=== block 1 ===
Block 1, placement by cell class:
Drawn at 4 px/um. Fill, decap, tap and diode cells in gray.
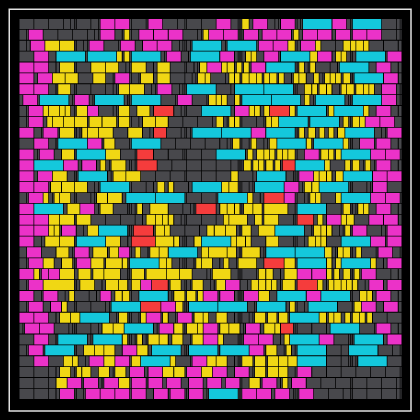

**config.mk**
```make
export PLATFORM = sky130hd
export DESIGN_NAME = mem_port_arbiter
export DESIGN_NICKNAME = d
export VERILOG_FILES = /design/src/rtl/mem_port_arbiter.sv
export SDC_FILE = /design/constraint.sdc
export NUM_CORES = 1
export LEC_CHECK = 0
export CORE_MARGIN = 2
export CORE_UTILIZATION = 46
export DETAILED_ROUTE_END_ITERATION = 12
export GPL_TIMING_DRIVEN = 1
export PLACE_DENSITY_LB_ADDON = 0.3
export SYNTH_ARGS = -nofsm -noshare
export SYNTH_HDL_FRONTEND = slang
export SYNTH_SLANG_ARGS = --single-unit
```
**constraint.sdc**
```tcl
create_clock -name clk -period 3.55 [get_ports clk]
set_clock_uncertainty 0.15 [all_clocks]
set_input_delay 0.355 -clock clk [delete_from_list [all_inputs] [get_ports clk]]
set_output_delay 0.355 -clock clk [all_outputs]
set_load 0.05 [all_outputs]
```
**src/rtl/mem_port_arbiter.sv**
```systemverilog
// Three-way arbiter for the single-port video/data RAM: VGA fetch, CPU load/store
// and debug/IO. One access in flight at a time; VGA first, CPU protected from starvation.
module mem_port_arbiter #(
    parameter int ADDR_W   = 15,
    parameter int DATA_W   = 16,
    parameter int MEM_LAT  = 1,
    parameter int CPU_MAXW = 8
) (
    input  logic              clk,
    input  logic              reset,
    input  logic              vga_req,
    input  logic [ADDR_W-1:0] vga_addr,
    output logic              vga_ack,
    output logic [DATA_W-1:0] vga_rdata,
    input  logic              cpu_req,
    input  logic              cpu_we,
    input  logic [ADDR_W-1:0] cpu_addr,
    input  logic [DATA_W-1:0] cpu_wdata,
    output logic              cpu_ack,
    output logic [DATA_W-1:0] cpu_rdata,
    input  logic              dbg_req,
    input  logic              dbg_we,
    input  logic [ADDR_W-1:0] dbg_addr,
    input  logic [DATA_W-1:0] dbg_wdata,
    output logic              dbg_ack,
    output logic [DATA_W-1:0] dbg_rdata,
    output logic [ADDR_W-1:0] mem_addr,
    output logic              mem_we,
    output logic [DATA_W-1:0] mem_wdata,
    input  logic [DATA_W-1:0] mem_rdata
);

    localparam int               CNT_W    = $clog2(CPU_MAXW + 1);
    localparam logic [CNT_W-1:0] MAXW_C   = CNT_W'(CPU_MAXW);
    localparam logic [1:0]       LAT_LAST = 2'(MEM_LAT - 1);

    typedef enum logic [1:0] {S_IDLE, S_ISSUE, S_WAIT, S_ACK} state_t;
    typedef enum logic [1:0] {G_VGA, G_CPU, G_DBG} grant_t;

    state_t            state_q, state_d;
    grant_t            gnt_q, gnt_d, arb_sel;
    logic [ADDR_W-1:0] addr_q, addr_d;
    logic              we_q, we_d;
    logic [DATA_W-1:0] wdata_q, wdata_d;
    logic [1:0]        lat_q, lat_d;
    logic [CNT_W-1:0]  starve_q, starve_d;
    logic              rr_dbg_q, rr_dbg_d;
    logic [DATA_W-1:0] vga_rdata_q, vga_rdata_d;
    logic [DATA_W-1:0] cpu_rdata_q, cpu_rdata_d;
    logic [DATA_W-1:0] dbg_rdata_q, dbg_rdata_d;

    // rr_dbg_q set means debug holds the round-robin turn
    always_comb begin
        arb_sel = G_DBG;
        if (cpu_req && (starve_q >= MAXW_C)) begin
            arb_sel = G_CPU;
        end else if (vga_req) begin
            arb_sel = G_VGA;
        end else if (cpu_req && (!dbg_req || !rr_dbg_q)) begin
            arb_sel = G_CPU;
        end
    end

    always_comb begin
        state_d     = state_q;
        gnt_d       = gnt_q;
        addr_d      = addr_q;
        we_d        = we_q;
        wdata_d     = wdata_q;
        lat_d       = lat_q;
        starve_d    = starve_q;
        rr_dbg_d    = rr_dbg_q;
        vga_rdata_d = vga_rdata_q;
        cpu_rdata_d = cpu_rdata_q;
        dbg_rdata_d = dbg_rdata_q;
        unique case (state_q)
            S_IDLE: begin
                if (!cpu_req) begin
                    starve_d = '0;
                end
                if (vga_req || cpu_req || dbg_req) begin
                    state_d = S_ISSUE;
                    gnt_d   = arb_sel;
                    unique case (arb_sel)
                        G_VGA: begin
                            addr_d  = vga_addr;
                            we_d    = 1'b0;
                            wdata_d = '0;
                        end
                        G_CPU: begin
                            addr_d   = cpu_addr;
                            we_d     = cpu_we;
                            wdata_d  = cpu_wdata;
                            rr_dbg_d = 1'b1;
                            starve_d = '0;
                        end
                        default: begin
                            addr_d   = dbg_addr;
                            we_d     = dbg_we;
                            wdata_d  = dbg_wdata;
                            rr_dbg_d = 1'b0;
                        end
                    endcase
                    if (cpu_req && (arb_sel != G_CPU) && (starve_q < MAXW_C)) begin
                        starve_d = starve_q + 1'b1;
                    end
                end
            end
            S_ISSUE: begin
                lat_d   = LAT_LAST;
                state_d = we_q ? S_ACK : S_WAIT;
            end
            S_WAIT: begin
                if (lat_q == 2'd0) begin
                    unique case (gnt_q)
                        G_VGA:   vga_rdata_d = mem_rdata;
                        G_CPU:   cpu_rdata_d = mem_rdata;
                        default: dbg_rdata_d = mem_rdata;
                    endcase
                    state_d = S_ACK;
                end else begin
                    lat_d = lat_q - 2'd1;
                end
            end
            S_ACK:   state_d = S_IDLE;
            default: state_d = S_IDLE;
        endcase
    end

    always_ff @(posedge clk) begin
        if (reset) begin
            state_q     <= S_IDLE;
            gnt_q       <= G_VGA;
            addr_q      <= '0;
            we_q        <= 1'b0;
            wdata_q     <= '0;
            lat_q       <= 2'd0;
            starve_q    <= '0;
            rr_dbg_q    <= 1'b0;
            vga_rdata_q <= '0;
            cpu_rdata_q <= '0;
            dbg_rdata_q <= '0;
        end else begin
            state_q     <= state_d;
            gnt_q       <= gnt_d;
            addr_q      <= addr_d;
            we_q        <= we_d;
            wdata_q     <= wdata_d;
            lat_q       <= lat_d;
            starve_q    <= starve_d;
            rr_dbg_q    <= rr_dbg_d;
            vga_rdata_q <= vga_rdata_d;
            cpu_rdata_q <= cpu_rdata_d;
            dbg_rdata_q <= dbg_rdata_d;
        end
    end

    // Address stays on the bus for the whole access so multi-cycle RAMs see it stable
    assign mem_addr  = addr_q;
    assign mem_wdata = wdata_q;
    assign mem_we    = (state_q == S_ISSUE) && we_q;

    assign vga_ack   = (state_q == S_ACK) && (gnt_q == G_VGA);
    assign cpu_ack   = (state_q == S_ACK) && (gnt_q == G_CPU);
    assign dbg_ack   = (state_q == S_ACK) && (gnt_q == G_DBG);
    assign vga_rdata = vga_rdata_q;
    assign cpu_rdata = cpu_rdata_q;
    assign dbg_rdata = dbg_rdata_q;

endmodule

```
=== block 2 ===
File: src/rtl/stream_serializer_if.sv
// Handshake bundle for stream_serializer: a wide input word stream on the
// upstream side and a narrow beat stream on the downstream side.
interface stream_serializer_if #(
  parameter int FROM = 8,
  parameter int TO   = 1
);
  logic [FROM-1:0] data_i;
  logic            valid_i;
  logic            ready_o;
  logic [TO-1:0]   data_o;
  logic            valid_o;
  logic            ready_i;
  logic            last_o;

  // Environment side: sources words and sinks beats.
  modport master (
    output data_i, valid_i, ready_i,
    input  ready_o, data_o, valid_o, last_o
  );

  // Serializer side.
  modport slave (
    input  data_i, valid_i, ready_i,
    output ready_o, data_o, valid_o, last_o
  );
endinterface

File: src/rtl/stream_serializer.sv
// Width-reducing serializer: one FROM-bit word becomes FROM/TO TO-bit beats,
// with valid/ready on both sides. The next word is accepted during the final
// beat so a continuous stream runs without bubbles.
module stream_serializer #(
  parameter int FROM      = 8,
  parameter int TO        = 1,
  parameter int LSB_FIRST = 1
) (
  input  logic                clk,
  input  logic                reset_n,
  stream_serializer_if.slave  bus
);

  localparam int BEATS = FROM / TO;
  localparam int CNTW  = (BEATS > 1) ? $clog2(BEATS) : 1;
  localparam logic [CNTW-1:0] LAST_CNT = CNTW'(BEATS - 1);

  typedef enum logic {
    IDLE = 1'b0,
    SEND = 1'b1
  } state_e;

  state_e          state_q, state_d;
  logic [CNTW-1:0] cnt_q, cnt_d;
  logic [FROM-1:0] sreg_q, sreg_d;
  logic [FROM-1:0] sreg_adv;
  logic            last_beat;
  logic            ready;
  logic            valid;
  logic            in_fire;
  logic            out_fire;

  if ((TO < 1) || (TO > FROM) || ((FROM % TO) != 0)) begin : g_bad_params
    $error("stream_serializer: FROM (%0d) must be a multiple of TO (%0d) with 1 <= TO <= FROM",
           FROM, TO);
  end

  // The outgoing beat always sits at the register edge nearest the output,
  // so data_o is a plain register slice and advancing is a fixed shift.
  if (LSB_FIRST != 0) begin : g_lsb
    assign bus.data_o = sreg_q[TO-1:0];
    assign sreg_adv   = sreg_q >> TO;
  end else begin : g_msb
    assign bus.data_o = sreg_q[FROM-1 -: TO];
    assign sreg_adv   = sreg_q << TO;
  end

  // ready_o depends only on state and ready_i, never on valid_i; in IDLE it
  // is gated by reset_n so it reads 0 while reset is held.
  assign valid       = (state_q == SEND);
  assign last_beat   = valid && (cnt_q == LAST_CNT);
  assign ready       = (state_q == IDLE) ? reset_n : (last_beat & bus.ready_i);
  assign in_fire     = bus.valid_i & ready;
  assign out_fire    = valid & bus.ready_i;

  assign bus.valid_o = valid;
  assign bus.last_o  = last_beat;
  assign bus.ready_o = ready;

  // Next-state logic: load on accept, shift on non-final beats, reload or
  // drop to IDLE on the final beat.
  always_comb begin
    state_d = state_q;
    cnt_d   = cnt_q;
    sreg_d  = sreg_q;
    unique case (state_q)
      IDLE: begin
        if (in_fire) begin
          sreg_d  = bus.data_i;
          cnt_d   = '0;
          state_d = SEND;
        end
      end
      SEND: begin
        if (out_fire) begin
          if (last_beat) begin
            cnt_d = '0;
            if (in_fire) begin
              sreg_d = bus.data_i;
            end else begin
              state_d = IDLE;
            end
          end else begin
            sreg_d = sreg_adv;
            cnt_d  = cnt_q + CNTW'(1);
          end
        end
      end
      default: state_d = IDLE;
    endcase
  end

  // State, beat counter and shift register; all cleared asynchronously.
  always_ff @(posedge clk or negedge reset_n) begin
    if (!reset_n) begin
      state_q <= IDLE;
      cnt_q   <= '0;
      sreg_q  <= '0;
    end else begin
      state_q <= state_d;
      cnt_q   <= cnt_d;
      sreg_q  <= sreg_d;
    end
  end

endmodule

File: src/flat_wrapper.sv
// flat-port wrapper written by rule: the top's interface ports become plain ports
module stream_serializer_flat 
#(
  parameter int FROM      = 8,
  parameter int TO        = 1,
  parameter int LSB_FIRST = 1
)
  (clk, reset_n, bus_data_i, bus_valid_i, bus_ready_i, bus_ready_o, bus_data_o, bus_valid_o, bus_last_o);
  stream_serializer_if #(.FROM(FROM), .TO(TO)) bus_i ();
  input  logic clk;
  input  logic reset_n;
  input wire logic [$bits(bus_i.data_i)-1:0] bus_data_i;
  input wire logic [$bits(bus_i.valid_i)-1:0] bus_valid_i;
  input wire logic [$bits(bus_i.ready_i)-1:0] bus_ready_i;
  output wire logic [$bits(bus_i.ready_o)-1:0] bus_ready_o;
  output wire logic [$bits(bus_i.data_o)-1:0] bus_data_o;
  output wire logic [$bits(bus_i.valid_o)-1:0] bus_valid_o;
  output wire logic [$bits(bus_i.last_o)-1:0] bus_last_o;
  assign bus_i.data_i = bus_data_i;
  assign bus_i.valid_i = bus_valid_i;
  assign bus_i.ready_i = bus_ready_i;
  assign bus_ready_o = bus_i.ready_o;
  assign bus_data_o = bus_i.data_o;
  assign bus_valid_o = bus_i.valid_o;
  assign bus_last_o = bus_i.last_o;
  stream_serializer #(.FROM(FROM), .TO(TO), .LSB_FIRST(LSB_FIRST)) u_core (.clk(clk), .reset_n(reset_n), .bus(bus_i));
endmodule
File: config.mk
export PLATFORM = sky130hd
export DESIGN_NAME = stream_serializer_flat
export DESIGN_NICKNAME = d
export VERILOG_FILES = /design/src/rtl/stream_serializer_if.sv /design/src/rtl/stream_serializer.sv /design/src/flat_wrapper.sv
export SDC_FILE = /design/constraint.sdc
export NUM_CORES = 1
export LEC_CHECK = 0
export CAP_MARGIN = 20
export CORE_MARGIN = 2
export CORE_UTILIZATION = 50
export DETAILED_ROUTE_END_ITERATION = 10
export MAX_ROUTING_LAYER = met4
export PLACE_DENSITY = 0.77
export SLEW_MARGIN = 0
export SYNTH_ARGS = -nofsm -noshare
export SYNTH_HDL_FRONTEND = slang
export SYNTH_SLANG_ARGS = --single-unit
File: constraint.sdc
create_clock -name clk -period 2 [get_ports clk]
set_clock_uncertainty 0.05 [all_clocks]
set_input_delay 0.5 -clock clk [delete_from_list [all_inputs] [get_ports clk]]
set_output_delay 0.5 -clock clk [all_outputs]
set_load 0.01 [all_outputs]
=== block 3 ===
$ cat config.mk
export PLATFORM = sky130hd
export DESIGN_NAME = seq_shift_left
export DESIGN_NICKNAME = d
export VERILOG_FILES = /design/src/rtl/cpu16_shift_pkg.sv /design/src/rtl/seq_shift_left_shl1_step.sv /design/src/rtl/seq_shift_left.sv
export SDC_FILE = /design/constraint.sdc
export NUM_CORES = 1
export LEC_CHECK = 0
export ABC_AREA = 1
export ABC_CLOCK_PERIOD_IN_PS = 2900
export CAP_MARGIN = 20
export CORE_MARGIN = 4
export CORE_UTILIZATION = 47
export CTS_CLUSTER_DIAMETER = 40
export CTS_CLUSTER_SIZE = 40
export DETAILED_ROUTE_END_ITERATION = 16
export PLACE_DENSITY = 0.8
export SLEW_MARGIN = 15
export SYNTH_ARGS = -nofsm -noshare
export SYNTH_HDL_FRONTEND = slang
export SYNTH_SLANG_ARGS = --single-unit
$ cat constraint.sdc
create_clock -name clk -period 2.9 [get_ports clk]
set_input_delay 0.87 -clock clk [delete_from_list [all_inputs] [get_ports clk]]
set_output_delay 0.87 -clock clk [all_outputs]
set_load 0.02 [all_outputs]
$ cat src/rtl/cpu16_shift_pkg.sv
// Shared definitions for the CPU-16 multi-cycle shift unit: data widths and FSM encoding.
package cpu16_shift_pkg;

    localparam int DATA_W  = 16;
    localparam int SHAMT_W = 4;

    typedef enum logic [1:0] {
        ST_IDLE  = 2'd0,
        ST_SHIFT = 2'd1,
        ST_DONE  = 2'd2
    } state_t;

endpackage

$ cat src/rtl/seq_shift_left_shl1_step.sv
// Single-position left shift with zero fill; the bit leaving the MSB is returned as cout.
module shl1_step
    import cpu16_shift_pkg::*;
#(
    parameter int WIDTH = DATA_W
) (
    input  logic [WIDTH-1:0] x,
    output logic [WIDTH-1:0] y,
    output logic             cout
);

    assign {cout, y} = {x, 1'b0};

endmodule

$ cat src/rtl/seq_shift_left.sv
// Multi-cycle left shifter (one bit per clock) with start/done handshake.
// Define SLL_OVF_EN to add the sticky signed-overflow output ovf.
module seq_shift_left
    import cpu16_shift_pkg::*;
#(
    parameter int WIDTH = DATA_W,
    parameter int SHW   = SHAMT_W
) (
    input  logic             clk,
    input  logic             reset,
    input  logic             start,
    input  logic [WIDTH-1:0] a,
    input  logic [SHW-1:0]   shamt,
    output logic             busy,
    output logic             done,
    output logic [WIDTH-1:0] out,
    output logic             carry
`ifdef SLL_OVF_EN
    ,
    output logic             ovf
`endif
);

    state_t           r_state;
    state_t           w_next;
    logic [SHW-1:0]   r_cnt;
    logic [WIDTH-1:0] r_sreg;
    logic             r_carry;
    logic [WIDTH-1:0] w_shift_y;
    logic             w_shift_c;
    logic             w_accept;

    // start is only honoured in IDLE; while busy it is dropped, not queued.
    assign w_accept = (r_state == ST_IDLE) && start;

    shl1_step #(.WIDTH(WIDTH)) u_step (
        .x    (r_sreg),
        .y    (w_shift_y),
        .cout (w_shift_c)
    );

    always_ff @(posedge clk) begin
        if (reset) begin
            r_state <= ST_IDLE;
        end else begin
            r_state <= w_next;
        end
    end

    always_comb begin
        w_next = r_state;
        case (r_state)
            ST_IDLE: begin
                if (start) begin
                    w_next = (shamt == '0) ? ST_DONE : ST_SHIFT;
                end
            end
            ST_SHIFT: begin
                // The last shift happens on the same edge that moves to DONE.
                if (r_cnt == SHW'(1)) begin
                    w_next = ST_DONE;
                end
            end
            ST_DONE:  w_next = ST_IDLE;
            default:  w_next = ST_IDLE;
        endcase
    end

    always_ff @(posedge clk) begin
        if (reset) begin
            r_sreg  <= '0;
            r_cnt   <= '0;
            r_carry <= 1'b0;
        end else if (w_accept) begin
            r_sreg  <= a;
            r_cnt   <= shamt;
            r_carry <= 1'b0;
        end else if (r_state == ST_SHIFT) begin
            r_sreg  <= w_shift_y;
            r_carry <= w_shift_c;
            r_cnt   <= r_cnt - SHW'(1);
        end
    end

`ifdef SLL_OVF_EN
    logic r_ovf;
    logic r_sign;

    // Each shift moves sreg[WIDTH-2] into the sign position; any mismatch with the original sign overflows.
    always_ff @(posedge clk) begin
        if (reset) begin
            r_ovf  <= 1'b0;
            r_sign <= 1'b0;
        end else if (w_accept) begin
            r_ovf  <= 1'b0;
            r_sign <= a[WIDTH-1];
        end else if ((r_state == ST_SHIFT) && (r_sreg[WIDTH-2] != r_sign)) begin
            r_ovf  <= 1'b1;
        end
    end

    assign ovf = r_ovf;
`endif

    assign busy  = (r_state != ST_IDLE);
    assign done  = (r_state == ST_DONE);
    assign out   = r_sreg;
    assign carry = r_carry;

endmodule
Block 2, met2 routing:
Drawn at 12 px/um.
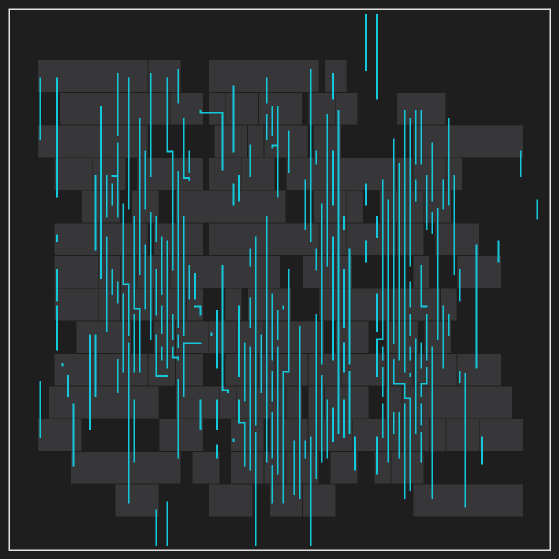
wire length on this layer: 966 um
nets with wire on the layer: 107
share of all routed wire: 49%
longest straight run: 26.9 um

==> metrics.log, block 2 <==
[report] implementation figures
[metrics] pin count of the biggest net entering global routing: 22
[metrics] fraction of post-synthesis cell area in the top cell type by area: between 30 and 40%
[metrics] minimum setup slack among reg-to-reg paths: between 0.3 and 0.4 ns
[metrics] Logic pwr share: about 53%
[metrics] Worst Setup Slack post-DPL: -0.4122 ns
[metrics] Cells on Worst Hold Path: 1
[metrics] power density cells: 1275 mW/mm^2
[metrics] Well-Tap Cells: 16
[metrics] non-filler instance count after layout: roughly 130
[metrics] worst reg2reg path startpoint: u_core.cnt_q[0]$_DFFE_PN0P_
[metrics] number of placement rows: 14
[metrics] most frequent logic cell in the layout: sky130_fd_sc_hd__buf_4
[metrics] buffering stage count on the worst path with inverters included: 2
[metrics] met2 Usage GRT: about a third
[metrics] Sequential cell area: approximately 300 sq um
[metrics] worst r2r dst: u_core.sreg_q[0]$_DFFE_PN0P_
[metrics] final total negative setup slack: 0 ns
[metrics] launching element type of the critical path: flop
[metrics] clock distribution power: roughly 0.21 mW
[metrics] cell with the largest stage delay on the worst path: sky130_fd_sc_hd__clkdlybuf4s50_1
[metrics] Top-Level Pins: 16
[metrics] data required time at the worst endpoint: 1.45 ns
[metrics] area added between synthesis and finish: 33.13%
[metrics] endpoint with the worst hold slack: u_core.sreg_q[6]$_DFFE_PN0P_
[metrics] overall global routing resource usage: ~23%
[metrics] total stage count of the critical path: 2
[metrics] FMAX: 514.4 MHz
[metrics] Crit Path Class: flop to output pin
[metrics] post-synth design cell area: roughly 840 sq um
[metrics] inverters: 6
[metrics] slew of the pin with the lowest slew margin: 0.2843 ns
[metrics] sequential fraction of total cell area: a little over a quarter
[metrics] power share of the sequential group: between 30% and 40%
[metrics] status: finished, final reports clean
[metrics] final weighted congestion in routability-driven placement: roughly 0.79
[metrics] ordered cell list for the critical path: buf_4 -> clkdlybuf4s50_1
[metrics] Critical Path End Type: output pin
==> block 2: registers in the layout (all words and copies together) (netlist names) <==
signal	count
u_core.sreg_q	8
u_core.bus.valid_o	1
u_core.cnt_q	3
==> block 2: logic make-up (layout without fill, tap and decap cells) <==
group           after synthesis  count (layout)  share of synthesized area [%]
compound gates               24              24                          24.03
fa+ha+maj                     2               2                          2.985
buf+inv                      12              39                          7.761
flops                        12              12                          35.82
mux                           7               7                          8.359
simple gates                 30              30                          21.04
==> block 2: what timing repair did <==
action | in CTS | in global routing
setup endpoints to repair | 2 | 3
pin swaps | 1 | 1
buffers inserted | 1 | 1
resized | 10 | 2
Block 3, clock nets:
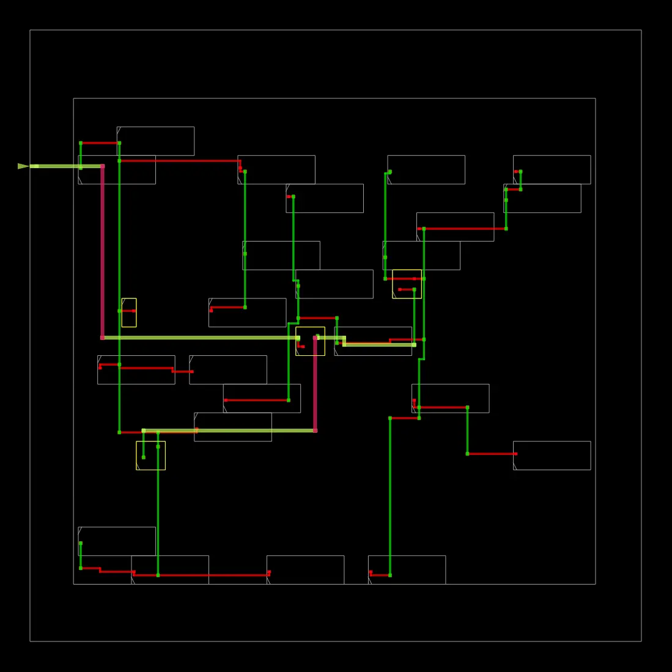
clock distribution power: 0.157 mW
total number of sequential cells: 23
clock buffers created by TritonCTS: 3
clock insertion delay at the later pin of the skew report: 0.32 ns

==> metrics.log, block 3 <==
[report] implementation figures
[metrics] status: finished, final reports clean
[metrics] Mapped Cells: roughly 170
[metrics] pin count of the biggest net entering global routing: 25
[metrics] Hold Vio Cnt, Final: 0
[metrics] flip-flop and latch power: roughly 0.37 mW
[metrics] final weighted congestion in routability-driven placement: between 0.8 and 0.9
[metrics] Antenna Violating Nets Remaining: 0
[metrics] Design Area, Final: 0.001592 sq mm
[metrics] signal arrival time at the worst endpoint: between 1.5 and 2 ns
[metrics] total wire length: ~3100 um
[metrics] highest fanout seen on the critical path: 5
[metrics] GR peak layer: met2
[metrics] arithmetic-cell share of the synthesized area counting full adders, half adders and majority gates: under 10%
[metrics] area added between synthesis and finish: 34.46%
[metrics] Largest cells by area: sky130_fd_sc_hd__dfxtp_1 (39%), sky130_fd_sc_hd__nand2_1 (18%), sky130_fd_sc_hd__nand3_1 (14%)
[metrics] yosys cell count: 169
[metrics] minimum setup slack among reg-to-reg paths: about 1.5 ns
[metrics] top cells by count, synth: sky130_fd_sc_hd__nand2_1 (56), sky130_fd_sc_hd__nand3_1 (32), sky130_fd_sc_hd__dfxtp_1 (23), sky130_fd_sc_hd__inv_1 (16), sky130_fd_sc_hd__a31oi_1 (8)
[metrics] Crit Path Class: flop to output pin
[metrics] via-per-instance ratio: roughly 5.3
[metrics] post-route worst setup slack: 0.4641 ns
[metrics] total core area: ~0.0023 sq mm
[metrics] iteration count of the initial detailed-routing pass: 4
[metrics] count of library flops with an enable pin: 0
[metrics] total clock sinks: 23
[metrics] peak supply drop: slightly above 400 uV
[metrics] sequential share of the synthesized area: between 30% and 40%
[metrics] Critical Path End Type: output pin
[metrics] vias after detailed routing: ~1,200
[metrics] number of cells on the worst reg-to-reg path: 8
[metrics] Die ar.: 0.003385 sq mm
[metrics] detailed-route wire length per cell: 13.30 um
[metrics] Placed Instance Area: ~0.0016 sq mm
[metrics] Die X: 58.19 um
[metrics] slowest stage delay, CP: 0.59 ns
[metrics] syn nets: a little under 200
[metrics] starting DRC count in detailed routing: 42
[metrics] async set or reset register ratio after synthesis: 0%
[metrics] synthesized chip area reported by yosys: 0.001184 sq mm
[metrics] endpoint with the worst hold slack: carry$_SDFFE_PP0P_
[metrics] clock skew after layout: 0.002446 ns
[metrics] yosys xor share: less than 1%
==> block 3: cell type report <==
| class | instances | share of cell area [%] |
|---|---|---|
| multi-input combinational | 117 | 35.61 |
| clock buffer | 4 | 1.651 |
| tap | 28 | 2.201 |
| sequential | 23 | 28.93 |
| inverter | 18 | 4.403 |
| timing repair buffer | 44 | 27.20 |
==> block 3: critical path: cells and delay by family (launching register included) <==
family | cells | cell delay, ns
buffers and inverters | 2 | 0.65
flip-flops | 1 | 0.48
AND/OR/NAND/NOR | 1 | 0.12
==> block 3: registers in the layout, indices dropped and copies added, names as in the netlist <==
register	count
r_state	2
out	16
r_cnt	4
carry	1
Block 1, met2 routing:
Drawn at 4 px/um.
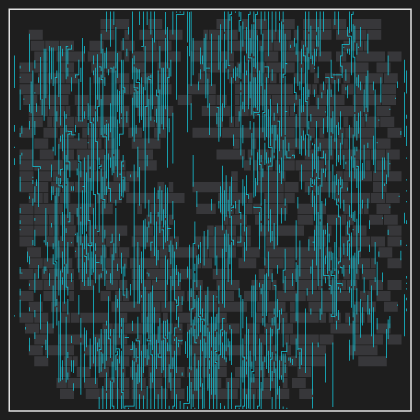
main direction: vertical
wire length on this layer: 6,190 um
nets with wire on the layer: 642
share of all routed wire: 49%
longest straight run: 38.1 um

About 'placement by cell class' of block 1:
[cyan] sequential cells | cells: 91 | share of their area: 30%
[red] clock drivers and dummy loads | cells: 16 | share of their area: 3.3%
[yellow] combinational and other logic | cells: 365 | share of their area: 36%
[magenta] remaining buffers and delay cells | cells: 189 | share of their area: 31%

==> metrics.log, block 1 <==
[report] implementation figures
[metrics] number of setup violations in the final report: 0
[metrics] sequential fraction of total cell area: 29.43%
[metrics] static leakage power: 2.107 nW
[metrics] fraction of layout cells with a size suffix above 1: 6.051%
[metrics] minimum setup slack among reg-to-reg paths: 0.88 ns
[metrics] number of placement rows: 35
[metrics] placed insts: between 700 and 800
[metrics] Placed Instance Area: roughly 0.006 sq mm
[metrics] Top Layout Cells: sky130_fd_sc_hd__clkdlybuf4s50_1 (181), sky130_fd_sc_hd__nand2_1 (120), sky130_fd_sc_hd__dfxtp_1 (91), sky130_fd_sc_hd__a21oi_1 (59), sky130_fd_sc_hd__o211ai_1 (34)
[metrics] filler cell count in the final layout: ~740
[metrics] power share of the sequential group: between 30% and 40%
[metrics] number of buffers other than clock buffers in the final layout: 189
[metrics] power drawn by the combinational cells: between 1 and 1.5 mW
[metrics] status: finished, final reports clean
[metrics] sum of met2 wire segment lengths after detailed routing: just over 6000 um
[metrics] Die ar.: around 0.01 sq mm
[metrics] Worst Hold Class: flop to flop
[metrics] count of distinct cell types in the synthesized netlist: roughly 45
[metrics] post-CTS setup buffer count: 0
[metrics] clock network fraction of total power: between 20 and 25%
[metrics] grt met1 use: 31.72%
[metrics] final routed DRC violation total: 0
[metrics] FMAX: roughly 380 MHz
[metrics] crit path capture: mem_addr[9]$_SDFFE_PP0P_
[metrics] Logic pwr share: 40.0%
[metrics] post-route worst setup slack: 0.8838 ns
[metrics] Worst Setup Slack post-DPL: 0.9009 ns
[metrics] dominant class by area: combinational gates
[metrics] min Tclk post-route: around 2.7 ns
[metrics] detailed-route wire length per cell: 16.30 um
[metrics] chip height: about 100 um
[metrics] half-perimeter wire length after detailed placement: between 8000 and 9000 um
[metrics] net switching fraction of the power: between 40% and 50%
[metrics] syn nets: roughly 610
[metrics] leading power group: combinational logic
[metrics] share of final layout cell area taken by non-clock buffers: a little under a third
[metrics] highest fanout seen on the critical path: 25
-- block 1: kinds of logic (layout without fill, tap and decap cells) --
kind of cell | Yosys count | after routing | share of synthesized area (%)
AOI/OAI and AO/OA | 183 | 183 | 30.58
adders and majority gates | 7 | 7 | 2.064
buffers and inverters | 73 | 229 | 8.434
DFF | 91 | 91 | 42.94
and+or+nand+nor | 151 | 151 | 15.98
-- block 1: critical path, cell delays in order (launching register included) --
cell,delay [ns]
sky130_fd_sc_hd__dfxtp_1,0.91
sky130_fd_sc_hd__clkinv_1,0.77
sky130_fd_sc_hd__a211o_2,0.48
sky130_fd_sc_hd__a32o_1,0.24

==> layout pictures side by side <==
Wires at chosen ports, followed through buffers.
(a)
Drawn at 4 px/um.
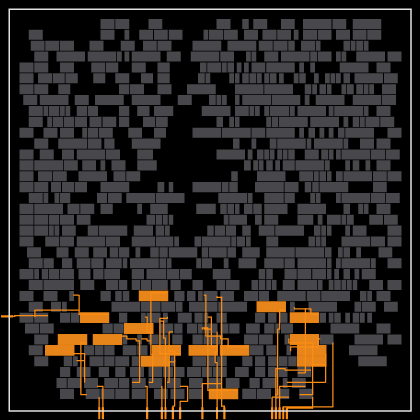
(b)
Drawn at 6 px/um.
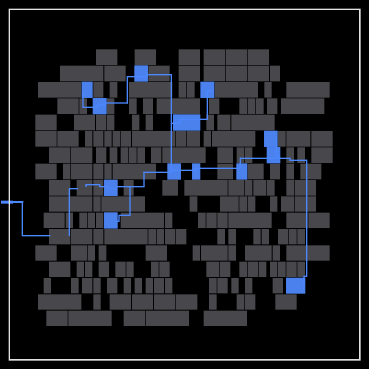
(c)
Drawn at 8 px/um.
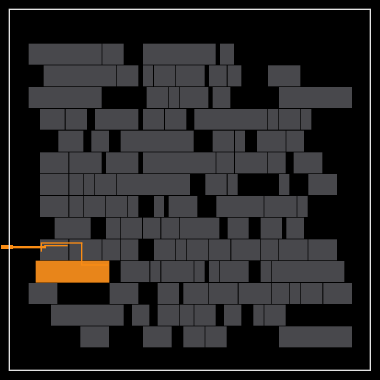
The one with the most cells is (a).
The one with the smallest die is (c).
- block 1 = (a)
- block 2 = (c)
- block 3 = (b)

Key to (c):
[orange] bus_data_o | bits: 1 | direction: output | edge: left | end cells: 1 | buffers: 1 | wire: 18.9 um


=== block 4 ===
Block 4, clock wires, drivers and flops:
Drawn at 2 px/um.
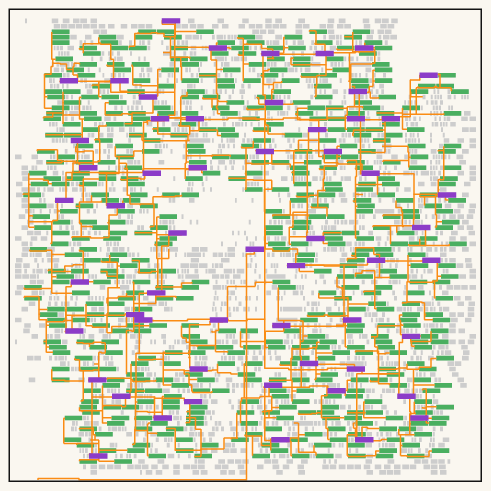

File: config.mk
export PLATFORM = sky130hd
export DESIGN_NAME = aes_in_loader_flat
export DESIGN_NICKNAME = d
export VERILOG_FILES = /design/src/rtl/aes_in_loader_if.sv /design/src/rtl/aes_in_loader.sv /design/src/flat_wrapper.sv
export SDC_FILE = /design/constraint.sdc
export NUM_CORES = 1
export LEC_CHECK = 0
export ABC_AREA = 1
export CAP_MARGIN = 20
export CELL_PAD_IN_SITES_DETAIL_PLACEMENT = 0
export CELL_PAD_IN_SITES_GLOBAL_PLACEMENT = 1
export CORE_MARGIN = 2
export CORE_UTILIZATION = 42
export CTS_CLUSTER_DIAMETER = 150
export DETAILED_ROUTE_END_ITERATION = 12
export PLACE_DENSITY = 0.76
export RECOVER_POWER = 25
export SYNTH_ARGS = -nofsm -noshare
export SYNTH_HDL_FRONTEND = slang
export SYNTH_SLANG_ARGS = --single-unit
File: constraint.sdc
create_clock -name clk -period 20.3 [get_ports clk]
set_clock_uncertainty 0.15 [all_clocks]
set_input_delay 3.045 -clock clk [delete_from_list [all_inputs] [get_ports clk]]
set_output_delay 3.045 -clock clk [all_outputs]
set_load 0.02 [all_outputs]
File: src/rtl/aes_in_loader_if.sv
// Word-stream input and round-0 output bundle of the AES front-end loader.
// The loader is the slave; the upstream/downstream environment is the master.
interface aes_in_loader_if;
  logic         in_valid;
  logic         in_ready;
  logic [31:0]  in_data;
  logic         out_ready;
  logic         en;
  logic [127:0] state;
  logic [127:0] key;
  logic [3:0]   num;

  modport master (
    output in_valid, in_data, out_ready,
    input  in_ready, en, state, key, num
  );

  modport slave (
    input  in_valid, in_data, out_ready,
    output in_ready, en, state, key, num
  );
endinterface

File: src/rtl/aes_in_loader.sv
// AES front-end: assembles plaintext and key from a 32-bit word stream, applies
// the initial AddRoundKey and holds the result for the first round register.
module aes_in_loader #(
  parameter int WORDS_PER_BLOCK = 4,
  parameter int CNT_W           = 16
) (
  input  logic              clk,
  input  logic              rst,
  input  logic              flush,
  aes_in_loader_if.slave    bus,
  output logic [CNT_W-1:0]  blk_cnt
);

  localparam int WCNT_W = $clog2(2 * WORDS_PER_BLOCK);
  localparam logic [WCNT_W-1:0] LAST_WORD = WCNT_W'(2 * WORDS_PER_BLOCK - 1);

  logic [WCNT_W-1:0] wcnt_q, wcnt_d;
  logic              asm_full_q, asm_full_d;
  logic [127:0]      pt_q, pt_d;
  logic [127:0]      kbuf_q, kbuf_d;
  logic              en_q, en_d;
  logic [127:0]      state_q, state_d;
  logic [127:0]      key_q, key_d;
  logic [3:0]        num_q, num_d;
  logic [CNT_W-1:0]  blk_cnt_q, blk_cnt_d;

  logic accept;
  logic transfer;

  // Stall only when a finished block waits behind an occupied, non-draining slot.
  assign bus.in_ready = !asm_full_q || !en_q || bus.out_ready;
  assign accept       = bus.in_valid && bus.in_ready;
  assign transfer     = asm_full_q && (!en_q || bus.out_ready);

  always_comb begin
    wcnt_d     = wcnt_q;
    asm_full_d = asm_full_q;
    pt_d       = pt_q;
    kbuf_d     = kbuf_q;
    en_d       = en_q;
    state_d    = state_q;
    key_d      = key_q;
    num_d      = num_q;
    blk_cnt_d  = blk_cnt_q;

    if (flush) begin
      wcnt_d     = '0;
      asm_full_d = 1'b0;
      en_d       = 1'b0;
      state_d    = '0;
      key_d      = '0;
      num_d      = '0;
    end else begin
      if (transfer) begin
        state_d    = pt_q ^ kbuf_q;
        key_d      = kbuf_q;
        num_d      = 4'h1;
        en_d       = 1'b1;
        asm_full_d = 1'b0;
        blk_cnt_d  = blk_cnt_q + CNT_W'(1);
      end else if (en_q && bus.out_ready) begin
        en_d = 1'b0;
      end

      // A word accepted alongside a transfer is always word 0, so it never
      // disturbs the key buffer the transfer is reading.
      if (accept) begin
        if (!wcnt_q[2]) begin
          pt_d[{wcnt_q[1:0], 5'd0} +: 32] = bus.in_data;
        end else begin
          kbuf_d[{wcnt_q[1:0], 5'd0} +: 32] = bus.in_data;
        end
        wcnt_d = wcnt_q + WCNT_W'(1);
        if (wcnt_q == LAST_WORD) begin
          asm_full_d = 1'b1;
        end
      end
    end
  end

  always_ff @(posedge clk or posedge rst) begin
    if (rst) begin
      wcnt_q     <= '0;
      asm_full_q <= 1'b0;
      pt_q       <= '0;
      kbuf_q     <= '0;
      en_q       <= 1'b0;
      state_q    <= '0;
      key_q      <= '0;
      num_q      <= '0;
      blk_cnt_q  <= '0;
    end else begin
      wcnt_q     <= wcnt_d;
      asm_full_q <= asm_full_d;
      pt_q       <= pt_d;
      kbuf_q     <= kbuf_d;
      en_q       <= en_d;
      state_q    <= state_d;
      key_q      <= key_d;
      num_q      <= num_d;
      blk_cnt_q  <= blk_cnt_d;
    end
  end

  assign bus.en    = en_q;
  assign bus.state = state_q;
  assign bus.key   = key_q;
  assign bus.num   = num_q;
  assign blk_cnt   = blk_cnt_q;

endmodule

File: src/flat_wrapper.sv
// flat-port wrapper written by rule: the top's interface ports become plain ports
module aes_in_loader_flat 
#(
  parameter int WORDS_PER_BLOCK = 4,
  parameter int CNT_W           = 16
)
  (clk, rst, flush, blk_cnt, bus_in_valid, bus_in_data, bus_out_ready, bus_in_ready, bus_en, bus_state, bus_key, bus_num);
  aes_in_loader_if bus_i ();
  input  logic clk;
  input  logic rst;
  input  logic flush;
  output logic [CNT_W-1:0] blk_cnt;
  input wire logic [$bits(bus_i.in_valid)-1:0] bus_in_valid;
  input wire logic [$bits(bus_i.in_data)-1:0] bus_in_data;
  input wire logic [$bits(bus_i.out_ready)-1:0] bus_out_ready;
  output wire logic [$bits(bus_i.in_ready)-1:0] bus_in_ready;
  output wire logic [$bits(bus_i.en)-1:0] bus_en;
  output wire logic [$bits(bus_i.state)-1:0] bus_state;
  output wire logic [$bits(bus_i.key)-1:0] bus_key;
  output wire logic [$bits(bus_i.num)-1:0] bus_num;
  assign bus_i.in_valid = bus_in_valid;
  assign bus_i.in_data = bus_in_data;
  assign bus_i.out_ready = bus_out_ready;
  assign bus_in_ready = bus_i.in_ready;
  assign bus_en = bus_i.en;
  assign bus_state = bus_i.state;
  assign bus_key = bus_i.key;
  assign bus_num = bus_i.num;
  aes_in_loader #(.WORDS_PER_BLOCK(WORDS_PER_BLOCK), .CNT_W(CNT_W)) u_core (.clk(clk), .rst(rst), .flush(flush), .bus(bus_i), .blk_cnt(blk_cnt));
endmodule
=== block 5 ===
$ cat src/rtl/sram_1r1w_port_ctrl.sv
// Front end for one 1R1W SRAM macro: round-robin read arbitration, pass-through write port,
// one-cycle tagged read response with valid/ready, same-edge write-to-read forwarding.
module sram_1r1w_port_ctrl #(
  parameter int NRD = 2,
  parameter int AW  = 17,
  parameter int DW  = 32,
  parameter int IDW = (NRD > 1) ? $clog2(NRD) : 1
) (
  input  logic              clk,
  input  logic              reset,
  input  logic [NRD-1:0]    rd_req_valid,
  input  logic [NRD*AW-1:0] rd_req_addr,
  output logic [NRD-1:0]    rd_req_ready,
  output logic              rd_resp_valid,
  input  logic              rd_resp_ready,
  output logic [DW-1:0]     rd_resp_data,
  output logic [IDW-1:0]    rd_resp_id,
  input  logic              wr_valid,
  output logic              wr_ready,
  input  logic [AW-1:0]     wr_addr,
  input  logic [DW-1:0]     wr_data,
  output logic [AW-1:0]     sram_a1,
  output logic              sram_csb1,
  output logic              sram_oeb1,
  input  logic [DW-1:0]     sram_o1,
  output logic [AW-1:0]     sram_a2,
  output logic [DW-1:0]     sram_i2,
  output logic              sram_csb2,
  output logic              sram_web2
);

  logic [IDW-1:0] rr_q, rr_d;
  logic           resp_vld_q, resp_vld_d;
  logic [IDW-1:0] resp_id_q, resp_id_d;
  logic           fwd_hit_q, fwd_hit_d;
  logic [DW-1:0]  fwd_data_q, fwd_data_d;

  logic           found_hi, found_lo, found;
  logic [IDW-1:0] gnt_hi, gnt_lo, gnt_idx;
  logic [AW-1:0]  gnt_addr;
  logic           slot_free, issue, wr_fire;

  // Descending scan: the last hit wins, so gnt_hi is the lowest valid index >= rr
  // and gnt_lo the lowest valid index overall (used when the scan wraps).
  always_comb begin
    found_hi = 1'b0;
    found_lo = 1'b0;
    gnt_hi   = '0;
    gnt_lo   = '0;
    for (int i = NRD - 1; i >= 0; i--) begin
      if (rd_req_valid[i]) begin
        if (IDW'(i) >= rr_q) begin
          found_hi = 1'b1;
          gnt_hi   = IDW'(i);
        end
        found_lo = 1'b1;
        gnt_lo   = IDW'(i);
      end
    end
    found   = found_hi | found_lo;
    gnt_idx = found_hi ? gnt_hi : gnt_lo;
  end

  always_comb begin
    gnt_addr = '0;
    for (int i = 0; i < NRD; i++) begin
      if (gnt_idx == IDW'(i)) gnt_addr = rd_req_addr[i*AW +: AW];
    end
  end

  assign slot_free    = ~resp_vld_q | rd_resp_ready;
  assign issue        = ~reset & slot_free & found;
  assign rd_req_ready = issue ? (NRD'(1) << gnt_idx) : '0;

  assign sram_a1   = gnt_addr;
  assign sram_csb1 = ~issue;
  assign sram_oeb1 = 1'b0;

  assign wr_ready  = ~reset;
  assign wr_fire   = wr_valid & wr_ready;
  assign sram_a2   = wr_addr;
  assign sram_i2   = wr_data;
  assign sram_csb2 = ~wr_fire;
  assign sram_web2 = ~wr_fire;

  // The macro may return stale data when read and write hit the same address on one edge,
  // so the write data is captured and substituted for that response.
  always_comb begin
    rr_d       = rr_q;
    resp_id_d  = resp_id_q;
    fwd_hit_d  = fwd_hit_q;
    fwd_data_d = fwd_data_q;
    resp_vld_d = resp_vld_q & ~rd_resp_ready;
    if (issue) begin
      resp_vld_d = 1'b1;
      resp_id_d  = gnt_idx;
      rr_d       = (gnt_idx == IDW'(NRD - 1)) ? '0 : gnt_idx + IDW'(1);
      fwd_hit_d  = wr_fire && (wr_addr == gnt_addr);
      fwd_data_d = wr_data;
    end
  end

  always_ff @(posedge clk or posedge reset) begin
    if (reset) begin
      rr_q       <= '0;
      resp_vld_q <= 1'b0;
      resp_id_q  <= '0;
      fwd_hit_q  <= 1'b0;
      fwd_data_q <= '0;
    end else begin
      rr_q       <= rr_d;
      resp_vld_q <= resp_vld_d;
      resp_id_q  <= resp_id_d;
      fwd_hit_q  <= fwd_hit_d;
      fwd_data_q <= fwd_data_d;
    end
  end

  assign rd_resp_valid = resp_vld_q;
  assign rd_resp_id    = resp_id_q;
  assign rd_resp_data  = fwd_hit_q ? fwd_data_q : sram_o1;

endmodule

$ cat config.mk
export PLATFORM = sky130hd
export DESIGN_NAME = sram_1r1w_port_ctrl
export DESIGN_NICKNAME = d
export VERILOG_FILES = /design/src/rtl/sram_1r1w_port_ctrl.sv
export SDC_FILE = /design/constraint.sdc
export NUM_CORES = 1
export LEC_CHECK = 0
export CORE_AREA = 2 2 88 90
export CTS_BUF_LIST = sky130_fd_sc_hd__clkbuf_2
export CTS_CLUSTER_DIAMETER = 30
export DETAILED_ROUTE_END_ITERATION = 7
export DIE_AREA = 0 0 90 92
export DONT_BUFFER_PORTS = 1
export GPL_ROUTABILITY_DRIVEN = 0
export PLACE_DENSITY = 0.55
export SYNTH_ARGS = -nofsm -noshare
export SYNTH_HDL_FRONTEND = slang
export SYNTH_SLANG_ARGS = --single-unit
$ cat constraint.sdc
create_clock -name clk -period 5.7 [get_ports clk]
set_input_delay 1.425 -clock clk [delete_from_list [all_inputs] [get_ports clk]]
set_output_delay 1.425 -clock clk [all_outputs]
set_load 0.02 [all_outputs]

==> layout pictures side by side <==
Met2 routing.
picture 1
Drawn at 4 px/um.
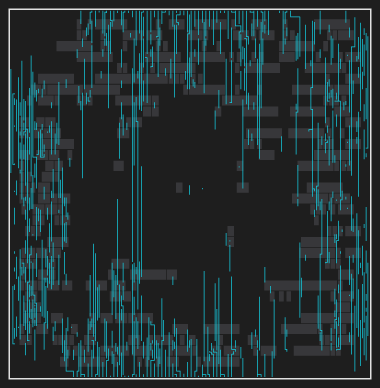
picture 2
Drawn at 2 px/um.
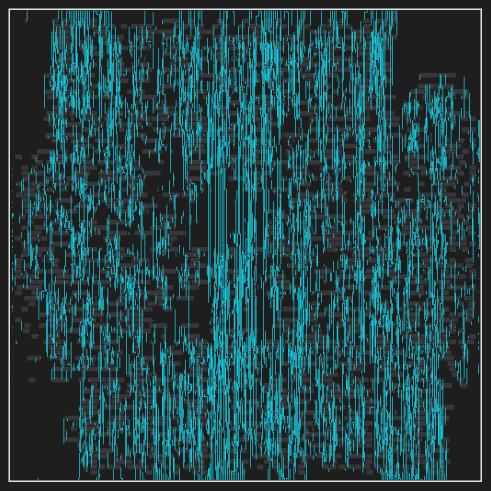
| picture | from |
|---|---|
| picture 1 | block 5 |
| picture 2 | block 4 |

Block 4, wires at chosen ports, followed through buffers:
Drawn at 1.5 px/um.
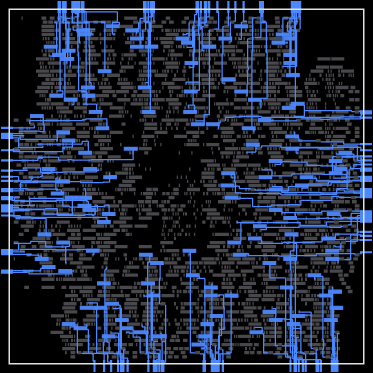
[blue] bus_state | bits: 128 | direction: output | edge: 39 top, 38 bottom, 28 right, 23 left | end cells: 128 | buffers: 128 | wire: 6,940 um

## Picture notes: 'clock wires, drivers and flops' of block 4
[purple] clock drivers | count: 56
[orange] clock wires | length: 6,710 um
[green] flip-flops | count: 534
flops lie: widely spread
routed clock nets: 57

==> metrics.log, block 4 <==
[report] implementation figures
[metrics] sequential fraction of total cell area: 48.46%
[metrics] clock buffers created by TritonCTS: ~56
[metrics] mux share of post-synthesis cell area: 0%
[metrics] count of maximum capacitance violations: 3
[metrics] headroom to the max-slew limit: -277.9%
[metrics] Top-Level Pins: about 320
[metrics] half-perimeter wire length after detailed placement: approximately 44,000 um
[metrics] final routed DRC violation total: 0
[metrics] violated checks: max-capacitance violations, max-slew violations
[metrics] total stage count of the critical path: 7
[metrics] yosys xor share: 5.264%
[metrics] number of synthesized register bits: 534
[metrics] status: complete, but fails checks
[metrics] wl on met1: between 30,000 and 40,000 um
[metrics] number of setup violations in the final report: 0
[metrics] combinational family with the most area after synthesis: simple AND/OR/NAND/NOR gates
[metrics] Dominant Register Cell: sky130_fd_sc_hd__dfrtp_1
[metrics] Top Layout Cells: sky130_fd_sc_hd__nand2_1 (649), sky130_fd_sc_hd__dfrtp_1 (534), sky130_fd_sc_hd__nand3_1 (331), sky130_fd_sc_hd__dlygate4sd3_1 (210), sky130_fd_sc_hd__o21ai_1 (200)
[metrics] power density cells: between 80 and 90 mW/mm^2
[metrics] most frequent logic cell in the layout: sky130_fd_sc_hd__nand2_1
[metrics] global-route wire length before repair: 104,600 um
[metrics] Hold Startpoint: u_core.bus.key[27]$_DFFE_PP0P_
[metrics] total wire length: 67,140 um
[metrics] # port buffers: 311
[metrics] number of cells on the worst reg-to-reg path: 5
[metrics] worst setup path startpoint: flush
[metrics] Cells on Worst Hold Path: 2
[metrics] clock insertion delay at the later pin of the skew report: about 0.6 ns
[metrics] synthesized chip area reported by yosys: 0.02246 sq mm
[metrics] detailed-route wire length per cell: approximately 20 um
[metrics] sequential share of the synthesized area: 59.49%
[metrics] top cells by count, synth: sky130_fd_sc_hd__nand2_1 (650), sky130_fd_sc_hd__dfrtp_1 (534), sky130_fd_sc_hd__nand3_1 (330), sky130_fd_sc_hd__o21ai_1 (200), sky130_fd_sc_hd__o21ai_0 (133)
[metrics] chip height: 235.3 um
[metrics] max-slew violations: 352
[metrics] peak supply drop: about 67 uV
[metrics] power share of the sequential group: a little under half
[metrics] Synth Area per Inst: a little under 10 sq um
[metrics] ordered cell list for the critical path: dlygate4sd3_1 -> clkinvlp_2 -> nand3_1 -> nor2_8 -> nand2_4 -> nand2_1 -> o21ai_1
[metrics] slew of the pin with the lowest slew margin: 5.638 ns
[metrics] Root Buffer: sky130_fd_sc_hd__clkbuf_16
[metrics] Critical Path End Type: flop
## block 4: stage by stage
stage | setup slack (ns) | total power [mW] | cells
2_1_floorplan | 2.181 | 1.203 | 2312
3_3_place_gp | 12.81 | 1.243 | 3171
3_5_place_dp | 12.83 | 1.247 | 3172
4_1_cts | 12.83 | 2.312 | 3277
5_1_grt | 8.674 | 2.373 | 3279
6_report | 9.450 | 2.292 | 3279
Block 5, placement by cell class:
Drawn at 4 px/um. Fill, decap, tap and diode cells in gray.
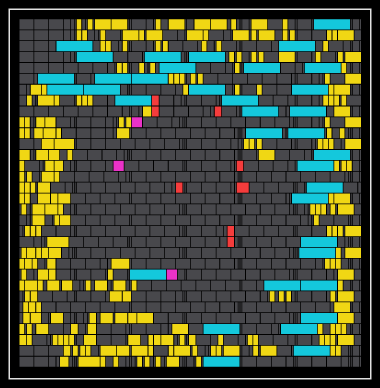
[red] clock drivers and dummy loads | cells: 8 | share of their area: 1.8%
[magenta] remaining buffers and delay cells | cells: 3 | share of their area: 0.92%
[yellow] combinational and other logic | cells: 256 | share of their area: 61%
[cyan] sequential cells | cells: 36 | share of their area: 37%

==> metrics.log, block 5 <==
[report] implementation figures
[metrics] via count of the first global-routing pass: 2,133
[metrics] flip-flop and latch power: 0.316 mW
[metrics] post-CTS setup buffer count: 0
[metrics] Worst Setup Slack post-DPL: roughly 1.6 ns
[metrics] Well-Tap Cells: 102
[metrics] headroom to the max-slew limit: 49.57%
[metrics] clock insertion delay at the later pin of the skew report: approximately 0.35 ns
[metrics] mux share of post-synthesis cell area: 14.83%
[metrics] syn nets: roughly 480
[metrics] Hold Vio Cnt, Final: 0
[metrics] Dominant Register Cell: sky130_fd_sc_hd__dfrtp_1
[metrics] final core occ: 34.63%
[metrics] FMAX: between 200 and 250 MHz
[metrics] power density cells: 232.1 mW/mm^2
[metrics] Critical Path End Type: output pin
[metrics] count of library flops with an enable pin: 0
[metrics] highest fanout seen on the critical path: 37
[metrics] post-layout net count: between 400 and 500
[metrics] non-filler instance count after layout: just over 400
[metrics] starting density of the core: between 30% and 40%
[metrics] Complex Gates by Area: approximately 8.6%
[metrics] combinational family with the most area after synthesis: simple AND/OR/NAND/NOR gates
[metrics] post-synthesis share of cell area spent on and, or, nand and nor gates: 23.62%
[metrics] min Tclk post-route: 4.057 ns
[metrics] count of distinct cell types in the synthesized netlist: around 44
[metrics] total wire length: 6727 um
[metrics] number of synthesized register bits: 36
[metrics] post-route total power: between 0.5 and 0.6 mW
[metrics] slew of the pin with the lowest slew margin: roughly 0.76 ns
[metrics] Largest cells by area: sky130_fd_sc_hd__dfrtp_1 (32%), sky130_fd_sc_hd__nand2_1 (18%), sky130_fd_sc_hd__buf_4 (14%)
[metrics] net switching fraction of the power: a little over a third
[metrics] Placed Instance Area: around 0.0025 sq mm
[metrics] dominant class by area: combinational gates
[metrics] RSZ-0062 raised after global routing: no
[metrics] sum of met2 wire segment lengths after detailed routing: ~3400 um
[metrics] CTS tree: yes
[metrics] Worst Hold Class: flop to flop
[metrics] synthesized chip area reported by yosys: around 0.0028 sq mm
[metrics] wl on met1: about 2700 um
[metrics] status: finished, final reports clean
[metrics] hold buffer count at CTS: 0
[metrics] clock distribution power: between 0.1 and 0.15 mW
[metrics] most used standard cell by instance count after synthesis: sky130_fd_sc_hd__nand2_1
[metrics] Top Layout Cells: sky130_fd_sc_hd__nand2_1 (134), sky130_fd_sc_hd__dfrtp_1 (36), sky130_fd_sc_hd__mux2_2 (34), sky130_fd_sc_hd__inv_1 (13), sky130_fd_sc_hd__o21ai_0 (9)
## block 5: sequential cells by signal, indices dropped and copies added (netlist names)
| register | count |
|---|---|
| fwd_data_q | 32 |
| rd_resp_id | 1 |
| fwd_hit_q | 1 |
| rd_resp_valid | 1 |
| rr_q | 1 |
## block 5: cell families after synthesis
| group | count (synthesis) |
|---|---|
| AND-OR/OR-AND | 33 |
| XOR/XNOR | 10 |
| buffers and inverters | 82 |
| flip-flops | 36 |
| multiplexers | 37 |
| other | 1 |
| AND/OR/NAND/NOR | 160 |

=== block 6 ===
Block 6, clock wires, drivers and flops:
Drawn at 4 px/um.
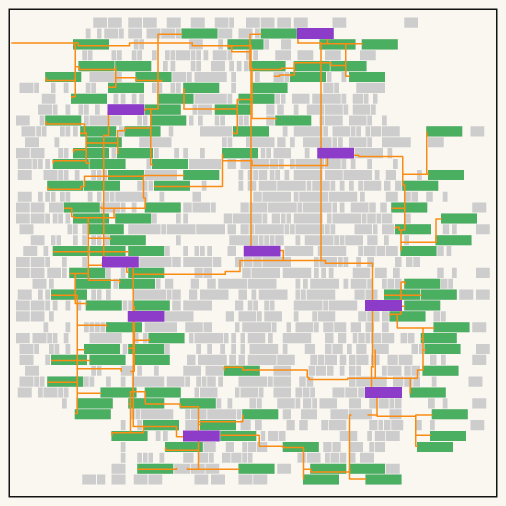

--- config.mk ---
export PLATFORM = sky130hd
export DESIGN_NAME = conv_mac
export DESIGN_NICKNAME = d
export VERILOG_FILES = /design/src/rtl/conv_mac_pkg.sv /design/src/rtl/conv_mac_mult.sv /design/src/rtl/conv_mac.sv
export SDC_FILE = /design/constraint.sdc
export NUM_CORES = 1
export LEC_CHECK = 0
export CORE_UTILIZATION = 50
export DETAILED_ROUTE_END_ITERATION = 8
export GPL_ROUTABILITY_DRIVEN = 0
export PLACE_DENSITY_LB_ADDON = 0.3
export SYNTH_ARGS = -nofsm -noshare
export SYNTH_HDL_FRONTEND = slang
export SYNTH_SLANG_ARGS = --single-unit
--- constraint.sdc ---
create_clock -name clk -period 7.85 [get_ports clk]
set_input_delay 1.1775 -clock clk [delete_from_list [all_inputs] [get_ports clk]]
set_output_delay 1.1775 -clock clk [all_outputs]
set_load 0.005 [all_outputs]
--- src/rtl/conv_mac_pkg.sv ---
// Shared types and sizing for the convolution MAC slice (package Conv).
// Optional build macro: CONV_SIGNED_EN selects two's-complement operands.
package Conv;

  localparam int WIDTH        = 8;
  localparam int LEN          = 4;
  // Wide enough for LEN full-scale products, so the sum can never wrap.
  localparam int RESULT_WIDTH = 2 * WIDTH + $clog2(LEN);
  // Tap index width, kept at least 1 bit for the degenerate LEN == 1 case.
  localparam int IDX_W        = (LEN > 1) ? $clog2(LEN) : 1;

  typedef logic [WIDTH-1:0]        data_t;
  typedef data_t [LEN-1:0]         data_vector;
  typedef logic [RESULT_WIDTH-1:0] result_t;

endpackage

--- src/rtl/conv_mac_mult.sv ---
// Combinational WIDTH x WIDTH multiplier producing a RESULT_WIDTH product.
// Build macro CONV_SIGNED_EN: operands are sign-extended; otherwise zero-extended.
import Conv::*;

module conv_mult (
  input  data_t   a,
  input  data_t   b,
  output result_t p
);

`ifdef CONV_SIGNED_EN
  logic signed [RESULT_WIDTH-1:0] a_ext;
  logic signed [RESULT_WIDTH-1:0] b_ext;

  // Sign-extend both operands to full width, then multiply at that width.
  always_comb begin
    a_ext = RESULT_WIDTH'(signed'(a));
    b_ext = RESULT_WIDTH'(signed'(b));
    p     = result_t'(a_ext * b_ext);
  end
`else
  // Zero-extend both operands to full width, then multiply at that width.
  always_comb begin
    p = result_t'(a) * result_t'(b);
  end
`endif

endmodule

--- src/rtl/conv_mac.sv ---
// Serial dot-product engine: latches LEN samples and LEN coefficients,
// accumulates one product per cycle through a single multiplier, then holds
// the result until downstream takes it.
// Handshake: a transfer happens on a rising edge where valid and ready are
// both high; valid, once raised, holds with its payload until that edge, and
// ready never depends combinationally on valid.
// Build macro CONV_SIGNED_EN: treat operands as two's-complement signed.
import Conv::*;

module conv_mac (
  input  logic       clk,
  input  logic       rst,
  input  data_vector data,
  input  logic       in_valid,
  output logic       in_ready,
  input  data_vector kernel,
  output result_t    result,
  output logic       out_valid,
  input  logic       out_ready,
  output logic [1:0] state_dbg
);

  typedef enum logic [1:0] {
    IDLE = 2'd0,
    CALC = 2'd1,
    DONE = 2'd2
  } state_t;

  state_t           state;
  state_t           state_next;
  data_vector       data_q;
  data_vector       kernel_q;
  result_t          acc;
  result_t          acc_next;
  result_t          prod;
  logic [IDX_W-1:0] idx;
  logic             accept;
  logic             last_tap;

  assign accept    = in_valid && in_ready && (state == IDLE);
  assign last_tap  = (idx == IDX_W'(LEN - 1));
  assign acc_next  = acc + prod;
  assign state_dbg = state;

  conv_mult u_mult (
    .a (data_q[idx]),
    .b (kernel_q[idx]),
    .p (prod)
  );

  // State register.
  always_ff @(posedge clk or posedge rst) begin
    if (rst) state <= IDLE;
    else     state <= state_next;
  end

  // Next-state logic: accept, run LEN taps, then wait for the result handoff.
  always_comb begin
    state_next = state;
    case (state)
      IDLE:    if (accept) state_next = CALC;
      CALC:    if (last_tap) state_next = DONE;
      DONE:    if (out_valid && out_ready) state_next = IDLE;
      default: state_next = IDLE;
    endcase
  end

  // Datapath and registered handshake flags, all keyed off the current state.
  always_ff @(posedge clk or posedge rst) begin
    if (rst) begin
      in_ready  <= 1'b1;
      out_valid <= 1'b0;
      result    <= '0;
      acc       <= '0;
      idx       <= '0;
      data_q    <= '0;
      kernel_q  <= '0;
    end else begin
      in_ready  <= (state_next == IDLE);
      out_valid <= (state_next == DONE);
      case (state)
        IDLE: begin
          if (accept) begin
            data_q   <= data;
            kernel_q <= kernel;
            acc      <= '0;
            idx      <= '0;
          end
        end
        CALC: begin
          acc <= acc_next;
          if (last_tap) result <= acc_next;
          else          idx    <= idx + 1'b1;
        end
        default: ;
      endcase
    end
  end

endmodule

=== block 7 ===
<file path="src/rtl/bkm_pkg.sv">
// Shared encodings for the BKM control-variable step: modes, signed digit
// codes, control-word binary-point formats and the ONE position per format.
package bkm_pkg;

    localparam logic MODE_E = 1'b0;
    localparam logic MODE_L = 1'b1;

    localparam logic [1:0] DIG_ZERO = 2'b00;
    localparam logic [1:0] DIG_POS  = 2'b01;
    localparam logic [1:0] DIG_NEG  = 2'b11;

    localparam logic [1:0] FMT_Q2   = 2'b00;
    localparam logic [1:0] FMT_Q3   = 2'b01;
    localparam logic [1:0] FMT_Q4   = 2'b10;
    localparam logic [1:0] FMT_Q2B  = 2'b11;

    // Bit position of ONE within a control word of width cw.
    function automatic int one_shift(input logic [1:0] fmt, input int cw);
        case (fmt)
            FMT_Q2:  return cw - 2;
            FMT_Q3:  return cw - 3;
            FMT_Q4:  return cw - 4;
            FMT_Q2B: return cw - 2;
            default: return cw - 2;
        endcase
    endfunction

endpackage

</file>
<file path="src/rtl/bkm_digit_term.sv">
// Computes sh(d*x): the digit-scaled control word arithmetic-shifted right by n,
// saturating to all sign bits once n reaches the control-word width.
module bkm_digit_term
    import bkm_pkg::*;
#(
    parameter int CW    = 16,
    parameter int LOG2W = 6,
    parameter int LOG2N = 6
) (
    input  logic [1:0]       d_i,
    input  logic [CW-1:0]    x_i,
    input  logic [LOG2N-1:0] n_i,
    output logic [CW-1:0]    term_o
);

    logic [CW-1:0]        prod;
    logic signed [CW-1:0] shr;
    logic                 sat;

    // Illegal digit code 10 falls into default and contributes nothing.
    always_comb begin
        prod = '0;
        case (d_i)
            DIG_POS:  prod = x_i;
            DIG_NEG:  prod = -x_i;
            DIG_ZERO: prod = '0;
            default:  prod = '0;
        endcase
    end

    // CW is 2^(LOG2W-2), so any set bit at or above that position means n >= CW.
    assign sat    = |n_i[LOG2N-1:LOG2W-2];
    assign shr    = $signed(prod) >>> n_i;
    assign term_o = sat ? {CW{prod[CW-1]}} : shr;

endmodule

</file>
<file path="src/rtl/bkm_control_step.sv">
// One registered BKM iteration step on the reduced-precision control pair
// (u, v): E-mode subtracts the table constants, L-mode applies the complex digit.
module bkm_control_step
    import bkm_pkg::*;
#(
    parameter int W     = 64,
    parameter int LOG2W = 6,
    parameter int LOG2N = 6
) (
    input  logic               clk,
    input  logic               arst,
    input  logic               srst,
    input  logic               enable,
    input  logic               mode,
    input  logic [1:0]         format,
    input  logic [LOG2N-1:0]   n,
    input  logic [1:0]         d_u_n,
    input  logic [1:0]         d_v_n,
    input  logic [W/4-1:0]     u_n,
    input  logic [W/4-1:0]     v_n,
    input  logic [W/4-1:0]     lut_u_n,
    input  logic [W/4-1:0]     lut_v_n,
    output logic [W/4-1:0]     u_np1,
    output logic [W/4-1:0]     v_np1
);

    localparam int CW = W / 4;

    logic [CW-1:0] one_sel, du_one, dv_one;
    logic [CW-1:0] t_uu, t_vv, t_uv, t_vu;
    logic [CW-1:0] e_u, e_v, l_u, l_v, pre_u, pre_v;
    logic [CW-1:0] u_d, v_d, u_q, v_q;

    function automatic logic [CW-1:0] scale_one(input logic [1:0] d, input logic [CW-1:0] one);
        case (d)
            DIG_POS: return one;
            DIG_NEG: return -one;
            default: return '0;
        endcase
    endfunction

    assign one_sel = CW'(1) << one_shift(format, CW);
    assign du_one  = scale_one(d_u_n, one_sel);
    assign dv_one  = scale_one(d_v_n, one_sel);

    bkm_digit_term #(.CW(CW), .LOG2W(LOG2W), .LOG2N(LOG2N)) u_term_uu (
        .d_i(d_u_n), .x_i(u_n), .n_i(n), .term_o(t_uu));
    bkm_digit_term #(.CW(CW), .LOG2W(LOG2W), .LOG2N(LOG2N)) u_term_vv (
        .d_i(d_v_n), .x_i(v_n), .n_i(n), .term_o(t_vv));
    bkm_digit_term #(.CW(CW), .LOG2W(LOG2W), .LOG2N(LOG2N)) u_term_uv (
        .d_i(d_u_n), .x_i(v_n), .n_i(n), .term_o(t_uv));
    bkm_digit_term #(.CW(CW), .LOG2W(LOG2W), .LOG2N(LOG2N)) u_term_vu (
        .d_i(d_v_n), .x_i(u_n), .n_i(n), .term_o(t_vu));

    assign e_u = u_n - lut_u_n;
    assign e_v = v_n - lut_v_n;
    assign l_u = u_n + du_one + t_uu - t_vv;
    assign l_v = v_n + dv_one + t_uv + t_vu;

    assign pre_u = (mode == MODE_L) ? l_u : e_u;
    assign pre_v = (mode == MODE_L) ? l_v : e_v;

    // Doubling wraps modulo 2^CW; the dropped MSB is intentional.
    assign u_d = {pre_u[CW-2:0], 1'b0};
    assign v_d = {pre_v[CW-2:0], 1'b0};

    always_ff @(posedge clk) begin
        if (arst || srst) begin
            u_q <= '0;
            v_q <= '0;
        end else if (enable) begin
            u_q <= u_d;
            v_q <= v_d;
        end
    end

    assign u_np1 = u_q;
    assign v_np1 = v_q;

endmodule

</file>
<file path="config.mk">
export PLATFORM = sky130hd
export DESIGN_NAME = bkm_control_step
export DESIGN_NICKNAME = d
export VERILOG_FILES = /design/src/rtl/bkm_pkg.sv /design/src/rtl/bkm_digit_term.sv /design/src/rtl/bkm_control_step.sv
export SDC_FILE = /design/constraint.sdc
export NUM_CORES = 1
export LEC_CHECK = 0
export CORE_MARGIN = 5
export CORE_UTILIZATION = 59
export CTS_BUF_LIST = sky130_fd_sc_hd__clkbuf_16
export DETAILED_ROUTE_END_ITERATION = 8
export PLACE_DENSITY = 0.83
export SYNTH_ARGS = -nofsm -noshare
export SYNTH_HDL_FRONTEND = slang
export SYNTH_SLANG_ARGS = --single-unit
</file>
<file path="constraint.sdc">
create_clock -name clk -period 9.25 [get_ports clk]
set_input_delay 1.3875 -clock clk [delete_from_list [all_inputs] [get_ports clk]]
set_output_delay 1.3875 -clock clk [all_outputs]
set_load 0.005 [all_outputs]
</file>

==> screenshots <==
Placement by cell class.
Drawn at 3 px/um. Fill, decap, tap and diode cells in gray.
image #1
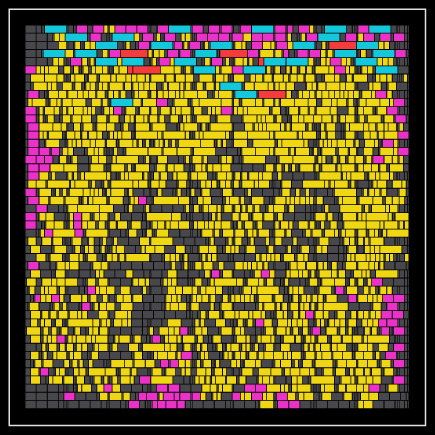
image #2
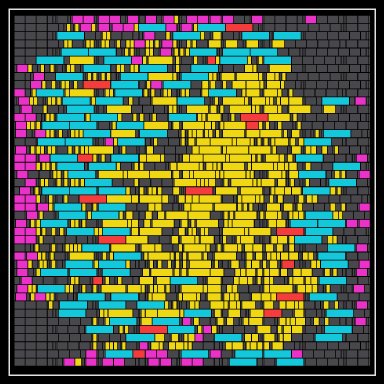
The one with the most sequential cells is image #2.
The one with the most cells is image #1.
block 7 -> image #1
block 6 -> image #2

Block 6, wires at chosen ports, followed through buffers:
Drawn at 3 px/um.
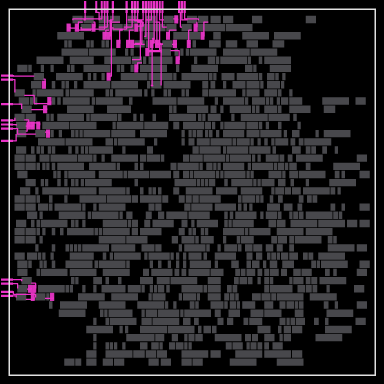
[magenta] kernel | bits: 32 | direction: input | edge: 21 top, 11 left | end cells: 32 | buffers: 32 | wire: 443 um

## Picture notes: 'clock wires, drivers and flops' of block 6
[green] flip-flops | count: 106
[purple] clock drivers | count: 9
[orange] clock wires | length: 1,380 um
flops lie: widely spread
routed clock nets: 10

==> metrics.log, block 6 <==
[report] implementation figures
[metrics] Clock buf/inv share: under 10%
[metrics] post-route worst setup slack: 1.962 ns
[metrics] non-filler instance count after layout: 1,028
[metrics] number of setup violations in the final report: 0
[metrics] final-layout worst hold slack: about 0.47 ns
[metrics] count of distinct cell types in the synthesized netlist: ~45
[metrics] Root Buffer: sky130_fd_sc_hd__clkbuf_16
[metrics] post-CTS setup buffer count: 0
[metrics] number of cells on the worst reg-to-reg path: 15
[metrics] status: finished, final reports clean
[metrics] Synthesis Warnings: 0
[metrics] RSZ-0062 raised after global routing: no
[metrics] arithmetic-cell share of the synthesized area counting full adders, half adders and majority gates: a little over a fifth
[metrics] worst setup path startpoint: idx[0]$_DFFE_PP0P_
[metrics] post-layout net count: about 1,000
Block 7, clock wires, drivers and flops:
Drawn at 3 px/um.
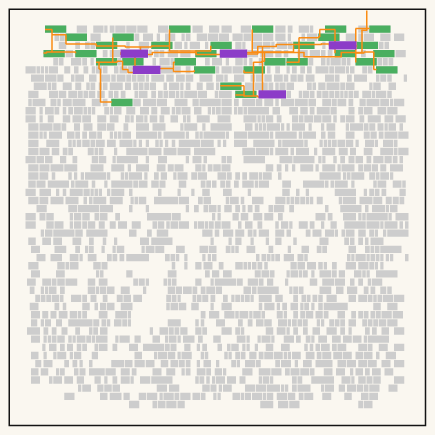
[green] flip-flops | count: 30
[orange] clock wires | length: 458 um
[purple] clock drivers | count: 5
flops lie: a horizontal strip, top

Block 7, met2 routing:
Drawn at 3 px/um.
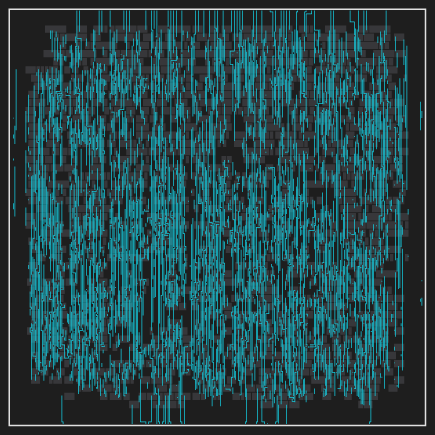
share of all routed wire: 46%
longest straight run: 53.2 um
main direction: vertical

==> metrics.log, block 7 <==
[report] implementation figures
[metrics] overall global routing resource usage: roughly a third
[metrics] total number of sequential cells: 30
[metrics] worst setup path startpoint: v_n[7]
[metrics] starting DRC count in detailed routing: between 1,000 and 1,500
[metrics] clk slew on worst S/H paths: roughly 0.05 ns
[metrics] sum of met2 wire segment lengths after detailed routing: 15,680 um
[metrics] top cell type by total area after synthesis: sky130_fd_sc_hd__ha_1
[metrics] number of cells upsized or downsized after cts: 0
[metrics] Hold Startpoint: v_np1[10]$_SDFFE_PP0P_
[metrics] yosys cell count: 1,413
[metrics] GR peak layer: met2
[metrics] Top-Level Pins: between 100 and 150
[metrics] Die X: approximately 140 um
[metrics] RSZ-0062 raised after global routing: no
[metrics] Antenna Violating Nets Remaining: 0
[metrics] half-perimeter wire length after detailed placement: around 27,000 um
[metrics] via count of the first global-routing pass: 10,360
[metrics] final routed DRC violation total: 0
[metrics] fraction of post-synthesis cell area in the top cell type by area: a little over a tenth
[metrics] Critical Path End Type: flop
[metrics] yosys xor share: a little under a tenth
[metrics] Synth Area per Inst: 6.872 sq um
[metrics] status: finished, final reports clean
[metrics] starting density of the core: 59.40%
[metrics] wire length on met3: about 3400 um
[metrics] # port buffers: around 110
[metrics] number of logged tool warnings: 29
-- block 7: stage by stage --
stage	hold WS (ns)	util, %
detailed placement	0.4819	66.38
global placement	0.4640	66.38
global route	0.5131	67.21
finish	0.4861	67.21
floorplan	0.4662	-
CTS	0.4892	67.21
-- block 7: critical path, delay by kind of cell --
kind                       cells  cell delay, ns
adders and majority gates      3            0.95
muxes                          2            0.93
AOI/OAI and AO/OA             13            2.52
and+or+nand+nor                4            1.47
buffers and inverters          4            1.02
xor gates and xnor gates       1            0.19
-- block 7: sequential cells by signal, indices dropped and copies added, names as in the netlist --
register and flops:
v_np1 15, u_np1 15

=== block 8 ===
<file path="config.mk">
export PLATFORM = sky130hd
export DESIGN_NAME = ysyx_24120013_idu_stage
export DESIGN_NICKNAME = d
export VERILOG_FILES = /design/src/rtl/ysyx_24120013_idu_stage.sv
export SDC_FILE = /design/constraint.sdc
export NUM_CORES = 1
export LEC_CHECK = 0
export CORE_UTILIZATION = 40
export CTS_CLUSTER_DIAMETER = 200
export DETAILED_ROUTE_END_ITERATION = 8
export GPL_TIMING_DRIVEN = 0
export PLACE_DENSITY = 0.84
export SLEW_MARGIN = 40
export SYNTH_ARGS = -nofsm -noshare
export SYNTH_HDL_FRONTEND = slang
export SYNTH_SLANG_ARGS = --single-unit
</file>
<file path="constraint.sdc">
create_clock -name clk -period 1.99 [get_ports clk]
set_input_delay 0.2985 -clock clk [delete_from_list [all_inputs] [get_ports clk]]
set_output_delay 0.2985 -clock clk [all_outputs]
set_load 0.02 [all_outputs]
</file>
<file path="src/rtl/ysyx_24120013_idu_stage.sv">
// ysyx_24120013_idu_stage: RV32I decode stage with a registered bundle; define IDU_SKID_EN for a second (skid) entry.
module ysyx_24120013_idu_stage #(
  parameter int ADDR_WIDTH    = 5,
  parameter int DATA_WIDTH    = 32,
  parameter int PC_WIDTH      = 32,
  parameter int COMMAND_WIDTH = 4
) (
  input  logic                     clk,
  input  logic                     rst,
  input  logic                     in_valid,
  output logic                     in_ready,
  input  logic [31:0]              in_inst,
  input  logic [PC_WIDTH-1:0]      in_pc,
  output logic [ADDR_WIDTH-1:0]    IDU_raddr1,
  output logic [ADDR_WIDTH-1:0]    IDU_raddr2,
  input  logic [DATA_WIDTH-1:0]    rdata1,
  input  logic [DATA_WIDTH-1:0]    rdata2,
  input  logic                     flush,
  output logic                     out_valid,
  input  logic                     out_ready,
  output logic [DATA_WIDTH-1:0]    IDU_src1,
  output logic [DATA_WIDTH-1:0]    IDU_src2,
  output logic [ADDR_WIDTH-1:0]    IDU_des,
  output logic [DATA_WIDTH-1:0]    IDU_imm,
  output logic [COMMAND_WIDTH-1:0] IDU_command,
  output logic [2:0]               IDU_funct3,
  output logic                     IDU_funct7b5,
  output logic [PC_WIDTH-1:0]      IDU_pc,
  output logic                     IDU_illegal
);
  typedef struct packed {
    logic [DATA_WIDTH-1:0]    src1;
    logic [DATA_WIDTH-1:0]    src2;
    logic [DATA_WIDTH-1:0]    imm;
    logic [ADDR_WIDTH-1:0]    des;
    logic [COMMAND_WIDTH-1:0] command;
    logic [2:0]               funct3;
    logic                     funct7b5;
    logic [PC_WIDTH-1:0]      pc;
    logic                     illegal;
  } bundle_t;
  logic [3:0] cmd;
  logic signed [31:0] imm32;
  bundle_t dec, out_q;
  logic out_valid_q, in_fire;
  assign IDU_raddr1 = ADDR_WIDTH'(in_inst[19:15]);
  assign IDU_raddr2 = ADDR_WIDTH'(in_inst[24:20]);
  assign in_fire = in_valid && in_ready;
  always_comb begin
    cmd = 4'd0;
    imm32 = '0;
    case (in_inst[6:0])
      7'b0010011: begin cmd = 4'd1;  imm32 = {{20{in_inst[31]}}, in_inst[31:20]}; end
      7'b0110011: cmd = 4'd2;
      7'b0000011: begin cmd = 4'd3;  imm32 = {{20{in_inst[31]}}, in_inst[31:20]}; end
      7'b0100011: begin cmd = 4'd4;  imm32 = {{20{in_inst[31]}}, in_inst[31:25], in_inst[11:7]}; end
      7'b1100011: begin cmd = 4'd5;  imm32 = {{19{in_inst[31]}}, in_inst[31], in_inst[7], in_inst[30:25], in_inst[11:8], 1'b0}; end
      7'b0110111: begin cmd = 4'd6;  imm32 = {in_inst[31:12], 12'b0}; end
      7'b0010111: begin cmd = 4'd7;  imm32 = {in_inst[31:12], 12'b0}; end
      7'b1101111: begin cmd = 4'd8;  imm32 = {{11{in_inst[31]}}, in_inst[31], in_inst[19:12], in_inst[20], in_inst[30:21], 1'b0}; end
      7'b1100111: begin cmd = 4'd9;  imm32 = {{20{in_inst[31]}}, in_inst[31:20]}; end
      7'b1110011: begin cmd = 4'd10; imm32 = {{20{in_inst[31]}}, in_inst[31:20]}; end
      7'b0001111: cmd = 4'd11;
      default: cmd = 4'd0;
    endcase
  end
  // imm32 is signed, so the width cast sign-extends when DATA_WIDTH > 32
  assign dec = '{src1: rdata1, src2: rdata2, imm: DATA_WIDTH'(imm32), des: ADDR_WIDTH'(in_inst[11:7]),
                 command: COMMAND_WIDTH'(cmd), funct3: in_inst[14:12], funct7b5: in_inst[30],
                 pc: in_pc, illegal: cmd == 4'd0};
`ifdef IDU_SKID_EN
  bundle_t skid_q;
  logic skid_valid_q;
  assign in_ready = !skid_valid_q && !flush;
  always_ff @(posedge clk) begin
    if (!rst) begin
      out_valid_q <= 1'b0;
      out_q <= '0;
      skid_valid_q <= 1'b0;
      skid_q <= '0;
    end else begin
      if (skid_valid_q && out_ready && !flush) out_q <= skid_q;
      else if (in_fire && (!out_valid_q || out_ready)) out_q <= dec;
      if (in_fire && out_valid_q && !out_ready) skid_q <= dec;
      out_valid_q <= !flush && (skid_valid_q || in_fire || (out_valid_q && !out_ready));
      skid_valid_q <= !flush && (skid_valid_q ? !out_ready : (in_fire && out_valid_q && !out_ready));
    end
  end
`else
  assign in_ready = !flush && (!out_valid_q || out_ready);
  always_ff @(posedge clk) begin
    if (!rst) begin
      out_valid_q <= 1'b0;
      out_q <= '0;
    end else begin
      if (in_fire) out_q <= dec;
      out_valid_q <= !flush && (in_fire || (out_valid_q && !out_ready));
    end
  end
`endif
  assign out_valid    = out_valid_q;
  assign IDU_src1     = out_q.src1;
  assign IDU_src2     = out_q.src2;
  assign IDU_des      = out_q.des;
  assign IDU_imm      = out_q.imm;
  assign IDU_command  = out_q.command;
  assign IDU_funct3   = out_q.funct3;
  assign IDU_funct7b5 = out_q.funct7b5;
  assign IDU_pc       = out_q.pc;
  assign IDU_illegal  = out_q.illegal;
endmodule

</file>
=== block 9 ===
[config.mk]
export PLATFORM = sky130hd
export DESIGN_NAME = aes_status
export DESIGN_NICKNAME = d
export VERILOG_FILES = /design/src/rtl/aes_pkg.sv /design/src/rtl/aes_sat_counter.sv /design/src/rtl/aes_status.sv
export SDC_FILE = /design/constraint.sdc
export NUM_CORES = 1
export LEC_CHECK = 0
export CAP_MARGIN = 20
export CORE_MARGIN = 2
export CORE_UTILIZATION = 40
export DETAILED_ROUTE_END_ITERATION = 16
export SYNTH_ARGS = -nofsm -noshare
export SYNTH_HDL_FRONTEND = slang
export SYNTH_SLANG_ARGS = --single-unit
[constraint.sdc]
create_clock -name clk -period 6.55 [get_ports clk]
set_clock_uncertainty 0.2 [all_clocks]
set_input_delay 0.655 -clock clk [delete_from_list [all_inputs] [get_ports clk]]
set_output_delay 0.655 -clock clk [all_outputs]
set_load 0.01 [all_outputs]
[src/rtl/aes_pkg.sv]
// aes_pkg: definitions shared by the AES status/readback block.
//   - aes_state_e     : operation-tracking FSM states
//   - AES_REG_*       : word addresses of the status register map
//   - STATUS_*_BIT    : bit positions inside the STATUS register
//   - sat_inc32()     : saturating 32-bit increment
package aes_pkg;

  typedef enum logic [1:0] {
    IDLE = 2'd0,
    RUN  = 2'd1,
    DONE = 2'd2,
    ERR  = 2'd3
  } aes_state_e;

  localparam logic [1:0] AES_REG_STATUS = 2'd0;
  localparam logic [1:0] AES_REG_CYCLES = 2'd1;
  localparam logic [1:0] AES_REG_OPCNT  = 2'd2;
  localparam logic [1:0] AES_REG_CTRL   = 2'd3;

  localparam int STATUS_BUSY_BIT  = 0;
  localparam int STATUS_DONE_BIT  = 1;
  localparam int STATUS_ERR_BIT   = 2;
  localparam int STATUS_IRQEN_BIT = 3;

  // Increment that sticks at all-ones instead of wrapping to zero.
  function automatic logic [31:0] sat_inc32(input logic [31:0] v);
    if (v == 32'hFFFF_FFFF) begin
      sat_inc32 = 32'hFFFF_FFFF;
    end else begin
      sat_inc32 = v + 32'd1;
    end
  endfunction

endpackage

[src/rtl/aes_sat_counter.sv]
// aes_sat_counter: up-counter with synchronous clear and enable.
// SATURATE=1 holds at all-ones, SATURATE=0 wraps modulo 2^WIDTH.
// Clear has priority over enable.
// Ports:
//   clk_i  : clock
//   rst_i  : asynchronous active-high reset (count -> 0)
//   clr_i  : synchronous clear
//   en_i   : count enable
//   cnt_o  : current count
module aes_sat_counter #(
  parameter int WIDTH    = 16,
  parameter bit SATURATE = 1'b0
) (
  input  logic             clk_i,
  input  logic             rst_i,
  input  logic             clr_i,
  input  logic             en_i,
  output logic [WIDTH-1:0] cnt_o
);

  logic [WIDTH-1:0] cnt_q;
  logic [WIDTH-1:0] cnt_d;

  // Next count: clear, then enabled increment unless pinned at saturation.
  always_comb begin
    cnt_d = cnt_q;
    if (clr_i) begin
      cnt_d = '0;
    end else if (en_i && !(SATURATE && (cnt_q == {WIDTH{1'b1}}))) begin
      cnt_d = cnt_q + WIDTH'(1);
    end else begin
      cnt_d = cnt_q;
    end
  end

  // Count register.
  always_ff @(posedge clk_i or posedge rst_i) begin
    if (rst_i) begin
      cnt_q <= '0;
    end else begin
      cnt_q <= cnt_d;
    end
  end

  assign cnt_o = cnt_q;

endmodule

[src/rtl/aes_status.sv]
// aes_status: read-side status block for the AES accelerator. Tracks each
// operation from the rising edge of the control register's start level to
// the core's done pulse and exposes busy/done/error flags, the latency of
// the last operation and a completed-operation count on an Avalon-MM slave.
// Optional feature macro: AES_STATUS_IRQ_EN (CTRL.irq_en and the irq output).
// Ports:
//   clk, reset                        : clock, async active-high reset
//   chipselect/read/write/address     : slave access, word index 0..3
//   writedata / readdata              : write data / registered read data
//   start                             : start level from the control register
//   done                              : single-cycle completion pulse
//   busy                              : high while an operation runs
//   irq                               : interrupt (0 without the macro)
module aes_status
  import aes_pkg::*;
#(
  parameter int unsigned TIMEOUT = 32'd4096,
  parameter int          OPCNT_W = 16
) (
  input  logic        clk,
  input  logic        reset,
  input  logic        chipselect,
  input  logic        read,
  input  logic        write,
  input  logic [1:0]  address,
  input  logic [31:0] writedata,
  output logic [31:0] readdata,
  input  logic        start,
  input  logic        done,
  output logic        busy,
  output logic        irq
);

  aes_state_e state_q, state_d;
  logic               start_q;
  logic               busy_q, busy_d;
  logic               irq_q, irq_d;
  logic [31:0]        readdata_q, readdata_d;
  logic [31:0]        last_cycles_q, last_cycles_d;
  logic [31:0]        run_cnt;
  logic [OPCNT_W-1:0] op_cnt;
  logic               irq_en;

  logic start_rise, wr_en, w1c_done, w1c_err, timeout_hit;
  logic run_clr, run_en, op_clr, op_en;
  logic [31:0] status_word, opcnt_word;

  assign start_rise = start & ~start_q;
  assign wr_en      = chipselect & write;
  assign w1c_done   = wr_en && (address == AES_REG_STATUS) && writedata[STATUS_DONE_BIT];
  assign w1c_err    = wr_en && (address == AES_REG_STATUS) && writedata[STATUS_ERR_BIT];

  // 33-bit compare so run_cnt + 1 cannot wrap to match a small TIMEOUT.
  assign timeout_hit = (TIMEOUT != 32'd0) && !done &&
                       (({1'b0, run_cnt} + 33'd1) == {1'b0, TIMEOUT[31:0]});

`ifdef AES_STATUS_IRQ_EN
  logic irq_en_q;

  // CTRL.bit0 interrupt enable.
  always_ff @(posedge clk or posedge reset) begin
    if (reset) begin
      irq_en_q <= 1'b0;
    end else if (wr_en && (address == AES_REG_CTRL)) begin
      irq_en_q <= writedata[0];
    end else begin
      irq_en_q <= irq_en_q;
    end
  end

  assign irq_en = irq_en_q;
`else
  assign irq_en = 1'b0;
`endif

  // Write-data bits that no register consumes.
  logic unused_wdata;
  assign unused_wdata = ^{writedata[31:3], writedata[0]};

  // FSM state register and start-level history.
  always_ff @(posedge clk or posedge reset) begin
    if (reset) begin
      state_q <= IDLE;
      start_q <= 1'b0;
    end else begin
      state_q <= state_d;
      start_q <= start;
    end
  end

  // FSM next state: done beats timeout in RUN, a new start beats W1C in DONE.
  always_comb begin
    state_d = state_q;
    case (state_q)
      IDLE: begin
        if (start_rise) state_d = RUN;
        else            state_d = IDLE;
      end
      RUN: begin
        if (done)             state_d = DONE;
        else if (timeout_hit) state_d = ERR;
        else                  state_d = RUN;
      end
      DONE: begin
        if (start_rise)    state_d = RUN;
        else if (w1c_done) state_d = IDLE;
        else               state_d = DONE;
      end
      ERR: begin
        if (w1c_err) state_d = IDLE;
        else         state_d = ERR;
      end
      default: state_d = IDLE;
    endcase
  end

  // FSM outputs: counter controls and registered flags aligned with the state.
  always_comb begin
    run_clr       = (state_d == RUN) && (state_q != RUN);
    run_en        = (state_q == RUN) && !done;
    op_en         = (state_q == RUN) && done;
    op_clr        = wr_en && (address == AES_REG_OPCNT);
    busy_d        = (state_d == RUN);
    irq_d         = ((state_d == DONE) || (state_d == ERR)) && irq_en;
    last_cycles_d = last_cycles_q;
    if (op_en) begin
      last_cycles_d = sat_inc32(run_cnt);
    end else begin
      last_cycles_d = last_cycles_q;
    end
  end

  aes_sat_counter #(.WIDTH(32), .SATURATE(1'b1)) u_run_cnt (
    .clk_i (clk),
    .rst_i (reset),
    .clr_i (run_clr),
    .en_i  (run_en),
    .cnt_o (run_cnt)
  );

  aes_sat_counter #(.WIDTH(OPCNT_W), .SATURATE(1'b0)) u_op_cnt (
    .clk_i (clk),
    .rst_i (reset),
    .clr_i (op_clr),
    .en_i  (op_en),
    .cnt_o (op_cnt)
  );

  // Read mux over pre-edge values; readdata holds when not read.
  always_comb begin
    status_word                   = 32'd0;
    status_word[STATUS_BUSY_BIT]  = (state_q == RUN);
    status_word[STATUS_DONE_BIT]  = (state_q == DONE);
    status_word[STATUS_ERR_BIT]   = (state_q == ERR);
    status_word[STATUS_IRQEN_BIT] = irq_en;
    opcnt_word                    = 32'd0;
    opcnt_word[OPCNT_W-1:0]       = op_cnt;
    readdata_d                    = readdata_q;
    if (chipselect && read) begin
      case (address)
        AES_REG_STATUS: readdata_d = status_word;
        AES_REG_CYCLES: readdata_d = last_cycles_q;
        AES_REG_OPCNT:  readdata_d = opcnt_word;
        AES_REG_CTRL:   readdata_d = {31'd0, irq_en};
        default:        readdata_d = 32'd0;
      endcase
    end else begin
      readdata_d = readdata_q;
    end
  end

  // Registered outputs and latency capture.
  always_ff @(posedge clk or posedge reset) begin
    if (reset) begin
      readdata_q    <= 32'd0;
      busy_q        <= 1'b0;
      irq_q         <= 1'b0;
      last_cycles_q <= 32'd0;
    end else begin
      readdata_q    <= readdata_d;
      busy_q        <= busy_d;
      irq_q         <= irq_d;
      last_cycles_q <= last_cycles_d;
    end
  end

  assign readdata = readdata_q;
  assign busy     = busy_q;
  assign irq      = irq_q;

endmodule
=== block 10 ===
<file path="config.mk">
export PLATFORM = sky130hd
export DESIGN_NAME = hex_to_screen
export DESIGN_NICKNAME = d
export VERILOG_FILES = /design/src/rtl/hex_pkg.sv /design/src/rtl/hex_fxmul.sv /design/src/rtl/hex_to_screen.sv
export SDC_FILE = /design/constraint.sdc
export NUM_CORES = 2
export LEC_CHECK = 0
export ABC_AREA = 1
export ABC_CLOCK_PERIOD_IN_PS = 27200
export CORE_ASPECT_RATIO = 0.7
export CORE_UTILIZATION = 40
export CTS_CLUSTER_SIZE = 8
export DETAILED_ROUTE_END_ITERATION = 8
export PLACE_DENSITY = 0.59
export SLEW_MARGIN = 20
export SYNTH_ARGS = -nofsm -noshare
export SYNTH_HDL_FRONTEND = slang
export SYNTH_SLANG_ARGS = --single-unit
</file>
<file path="constraint.sdc">
create_clock -name clk -period 27.2 [get_ports clk]
set_clock_uncertainty 0.1 [all_clocks]
set_input_delay 4.08 -clock clk [delete_from_list [all_inputs] [get_ports clk]]
set_output_delay 4.08 -clock clk [all_outputs]
set_load 0.005 [all_outputs]
</file>
<file path="src/rtl/hex_pkg.sv">
// rtl/hex_pkg.sv - shared Q16.16 types, hex geometry constants and FSM states
package hex_pkg;

  typedef logic signed [31:0] q16_16_t;

  localparam q16_16_t SQRT3_Q16      = 32'sd113512;
  localparam q16_16_t SQRT3_DIV2_Q16 = 32'sd56756;
  localparam q16_16_t THREE_DIV2_Q16 = 32'sd98304;

  typedef enum logic [1:0] {
    IDLE = 2'd0,
    CALC = 2'd1,
    EMIT = 2'd2
  } state_t;

endpackage

</file>
<file path="src/rtl/hex_fxmul.sv">
// rtl/hex_fxmul.sv - signed 32x32 Q16.16 multiply, floor shift, 32-bit wrap
module hex_fxmul
  import hex_pkg::*;
(
  input  q16_16_t i_a,
  input  q16_16_t i_b,
  output q16_16_t o_p
);

  logic signed [63:0] w_full;

  assign w_full = 64'(i_a) * 64'(i_b);
  assign o_p    = q16_16_t'(w_full >>> 16);

endmodule

</file>
<file path="src/rtl/hex_to_screen.sv">
// rtl/hex_to_screen.sv - axial hex to Q16.16 screen center; HEX_CORNER_EN adds six corner beats
module hex_to_screen
  import hex_pkg::*;
#(
  parameter int COORD_W = 16
)
(
  input  logic                      clk,
  input  logic                      reset,
  input  logic                      in_valid,
  output logic                      in_ready,
  input  logic signed [COORD_W-1:0] in_q,
  input  logic signed [COORD_W-1:0] in_r,
  input  logic [31:0]               hex_size,
  input  logic signed [31:0]        origin_x,
  input  logic signed [31:0]        origin_y,
  output logic                      out_valid,
  input  logic                      out_ready,
  output logic signed [31:0]        out_x,
  output logic signed [31:0]        out_y,
  output logic [2:0]                out_idx,
  output logic                      out_last
);

`ifdef HEX_CORNER_EN
  localparam logic [2:0] LAST_IDX = 3'd6;
`else
  localparam logic [2:0] LAST_IDX = 3'd0;
`endif

  state_t r_state, w_next_state;

  logic signed [COORD_W-1:0] r_q, r_r;
  q16_16_t r_size, r_ox, r_oy, r_cx, r_cy, r_out_x, r_out_y;
  logic    r_out_valid, r_out_last;
  logic [2:0] r_out_idx;

  logic    w_in_hs, w_out_hs, w_load_first;
  q16_16_t w_q_fx, w_r_fx, w_q_term, w_rx_term, w_ry_term, w_coef_x, w_mul_x, w_mul_y;

  // Integer coordinates are promoted to Q16.16 so every product goes through hex_fxmul.
  assign w_q_fx   = q16_16_t'(r_q) <<< 16;
  assign w_r_fx   = q16_16_t'(r_r) <<< 16;
  assign w_coef_x = w_q_term + w_rx_term;

  hex_fxmul u_mul_q  (.i_a(SQRT3_Q16),      .i_b(w_q_fx),    .o_p(w_q_term));
  hex_fxmul u_mul_rx (.i_a(SQRT3_DIV2_Q16), .i_b(w_r_fx),    .o_p(w_rx_term));
  hex_fxmul u_mul_ry (.i_a(THREE_DIV2_Q16), .i_b(w_r_fx),    .o_p(w_ry_term));
  hex_fxmul u_mul_x  (.i_a(r_size),         .i_b(w_coef_x),  .o_p(w_mul_x));
  hex_fxmul u_mul_y  (.i_a(r_size),         .i_b(w_ry_term), .o_p(w_mul_y));

`ifdef HEX_CORNER_EN
  q16_16_t    r_d, w_d, w_h, w_dx, w_dy;
  logic [2:0] w_next_idx;

  hex_fxmul u_mul_d (.i_a(r_size), .i_b(SQRT3_DIV2_Q16), .o_p(w_d));

  assign w_h        = r_size >> 1;
  assign w_next_idx = r_out_idx + 3'd1;

  always_comb begin
    w_dx = '0;
    w_dy = '0;
    case (w_next_idx)
      3'd1: begin w_dx = r_d;  w_dy = -w_h;    end
      3'd2: begin w_dx = r_d;  w_dy = w_h;     end
      3'd3: begin w_dx = '0;   w_dy = r_size;  end
      3'd4: begin w_dx = -r_d; w_dy = w_h;     end
      3'd5: begin w_dx = -r_d; w_dy = -w_h;    end
      3'd6: begin w_dx = '0;   w_dy = -r_size; end
      default: begin w_dx = '0; w_dy = '0;     end
    endcase
  end
`endif

  always_ff @(posedge clk) begin
    if (reset) r_state <= IDLE;
    else       r_state <= w_next_state;
  end

  always_comb begin
    w_next_state = r_state;
    case (r_state)
      IDLE:    if (in_valid) w_next_state = CALC;
      CALC:    w_next_state = EMIT;
      EMIT:    if (w_out_hs && r_out_last) w_next_state = IDLE;
      default: w_next_state = IDLE;
    endcase
  end

  // EMIT spends its first cycle loading beat 0 from the registered center.
  always_comb begin
    in_ready     = (r_state == IDLE) && !reset;
    w_in_hs      = in_valid && in_ready;
    w_out_hs     = r_out_valid && out_ready;
    w_load_first = (r_state == EMIT) && !r_out_valid;
  end

  always_ff @(posedge clk) begin
    if (reset) begin
      r_q         <= '0;
      r_r         <= '0;
      r_size      <= '0;
      r_ox        <= '0;
      r_oy        <= '0;
      r_cx        <= '0;
      r_cy        <= '0;
      r_out_x     <= '0;
      r_out_y     <= '0;
      r_out_valid <= 1'b0;
      r_out_last  <= 1'b0;
      r_out_idx   <= '0;
`ifdef HEX_CORNER_EN
      r_d         <= '0;
`endif
    end else begin
      if (w_in_hs) begin
        r_q    <= in_q;
        r_r    <= in_r;
        r_size <= hex_size;
        r_ox   <= origin_x;
        r_oy   <= origin_y;
      end
      if (r_state == CALC) begin
        r_cx <= r_ox + w_mul_x;
        r_cy <= r_oy + w_mul_y;
`ifdef HEX_CORNER_EN
        r_d  <= w_d;
`endif
      end
      if (w_load_first) begin
        r_out_valid <= 1'b1;
        r_out_x     <= r_cx;
        r_out_y     <= r_cy;
        r_out_idx   <= '0;
        r_out_last  <= (LAST_IDX == 3'd0);
      end else if (w_out_hs) begin
        if (r_out_last) r_out_valid <= 1'b0;
`ifdef HEX_CORNER_EN
        else begin
          r_out_idx  <= w_next_idx;
          r_out_x    <= r_cx + w_dx;
          r_out_y    <= r_cy + w_dy;
          r_out_last <= (w_next_idx == LAST_IDX);
        end
`endif
      end
    end
  end

  assign out_valid = r_out_valid;
  assign out_x     = r_out_x;
  assign out_y     = r_out_y;
  assign out_idx   = r_out_idx;
  assign out_last  = r_out_last;

endmodule

</file>
=== block 11 ===
### config.mk
export PLATFORM = sky130hd
export DESIGN_NAME = neuron_mac
export DESIGN_NICKNAME = d
export VERILOG_FILES = /design/src/rtl/neuron_pkg.sv /design/src/rtl/neuron_lane.sv /design/src/rtl/neuron_mac.sv
export SDC_FILE = /design/constraint.sdc
export NUM_CORES = 1
export LEC_CHECK = 0
export ABC_CLOCK_PERIOD_IN_PS = 10400
export CAP_MARGIN = 20
export CORE_ASPECT_RATIO = 1.4
export CORE_MARGIN = 2
export CORE_UTILIZATION = 60
export CTS_CLUSTER_DIAMETER = 100
export CTS_CLUSTER_SIZE = 8
export DETAILED_ROUTE_END_ITERATION = 10
export PLACE_DENSITY_LB_ADDON = 0.3
export SLEW_MARGIN = 20
export SYNTH_ARGS = -nofsm -noshare
export SYNTH_HDL_FRONTEND = slang
export SYNTH_SLANG_ARGS = --single-unit
### constraint.sdc
create_clock -name clk -period 10.4 [get_ports clk]
set_input_delay 2.08 -clock clk [delete_from_list [all_inputs] [get_ports clk]]
set_output_delay 2.08 -clock clk [all_outputs]
set_load 0.03 [all_outputs]
### src/rtl/neuron_pkg.sv
// Shared defaults, FSM state encoding and width helpers for the neuron MAC slice.
package neuron_pkg;

  localparam int PIXEL_W    = 8;
  localparam int WEIGHT_W   = 5;
  localparam int LANES      = 4;
  localparam int NUM_PIXELS = 12288;
  localparam int ACC_W      = 32;

  typedef enum logic [1:0] {
    IDLE  = 2'd0,
    RUN   = 2'd1,
    DRAIN = 2'd2,
    DONE  = 2'd3
  } state_t;

  // Unsigned pixel gains a zero sign bit, so the signed product needs pw+ww+1 bits.
  function automatic int prod_width(input int pw, input int ww);
    return pw + ww + 1;
  endfunction

endpackage

### src/rtl/neuron_lane.sv
// One combinational lane: unsigned pixel times signed weight, signed product out.
module neuron_lane
  import neuron_pkg::*;
#(
  parameter int PixelWidth  = PIXEL_W,
  parameter int WeightWidth = WEIGHT_W,
  localparam int ProdW      = prod_width(PixelWidth, WeightWidth)
) (
  input  logic [PixelWidth-1:0]  pixel,
  input  logic [WeightWidth-1:0] weight,
  output logic [ProdW-1:0]       product
);

  logic signed [ProdW-1:0] px_ext;
  logic signed [ProdW-1:0] wt_ext;

  assign px_ext  = {{(ProdW-PixelWidth){1'b0}}, pixel};
  assign wt_ext  = {{(ProdW-WeightWidth){weight[WeightWidth-1]}}, weight};
  assign product = px_ext * wt_ext;

endmodule

### src/rtl/neuron_mac.sv
// Multi-lane streaming dot product with bias and cat decision.
// Optional NEURON_MAC_SATURATE_EN: saturating accumulator plus sticky sat_flag.
module neuron_mac
  import neuron_pkg::*;
#(
  parameter int PixelWidth  = PIXEL_W,
  parameter int WeightWidth = WEIGHT_W,
  parameter int Lanes       = LANES,
  parameter int NumPixels   = NUM_PIXELS,
  parameter int AccWidth    = ACC_W
) (
  input  logic                         clk,
  input  logic                         rst,
  input  logic                         start,
  input  logic                         in_valid,
  output logic                         in_ready,
  input  logic [Lanes*PixelWidth-1:0]  pixels,
  input  logic [Lanes*WeightWidth-1:0] weights,
  input  logic [WeightWidth-1:0]       bias,
  output logic                         busy,
  output logic                         out_valid,
  output logic [AccWidth-1:0]          result,
`ifdef NEURON_MAC_SATURATE_EN
  output logic                         sat_flag,
`endif
  output logic                         is_cat
);

  localparam int ProdW    = prod_width(PixelWidth, WeightWidth);
  localparam int Beats    = NumPixels / Lanes;
  localparam int CntW     = (Beats > 1) ? $clog2(Beats) : 1;
  localparam int LaneBits = (Lanes > 1) ? $clog2(Lanes) : 1;
  localparam int SumW     = ((AccWidth > ProdW + LaneBits) ? AccWidth : ProdW + LaneBits) + 1;
  localparam logic [CntW-1:0] LastBeat = CntW'(Beats - 1);

  state_t                   state, state_nxt;
  logic [CntW-1:0]          beat_cnt;
  logic                     drain_cnt;
  logic                     accept;
  logic [Lanes*ProdW-1:0]   prod_comb;
  logic [Lanes*ProdW-1:0]   prod_q;
  logic                     v1;
  logic [AccWidth-1:0]      acc;
  logic [AccWidth-1:0]      acc_nxt;
  logic [SumW-1:0]          sum_wide;
`ifdef NEURON_MAC_SATURATE_EN
  logic                     sat_hit;
`endif

  for (genvar i = 0; i < Lanes; i++) begin : g_lane
    neuron_lane #(
      .PixelWidth (PixelWidth),
      .WeightWidth(WeightWidth)
    ) u_lane (
      .pixel  (pixels[i*PixelWidth +: PixelWidth]),
      .weight (weights[i*WeightWidth +: WeightWidth]),
      .product(prod_comb[i*ProdW +: ProdW])
    );
  end

  assign accept = in_valid && in_ready;

  // Tree sum and accumulate are computed wide so both wrap and clamp see the true total.
  always_comb begin
    sum_wide = {{(SumW-AccWidth){acc[AccWidth-1]}}, acc};
    for (int unsigned i = 0; i < Lanes; i++) begin
      sum_wide = sum_wide + {{(SumW-ProdW){prod_q[i*ProdW+ProdW-1]}}, prod_q[i*ProdW +: ProdW]};
    end
`ifdef NEURON_MAC_SATURATE_EN
    sat_hit = !((&sum_wide[SumW-1:AccWidth-1]) || !(|sum_wide[SumW-1:AccWidth-1]));
    if (sat_hit) begin
      acc_nxt = sum_wide[SumW-1] ? {1'b1, {(AccWidth-1){1'b0}}} : {1'b0, {(AccWidth-1){1'b1}}};
    end else begin
      acc_nxt = sum_wide[AccWidth-1:0];
    end
`else
    acc_nxt = sum_wide[AccWidth-1:0];
`endif
  end

  always_ff @(posedge clk) begin
    if (rst) begin
      state <= IDLE;
    end else begin
      state <= state_nxt;
    end
  end

  always_comb begin
    state_nxt = state;
    in_ready  = 1'b0;
    busy      = 1'b1;
    case (state)
      IDLE: begin
        busy = 1'b0;
        if (start) state_nxt = RUN;
      end
      RUN: begin
        in_ready = 1'b1;
        if (accept && beat_cnt == LastBeat) state_nxt = DRAIN;
      end
      DRAIN: begin
        if (drain_cnt) state_nxt = DONE;
      end
      DONE: begin
        state_nxt = IDLE;
      end
      default: state_nxt = IDLE;
    endcase
  end

  always_ff @(posedge clk) begin
    if (rst) begin
      beat_cnt  <= '0;
      drain_cnt <= 1'b0;
      v1        <= 1'b0;
      prod_q    <= '0;
      acc       <= '0;
      out_valid <= 1'b0;
      result    <= '0;
      is_cat    <= 1'b0;
`ifdef NEURON_MAC_SATURATE_EN
      sat_flag  <= 1'b0;
`endif
    end else begin
      out_valid <= 1'b0;
      v1        <= accept;
      if (accept) begin
        prod_q   <= prod_comb;
        beat_cnt <= (beat_cnt == LastBeat) ? '0 : beat_cnt + CntW'(1);
      end
      drain_cnt <= (state == DRAIN) ? ~drain_cnt : 1'b0;

      if (state == IDLE && start) begin
        acc      <= {{(AccWidth-WeightWidth){bias[WeightWidth-1]}}, bias};
        beat_cnt <= '0;
        result   <= '0;
        is_cat   <= 1'b0;
`ifdef NEURON_MAC_SATURATE_EN
        sat_flag <= 1'b0;
`endif
      end else if (v1) begin
        acc <= acc_nxt;
`ifdef NEURON_MAC_SATURATE_EN
        if (sat_hit) sat_flag <= 1'b1;
`endif
      end

      if (state == DONE) begin
        out_valid <= 1'b1;
        result    <= acc;
        is_cat    <= !acc[AccWidth-1] && (|acc);
      end
    end
  end

endmodule


## Gallery

Clock nets.
Plate I
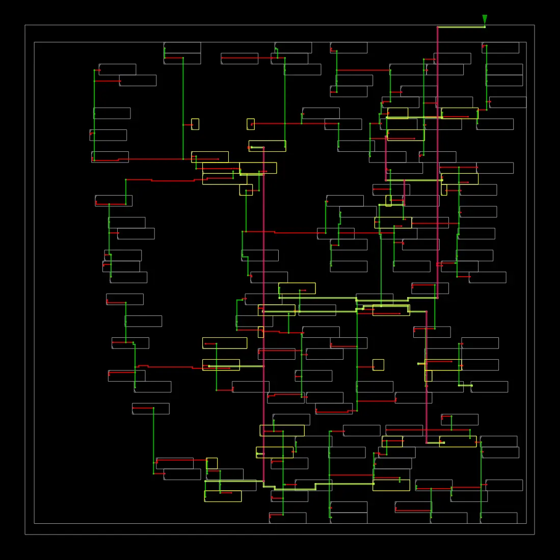
Plate II
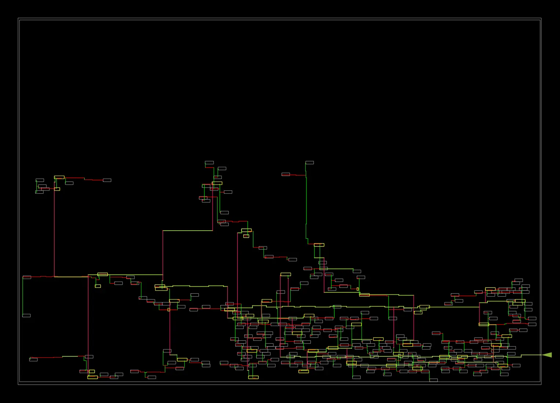
Plate III
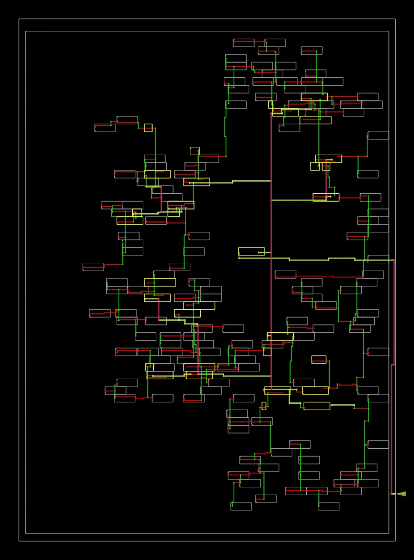
Plate IV
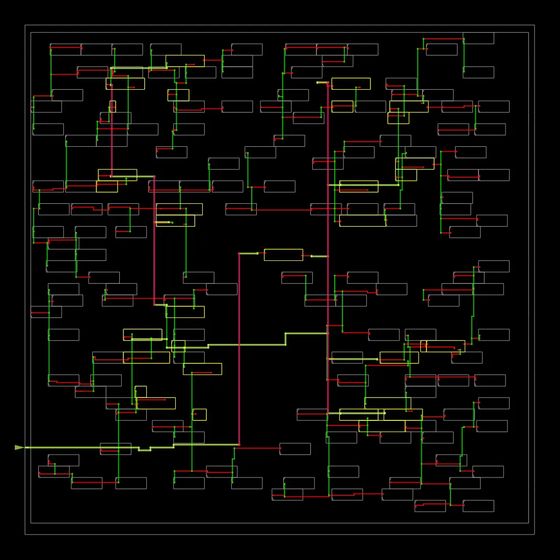
- Plate IV = block 8
- Plate II = block 10
- Plate I = block 9
- Plate III = block 11

Block 11, placement by cell class:
Drawn at 2 px/um. Fill, decap, tap and diode cells in gray.
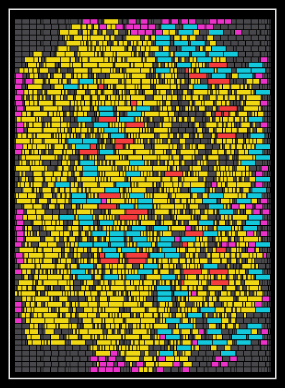
[magenta] remaining buffers and delay cells | cells: 105 | share of their area: 6.7%
[yellow] combinational and other logic | cells: 1,485 | share of their area: 71%
[cyan] sequential cells | cells: 138 | share of their area: 18%
[red] clock drivers and dummy loads | cells: 32 | share of their area: 4.1%

==> metrics.log, block 11 <==
[report] implementation figures
[metrics] largest register by flop count: prod_q
[metrics] Hold Startpoint: prod_q[36]$_SDFFE_PP0P_
[metrics] Design Area, Final: approximately 0.016 sq mm
[metrics] Largest cells by area: sky130_fd_sc_hd__dfxtp_1 (20%), sky130_fd_sc_hd__fa_1 (19%), sky130_fd_sc_hd__ha_1 (14%)
[metrics] Worst Setup Slack post-DPL: approximately 3.7 ns
[metrics] Synthesis Warnings: 0
[metrics] Worst Hold Class: flop to flop
[metrics] maximum level of the CTS H-tree: 4
[metrics] signal arrival time at the worst endpoint: around 6.6 ns
[metrics] cell with the largest stage delay on the worst path: sky130_fd_sc_hd__clkdlybuf4s50_1
[metrics] cell repeated most along the worst path: sky130_fd_sc_hd__fa_1
[metrics] CTS tree: yes
[metrics] yosys cell count: roughly 1,700
[metrics] synthesized chip area reported by yosys: ~0.014 sq mm
[metrics] Top-Level Pins: around 97
[metrics] status: finished, final reports clean
[metrics] via-per-instance ratio: ~5.6
[metrics] total grt overflow: 0
[metrics] number of logged tool warnings: 31
[metrics] final core occ: between 60% and 70%
[metrics] number of cells on the worst reg-to-reg path: 15
[metrics] crit path capture: prod_q[27]$_SDFFE_PP0P_
[metrics] buffering stage count on the worst path with inverters included: 1
[metrics] Crit Path Class: input pin to flop
[metrics] Placed Instance Area: ~0.015 sq mm
-- block 11: area by class of cell --
class / instances / area share, %
well taps: 301 / 2.395
clock inverters: 12 / 1.193
inverters: 357 / 8.521
flip-flops and latches: 138 / 17.57
multi-input cells: 1128 / 60.98
repair buffers: 105 / 6.508
clock buffers: 20 / 2.840
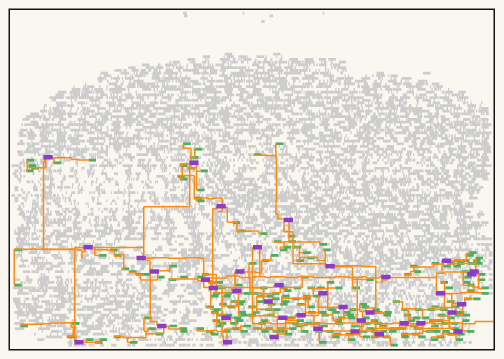
Block 10: clock wires, drivers and flops
Drawn at 1 px/um.
[purple] clock drivers | count: 39
[green] flip-flops | count: 260
[orange] clock wires | length: 5,280 um
routed clock nets: 40

Block 10, wires at chosen ports, followed through buffers:
Drawn at 1 px/um.
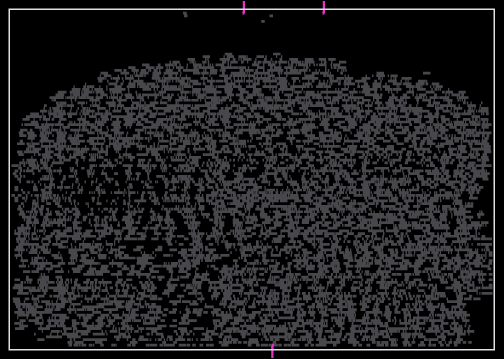
[magenta] out_idx | bits: 3 | direction: output | edge: 2 top, 1 bottom | end cells: 3 | buffers: 0 | wire: 8.70 um

==> metrics.log, block 10 <==
[report] implementation figures
[metrics] status: finished, final reports clean
[metrics] slowest stage delay, CP: approximately 0.96 ns
[metrics] arithmetic-cell share of the synthesized area counting full adders, half adders and majority gates: a little over half
[metrics] async set or reset register ratio after synthesis: 0%
[metrics] most used standard cell by instance count after synthesis: sky130_fd_sc_hd__inv_1
[metrics] combinational family with the most area after synthesis: adder cells
[metrics] dominant class by area: combinational gates
[metrics] worst setup path startpoint: r_r[0]$_SDFFE_PP0P_
[metrics] chip height: roughly 340 um
[metrics] headroom to the max-slew limit: about a fifth
[metrics] sequential fraction of total cell area: 7.412%
[metrics] post-layout period usage of the worst path: approximately 62%
[metrics] Largest cells by area: sky130_fd_sc_hd__fa_1 (42%), sky130_fd_sc_hd__inv_1 (12%), sky130_fd_sc_hd__ha_1 (11%)
[metrics] highest fanout seen on the critical path: 38
[metrics] clock buffers created by TritonCTS: 39
[metrics] number of logged tool warnings: 39
[metrics] starting density of the core: about two fifths
[metrics] number of cells on the worst reg-to-reg path: between 70 and 80
[metrics] total wire length: between 200,000 and 250,000 um
[metrics] number of placement rows: approximately 120
[metrics] post-synthesis share of cell area spent on and, or, nand and nor gates: between 15 and 20%
[metrics] cell with the largest stage delay on the worst path: sky130_fd_sc_hd__inv_1
[metrics] Worst Setup Slack post-DPL: 10.63 ns
[metrics] Critical Path End Type: flop
[metrics] Die ar.: 0.1640 sq mm
[metrics] Top-Level Pins: 202
[metrics] area added between synthesis and finish: 8.174%
[metrics] buffers from clock root to sink, at most: 3
[metrics] top cell type by total area after synthesis: sky130_fd_sc_hd__fa_1
[metrics] Well-Tap Cells: ~2,100
[metrics] total number of sequential cells: approximately 260
[metrics] Antenna Violating Nets Remaining: 0
## block 10: routing by layer
metal | up-vias | global-route usage (%) | wire length [um]
met1 | 26390 | 38.99 | 98040
li1 | 24060 | - | -
met5 | - | 0.5399 | 131
met4 | 6 | 6.411 | 5743
met3 | 224 | 7.840 | 22570
met2 | 2020 | 38.30 | 88120
## block 10: cells by family after synthesis
| kind of cell | count (synthesis) |
|---|---|
| buf+inv | 2445 |
| fa+ha+maj | 1934 |
| flops | 260 |
| simple gates | 2663 |
| xor+xnor | 189 |
| compound gates | 723 |
| other cells | 1 |
Block 8, placement by cell class:
Drawn at 3 px/um. Fill, decap, tap and diode cells in gray.
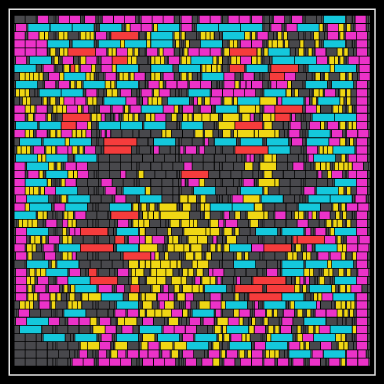
[cyan] sequential cells | cells: 143 | share of their area: 31%
[red] clock drivers and dummy loads | cells: 32 | share of their area: 7.3%
[yellow] combinational and other logic | cells: 485 | share of their area: 27%
[magenta] remaining buffers and delay cells | cells: 351 | share of their area: 35%

Block 8, clock wires, drivers and flops:
Drawn at 4 px/um.
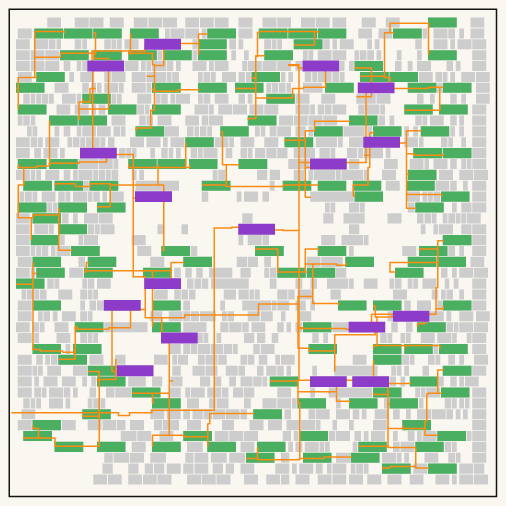
[green] flip-flops | count: 143
[orange] clock wires | length: 1,750 um
[purple] clock drivers | count: 17
routed clock nets: 18

==> metrics.log, block 8 <==
[report] implementation figures
[metrics] global-route wire length before repair: 29,000 um
[metrics] top cell type by total area after synthesis: sky130_fd_sc_hd__dfxtp_1
[metrics] wire length on met3: about 1800 um
[metrics] most frequent logic cell in the layout: sky130_fd_sc_hd__clkdlybuf4s50_1
[metrics] Clock buf/inv share: just over 7%
[metrics] sequential fraction of total cell area: 30.18%
[metrics] pin count of the biggest net entering global routing: 17
[metrics] Die X: around 120 um
[metrics] Antenna Violating Nets Remaining: 0
[metrics] dominant class by area: buffers
[metrics] post-synth design cell area: 0.005708 sq mm
[metrics] minimum setup slack among reg-to-reg paths: ~0.22 ns
[metrics] number of placement rows: 43
[metrics] Worst Setup Slack post-DPL: -0.5456 ns
[metrics] ordered cell list for the critical path: clkdlybuf4s50_1 -> buf_4 -> clkdlybuf4s50_1
[metrics] total core area: around 0.014 sq mm
[metrics] area added between synthesis and finish: 66.16%
[metrics] headroom to the max-slew limit: approximately half
[metrics] CTS tree: yes
[metrics] vias after detailed routing: around 6,000
[metrics] number of cells on the worst reg-to-reg path: 7
[metrics] Crit Path Class: input pin to output pin
[metrics] final core occ: ~68%
[metrics] Dominant Register Cell: sky130_fd_sc_hd__dfxtp_1
[metrics] number of logged tool warnings: 27
[metrics] Layout clock buffers: 24
[metrics] number of synthesized register bits: between 100 and 150
[metrics] worst r2r dst: IDU_src2[26]$_SDFFE_PN0P_
[metrics] status: finished, final reports clean
-- block 8: tightest hold or removal path, delay by kind of cell --
family	cells	cell delay, ns
compound gates	1	0.05
simple gates	1	0.06
buf+inv	1	0.40
Block 9, sequential cells colored by instance or generate block:
Drawn at 4 px/um. Other sequential cells in the stronger gray, the rest of the logic in the fainter gray.
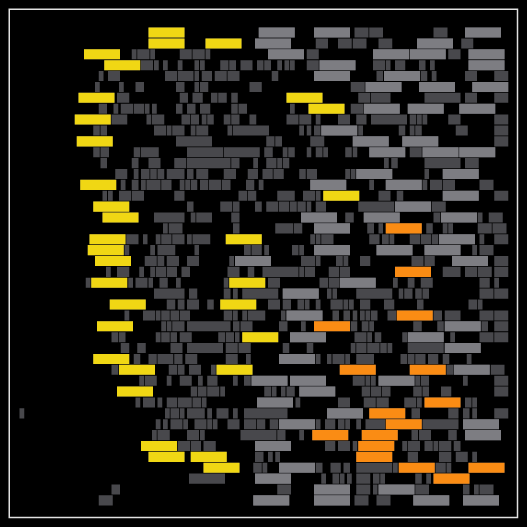
[yellow] u_run_cnt | sequential cells: 32
[orange] u_op_cnt | sequential cells: 16 | where: bottom right

==> metrics.log, block 9 <==
[report] implementation figures
[metrics] via-per-instance ratio: 5.670
[metrics] pin count of the biggest net entering global routing: about 73
[metrics] status: finished, final reports clean
[metrics] count of maximum capacitance violations: 0
[metrics] FMAX: approximately 300 MHz
[metrics] Worst Hold Class: flop to flop
[metrics] GR peak layer: met2
[metrics] final total negative setup slack: 0 ns
[metrics] count of library flops with an enable pin: 0
[metrics] count of multi-input combinational gates: 477
[metrics] top cells by count, synth: sky130_fd_sc_hd__dfrtp_1 (116), sky130_fd_sc_hd__nor2_1 (106), sky130_fd_sc_hd__nand2_1 (56), sky130_fd_sc_hd__a21oi_1 (34), sky130_fd_sc_hd__xnor2_1 (34)
[metrics] syn nets: between 600 and 700
[metrics] Cells on Worst Hold Path: 2
[metrics] detailed-route wire length per cell: ~18 um
[metrics] Synthesis Warnings: 0
[metrics] half-perimeter wire length after detailed placement: 10,520 um
[metrics] sequential fraction of total cell area: 40.64%
[metrics] signal arrival time at the worst endpoint: 3.42 ns
-- block 9: kinds of logic (layout without fill, tap and decap cells) --
family / Yosys count / count (layout) / synth area share, %
mux: 6 / 6 / 1.039
fa+ha+maj: 2 / 2 / 0.4156
buf+inv: 58 / 92 / 4.116
simple gates: 278 / 278 / 23.32
flops: 116 / 116 / 48.22
xor+xnor: 66 / 66 / 9.603
other cells: 1 / 1 / 0.06230
compound gates: 124 / 124 / 13.22

=== block 12 ===
**src/rtl/kernel_invoker_pkg.sv**
```systemverilog
// Shared types and default widths for the kernel start/finish caller.
package kernel_invoker_pkg;

  localparam int N_W   = 6;
  localparam int D_W   = 32;
  localparam int CNT_W = 16;

  typedef enum logic [1:0] {
    IDLE   = 2'd0,
    LAUNCH = 2'd1,
    WAIT   = 2'd2,
    HOLD   = 2'd3
  } invoker_state_t;

endpackage

```
**src/rtl/kernel_invoker.sv**
```systemverilog
// Caller end of a single-call kernel: launches the kernel with latched
// arguments, waits for its sticky done level, and returns the result with a cycle count.
module kernel_invoker
  import kernel_invoker_pkg::*;
#(
  parameter int          N_W     = kernel_invoker_pkg::N_W,
  parameter int          D_W     = kernel_invoker_pkg::D_W,
  parameter int          CNT_W   = kernel_invoker_pkg::CNT_W,
  parameter int unsigned TIMEOUT = 1024
) (
  input  logic             clk,
  input  logic             rst,
  input  logic             req_valid,
  output logic             req_ready,
  input  logic [N_W-1:0]   req_n,
  input  logic [D_W-1:0]   req_a,
  input  logic [D_W-1:0]   req_b,
  output logic             rsp_valid,
  input  logic             rsp_ready,
  output logic [D_W-1:0]   rsp_data,
  output logic             rsp_timeout,
  output logic [CNT_W-1:0] rsp_cycles,
  output logic             busy,
  output logic             k_r_enable,
  output logic             k_control_arr,
  output logic [N_W-1:0]   k_init_n,
  output logic [D_W-1:0]   k_init_a,
  output logic [D_W-1:0]   k_init_b,
  input  logic             k_w_enable,
  input  logic [D_W-1:0]   k_result
);

  localparam logic [CNT_W-1:0] TO_LAST = CNT_W'(TIMEOUT - 1);
  localparam logic [CNT_W-1:0] CNT_MAX = '1;

  invoker_state_t   state_q, state_d;
  logic [N_W-1:0]   n_q, n_d;
  logic [D_W-1:0]   a_q, a_d, b_q, b_d;
  logic [CNT_W-1:0] cnt_q, cnt_d;
  logic [D_W-1:0]   data_q, data_d;
  logic [CNT_W-1:0] cycles_q, cycles_d;
  logic             to_q, to_d;

  always_ff @(posedge clk or posedge rst) begin
    if (rst) begin
      state_q  <= IDLE;
      n_q      <= '0;
      a_q      <= '0;
      b_q      <= '0;
      cnt_q    <= '0;
      data_q   <= '0;
      cycles_q <= '0;
      to_q     <= 1'b0;
    end else begin
      state_q  <= state_d;
      n_q      <= n_d;
      a_q      <= a_d;
      b_q      <= b_d;
      cnt_q    <= cnt_d;
      data_q   <= data_d;
      cycles_q <= cycles_d;
      to_q     <= to_d;
    end
  end

  always_comb begin
    state_d  = state_q;
    n_d      = n_q;
    a_d      = a_q;
    b_d      = b_q;
    cnt_d    = cnt_q;
    data_d   = data_q;
    cycles_d = cycles_q;
    to_d     = to_q;
    unique case (state_q)
      IDLE: begin
        if (req_valid) begin
          n_d     = req_n;
          a_d     = req_a;
          b_d     = req_b;
          cnt_d   = '0;
          state_d = LAUNCH;
        end
      end
      // Done may still be high from the previous call, so it is not looked at here.
      LAUNCH: state_d = WAIT;
      WAIT: begin
        if (k_w_enable) begin
          data_d   = k_result;
          cycles_d = cnt_q;
          to_d     = 1'b0;
          state_d  = HOLD;
        end else if ((TIMEOUT != 0) && (cnt_q == TO_LAST)) begin
          data_d   = '0;
          cycles_d = cnt_q;
          to_d     = 1'b1;
          state_d  = HOLD;
        end else if (cnt_q != CNT_MAX) begin
          cnt_d = cnt_q + CNT_W'(1);
        end
      end
      HOLD: begin
        if (rsp_ready) state_d = IDLE;
      end
      default: state_d = IDLE;
    endcase
  end

  assign req_ready     = (state_q == IDLE);
  assign busy          = (state_q != IDLE);
  assign k_r_enable    = (state_q == LAUNCH);
  assign rsp_valid     = (state_q == HOLD);
  assign rsp_data      = data_q;
  assign rsp_cycles    = cycles_q;
  assign rsp_timeout   = to_q;
  assign k_control_arr = 1'b0;
  assign k_init_n      = n_q;
  assign k_init_a      = a_q;
  assign k_init_b      = b_q;

endmodule

```
**config.mk**
```make
export PLATFORM = sky130hd
export DESIGN_NAME = kernel_invoker
export DESIGN_NICKNAME = d
export VERILOG_FILES = /design/src/rtl/kernel_invoker_pkg.sv /design/src/rtl/kernel_invoker.sv
export SDC_FILE = /design/constraint.sdc
export NUM_CORES = 1
export LEC_CHECK = 0
export CAP_MARGIN = 20
export CORE_MARGIN = 2
export CORE_UTILIZATION = 39
export CTS_CLUSTER_SIZE = 28
export DETAILED_ROUTE_END_ITERATION = 8
export HOLD_SLACK_MARGIN = 0.08
export PLACE_DENSITY = 0.77
export REMOVE_ABC_BUFFERS = 1
export SYNTH_ARGS = -nofsm -noshare
export SYNTH_HDL_FRONTEND = slang
export SYNTH_SLANG_ARGS = --single-unit
```
**constraint.sdc**
```tcl
create_clock -name clk -period 4.55 [get_ports clk]
set_input_delay 0.91 -clock clk [delete_from_list [all_inputs] [get_ports clk]]
set_output_delay 0.91 -clock clk [all_outputs]
set_load 0.02 [all_outputs]
```
Block 12, met2 routing:
Drawn at 4 px/um.
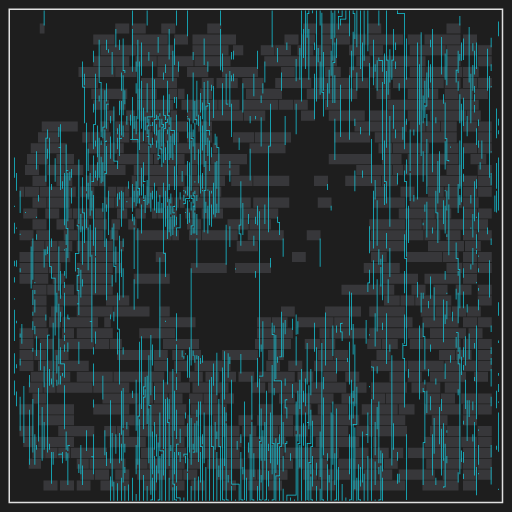
longest straight run: 39.1 um
wire length on this layer: 6,730 um

==> metrics.log <==
[report] implementation figures
[metrics] global-route wire length before repair: about 21,000 um
[metrics] synthesized chip area reported by yosys: around 0.0055 sq mm
[metrics] total grt overflow: 0
[metrics] Layout clock buffers: 21
[metrics] post-synthesis share of cell area spent on and, or, nand and nor gates: roughly 4.7%
[metrics] RSZ-0062 raised after global routing: no
[metrics] number of placement rows: 43
[metrics] non-filler instance count after layout: approximately 800
[metrics] inverters: 6
[metrics] Critical Path End Type: output pin
[metrics] clock buffers created by TritonCTS: 17
[metrics] net switching power of the design: approximately 2 mW
[metrics] grt met3 use: under 10%
[metrics] total number of sequential cells: between 100 and 150
[metrics] area added between synthesis and finish: 57.38%
[metrics] fraction of area in multi-input gates: between 20 and 25%
[metrics] slew of the pin with the lowest slew margin: around 0.92 ns
[metrics] sequential share of the synthesized area: around 62%
[metrics] fraction of post-synthesis cell area in the top cell type by area: around 62%
[metrics] status: finished, final reports clean
[metrics] count of maximum capacitance violations: 0
[metrics] count of library flops with an enable pin: 0
[metrics] endpoint with the worst hold slack: rsp_data[18]$_DFFE_PP0P_
[metrics] Top-Level Pins: roughly 230
[metrics] Logic pwr share: 43.1%
[metrics] half-perimeter wire length after detailed placement: between 9000 and 10,000 um
[metrics] maximum level of the CTS H-tree: 4
[metrics] final routed DRC violation total: 0
[metrics] starting density of the core: roughly two fifths
power groups by stage:
stage / registers (mW) / clock network (mW) / logic [mW]
2_1_floorplan: 2.54 / 0 / 0.858
3_3_place_gp: 1.97 / 0 / 2.65
3_5_place_dp: 2.00 / 0 / 2.70
4_1_cts: 1.99 / 1.60 / 2.71
5_1_grt: 2.04 / 1.66 / 2.86
6_report: 1.99 / 1.58 / 2.70
critical path: stages, from the launching register on:
cell and delay [ns]:
sky130_fd_sc_hd__dfrtp_1 0.43, sky130_fd_sc_hd__inv_1 0.13, sky130_fd_sc_hd__ha_1 0.30, sky130_fd_sc_hd__clkdlybuf4s50_1 0.65


==> notes/layouts.md <==
Pictures saved along the way, in no particular order.

Placement by cell class.
panel A
Drawn at 1 px/um. Fill, decap, tap and diode cells in gray.
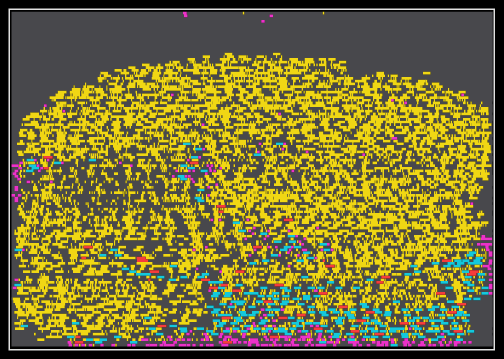
panel B
Drawn at 1.5 px/um. Fill, decap, tap and diode cells in gray.
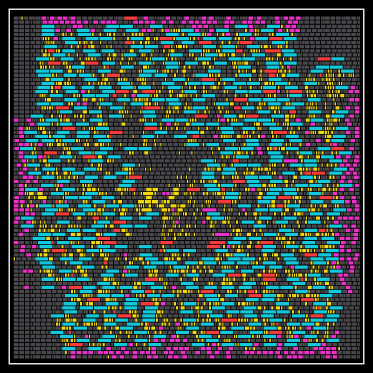
panel C
Drawn at 3 px/um. Fill, decap, tap and diode cells in gray.
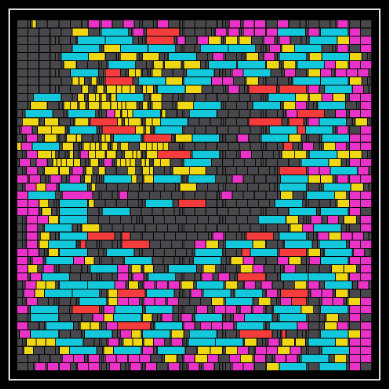
panel D
Drawn at 6 px/um. Fill, decap, tap and diode cells in gray.
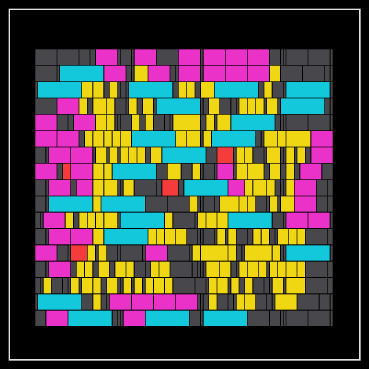
panel E
Drawn at 3 px/um. Fill, decap, tap and diode cells in gray.
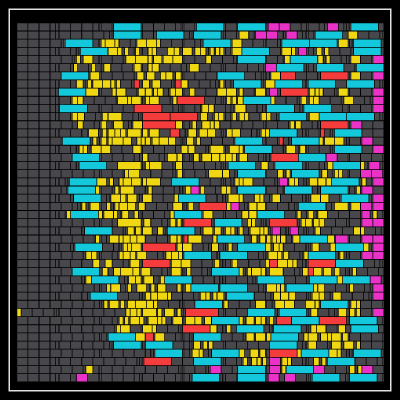
panel F
Drawn at 8 px/um. Fill, decap, tap and diode cells in gray.
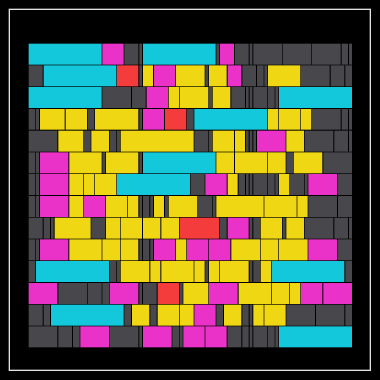
For block 2, see panel F.
For block 3, see panel D.
For block 10, see panel A.
For block 4, see panel B.
For block 9, see panel E.
For block 12, see panel C.
- fewest cells: panel F


==> gallery <==
Clock wires, drivers and flops.
shot_01.png
Drawn at 12 px/um.
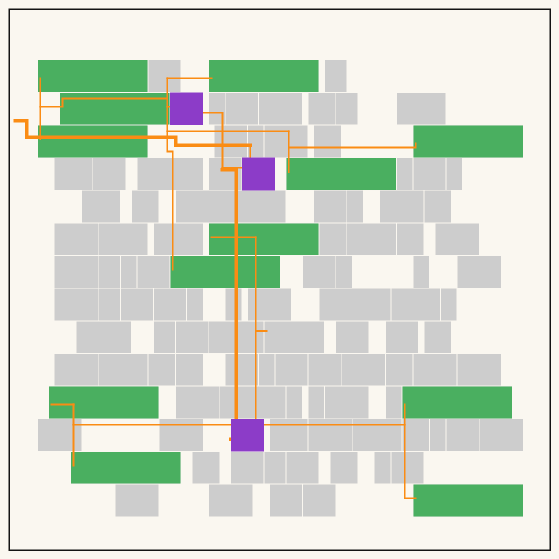
shot_02.png
Drawn at 4 px/um.
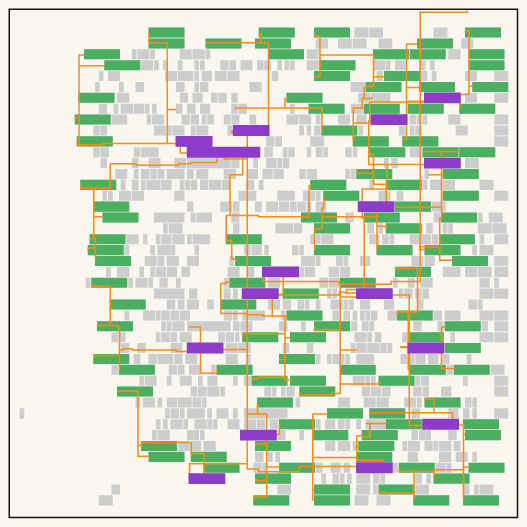
shot_03.png
Drawn at 2 px/um.
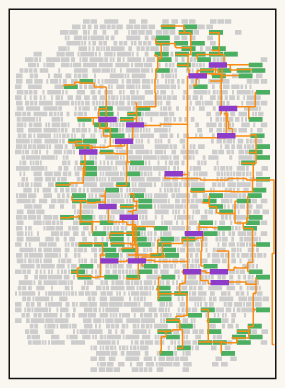
shot_04.png
Drawn at 4 px/um.
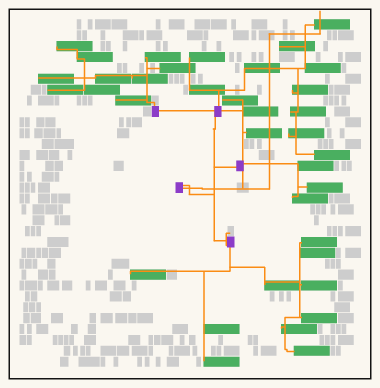
shot_05.png
Drawn at 8 px/um.
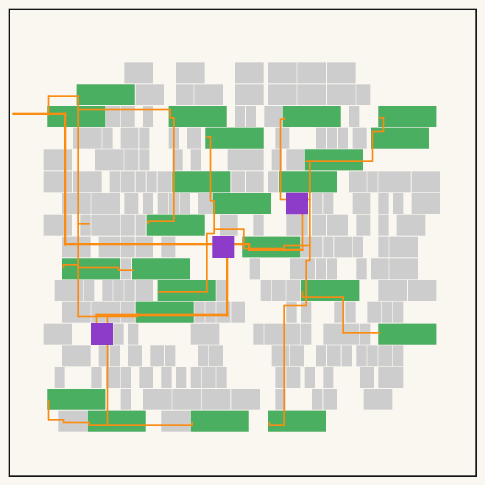
shot_06.png
Drawn at 4 px/um.
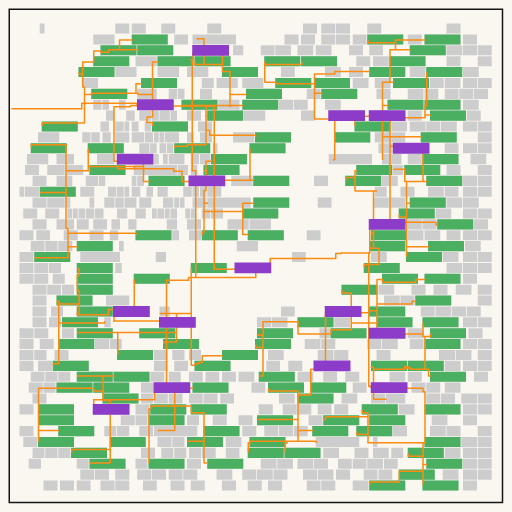
The one with the largest die is shot_03.png.
shot_05.png comes from block 3.
shot_06.png comes from block 12.
shot_02.png comes from block 9.
shot_01.png comes from block 2.
shot_04.png comes from block 5.
shot_03.png comes from block 11.

No activity file was given, so power comes from the tool's default toggle rates.
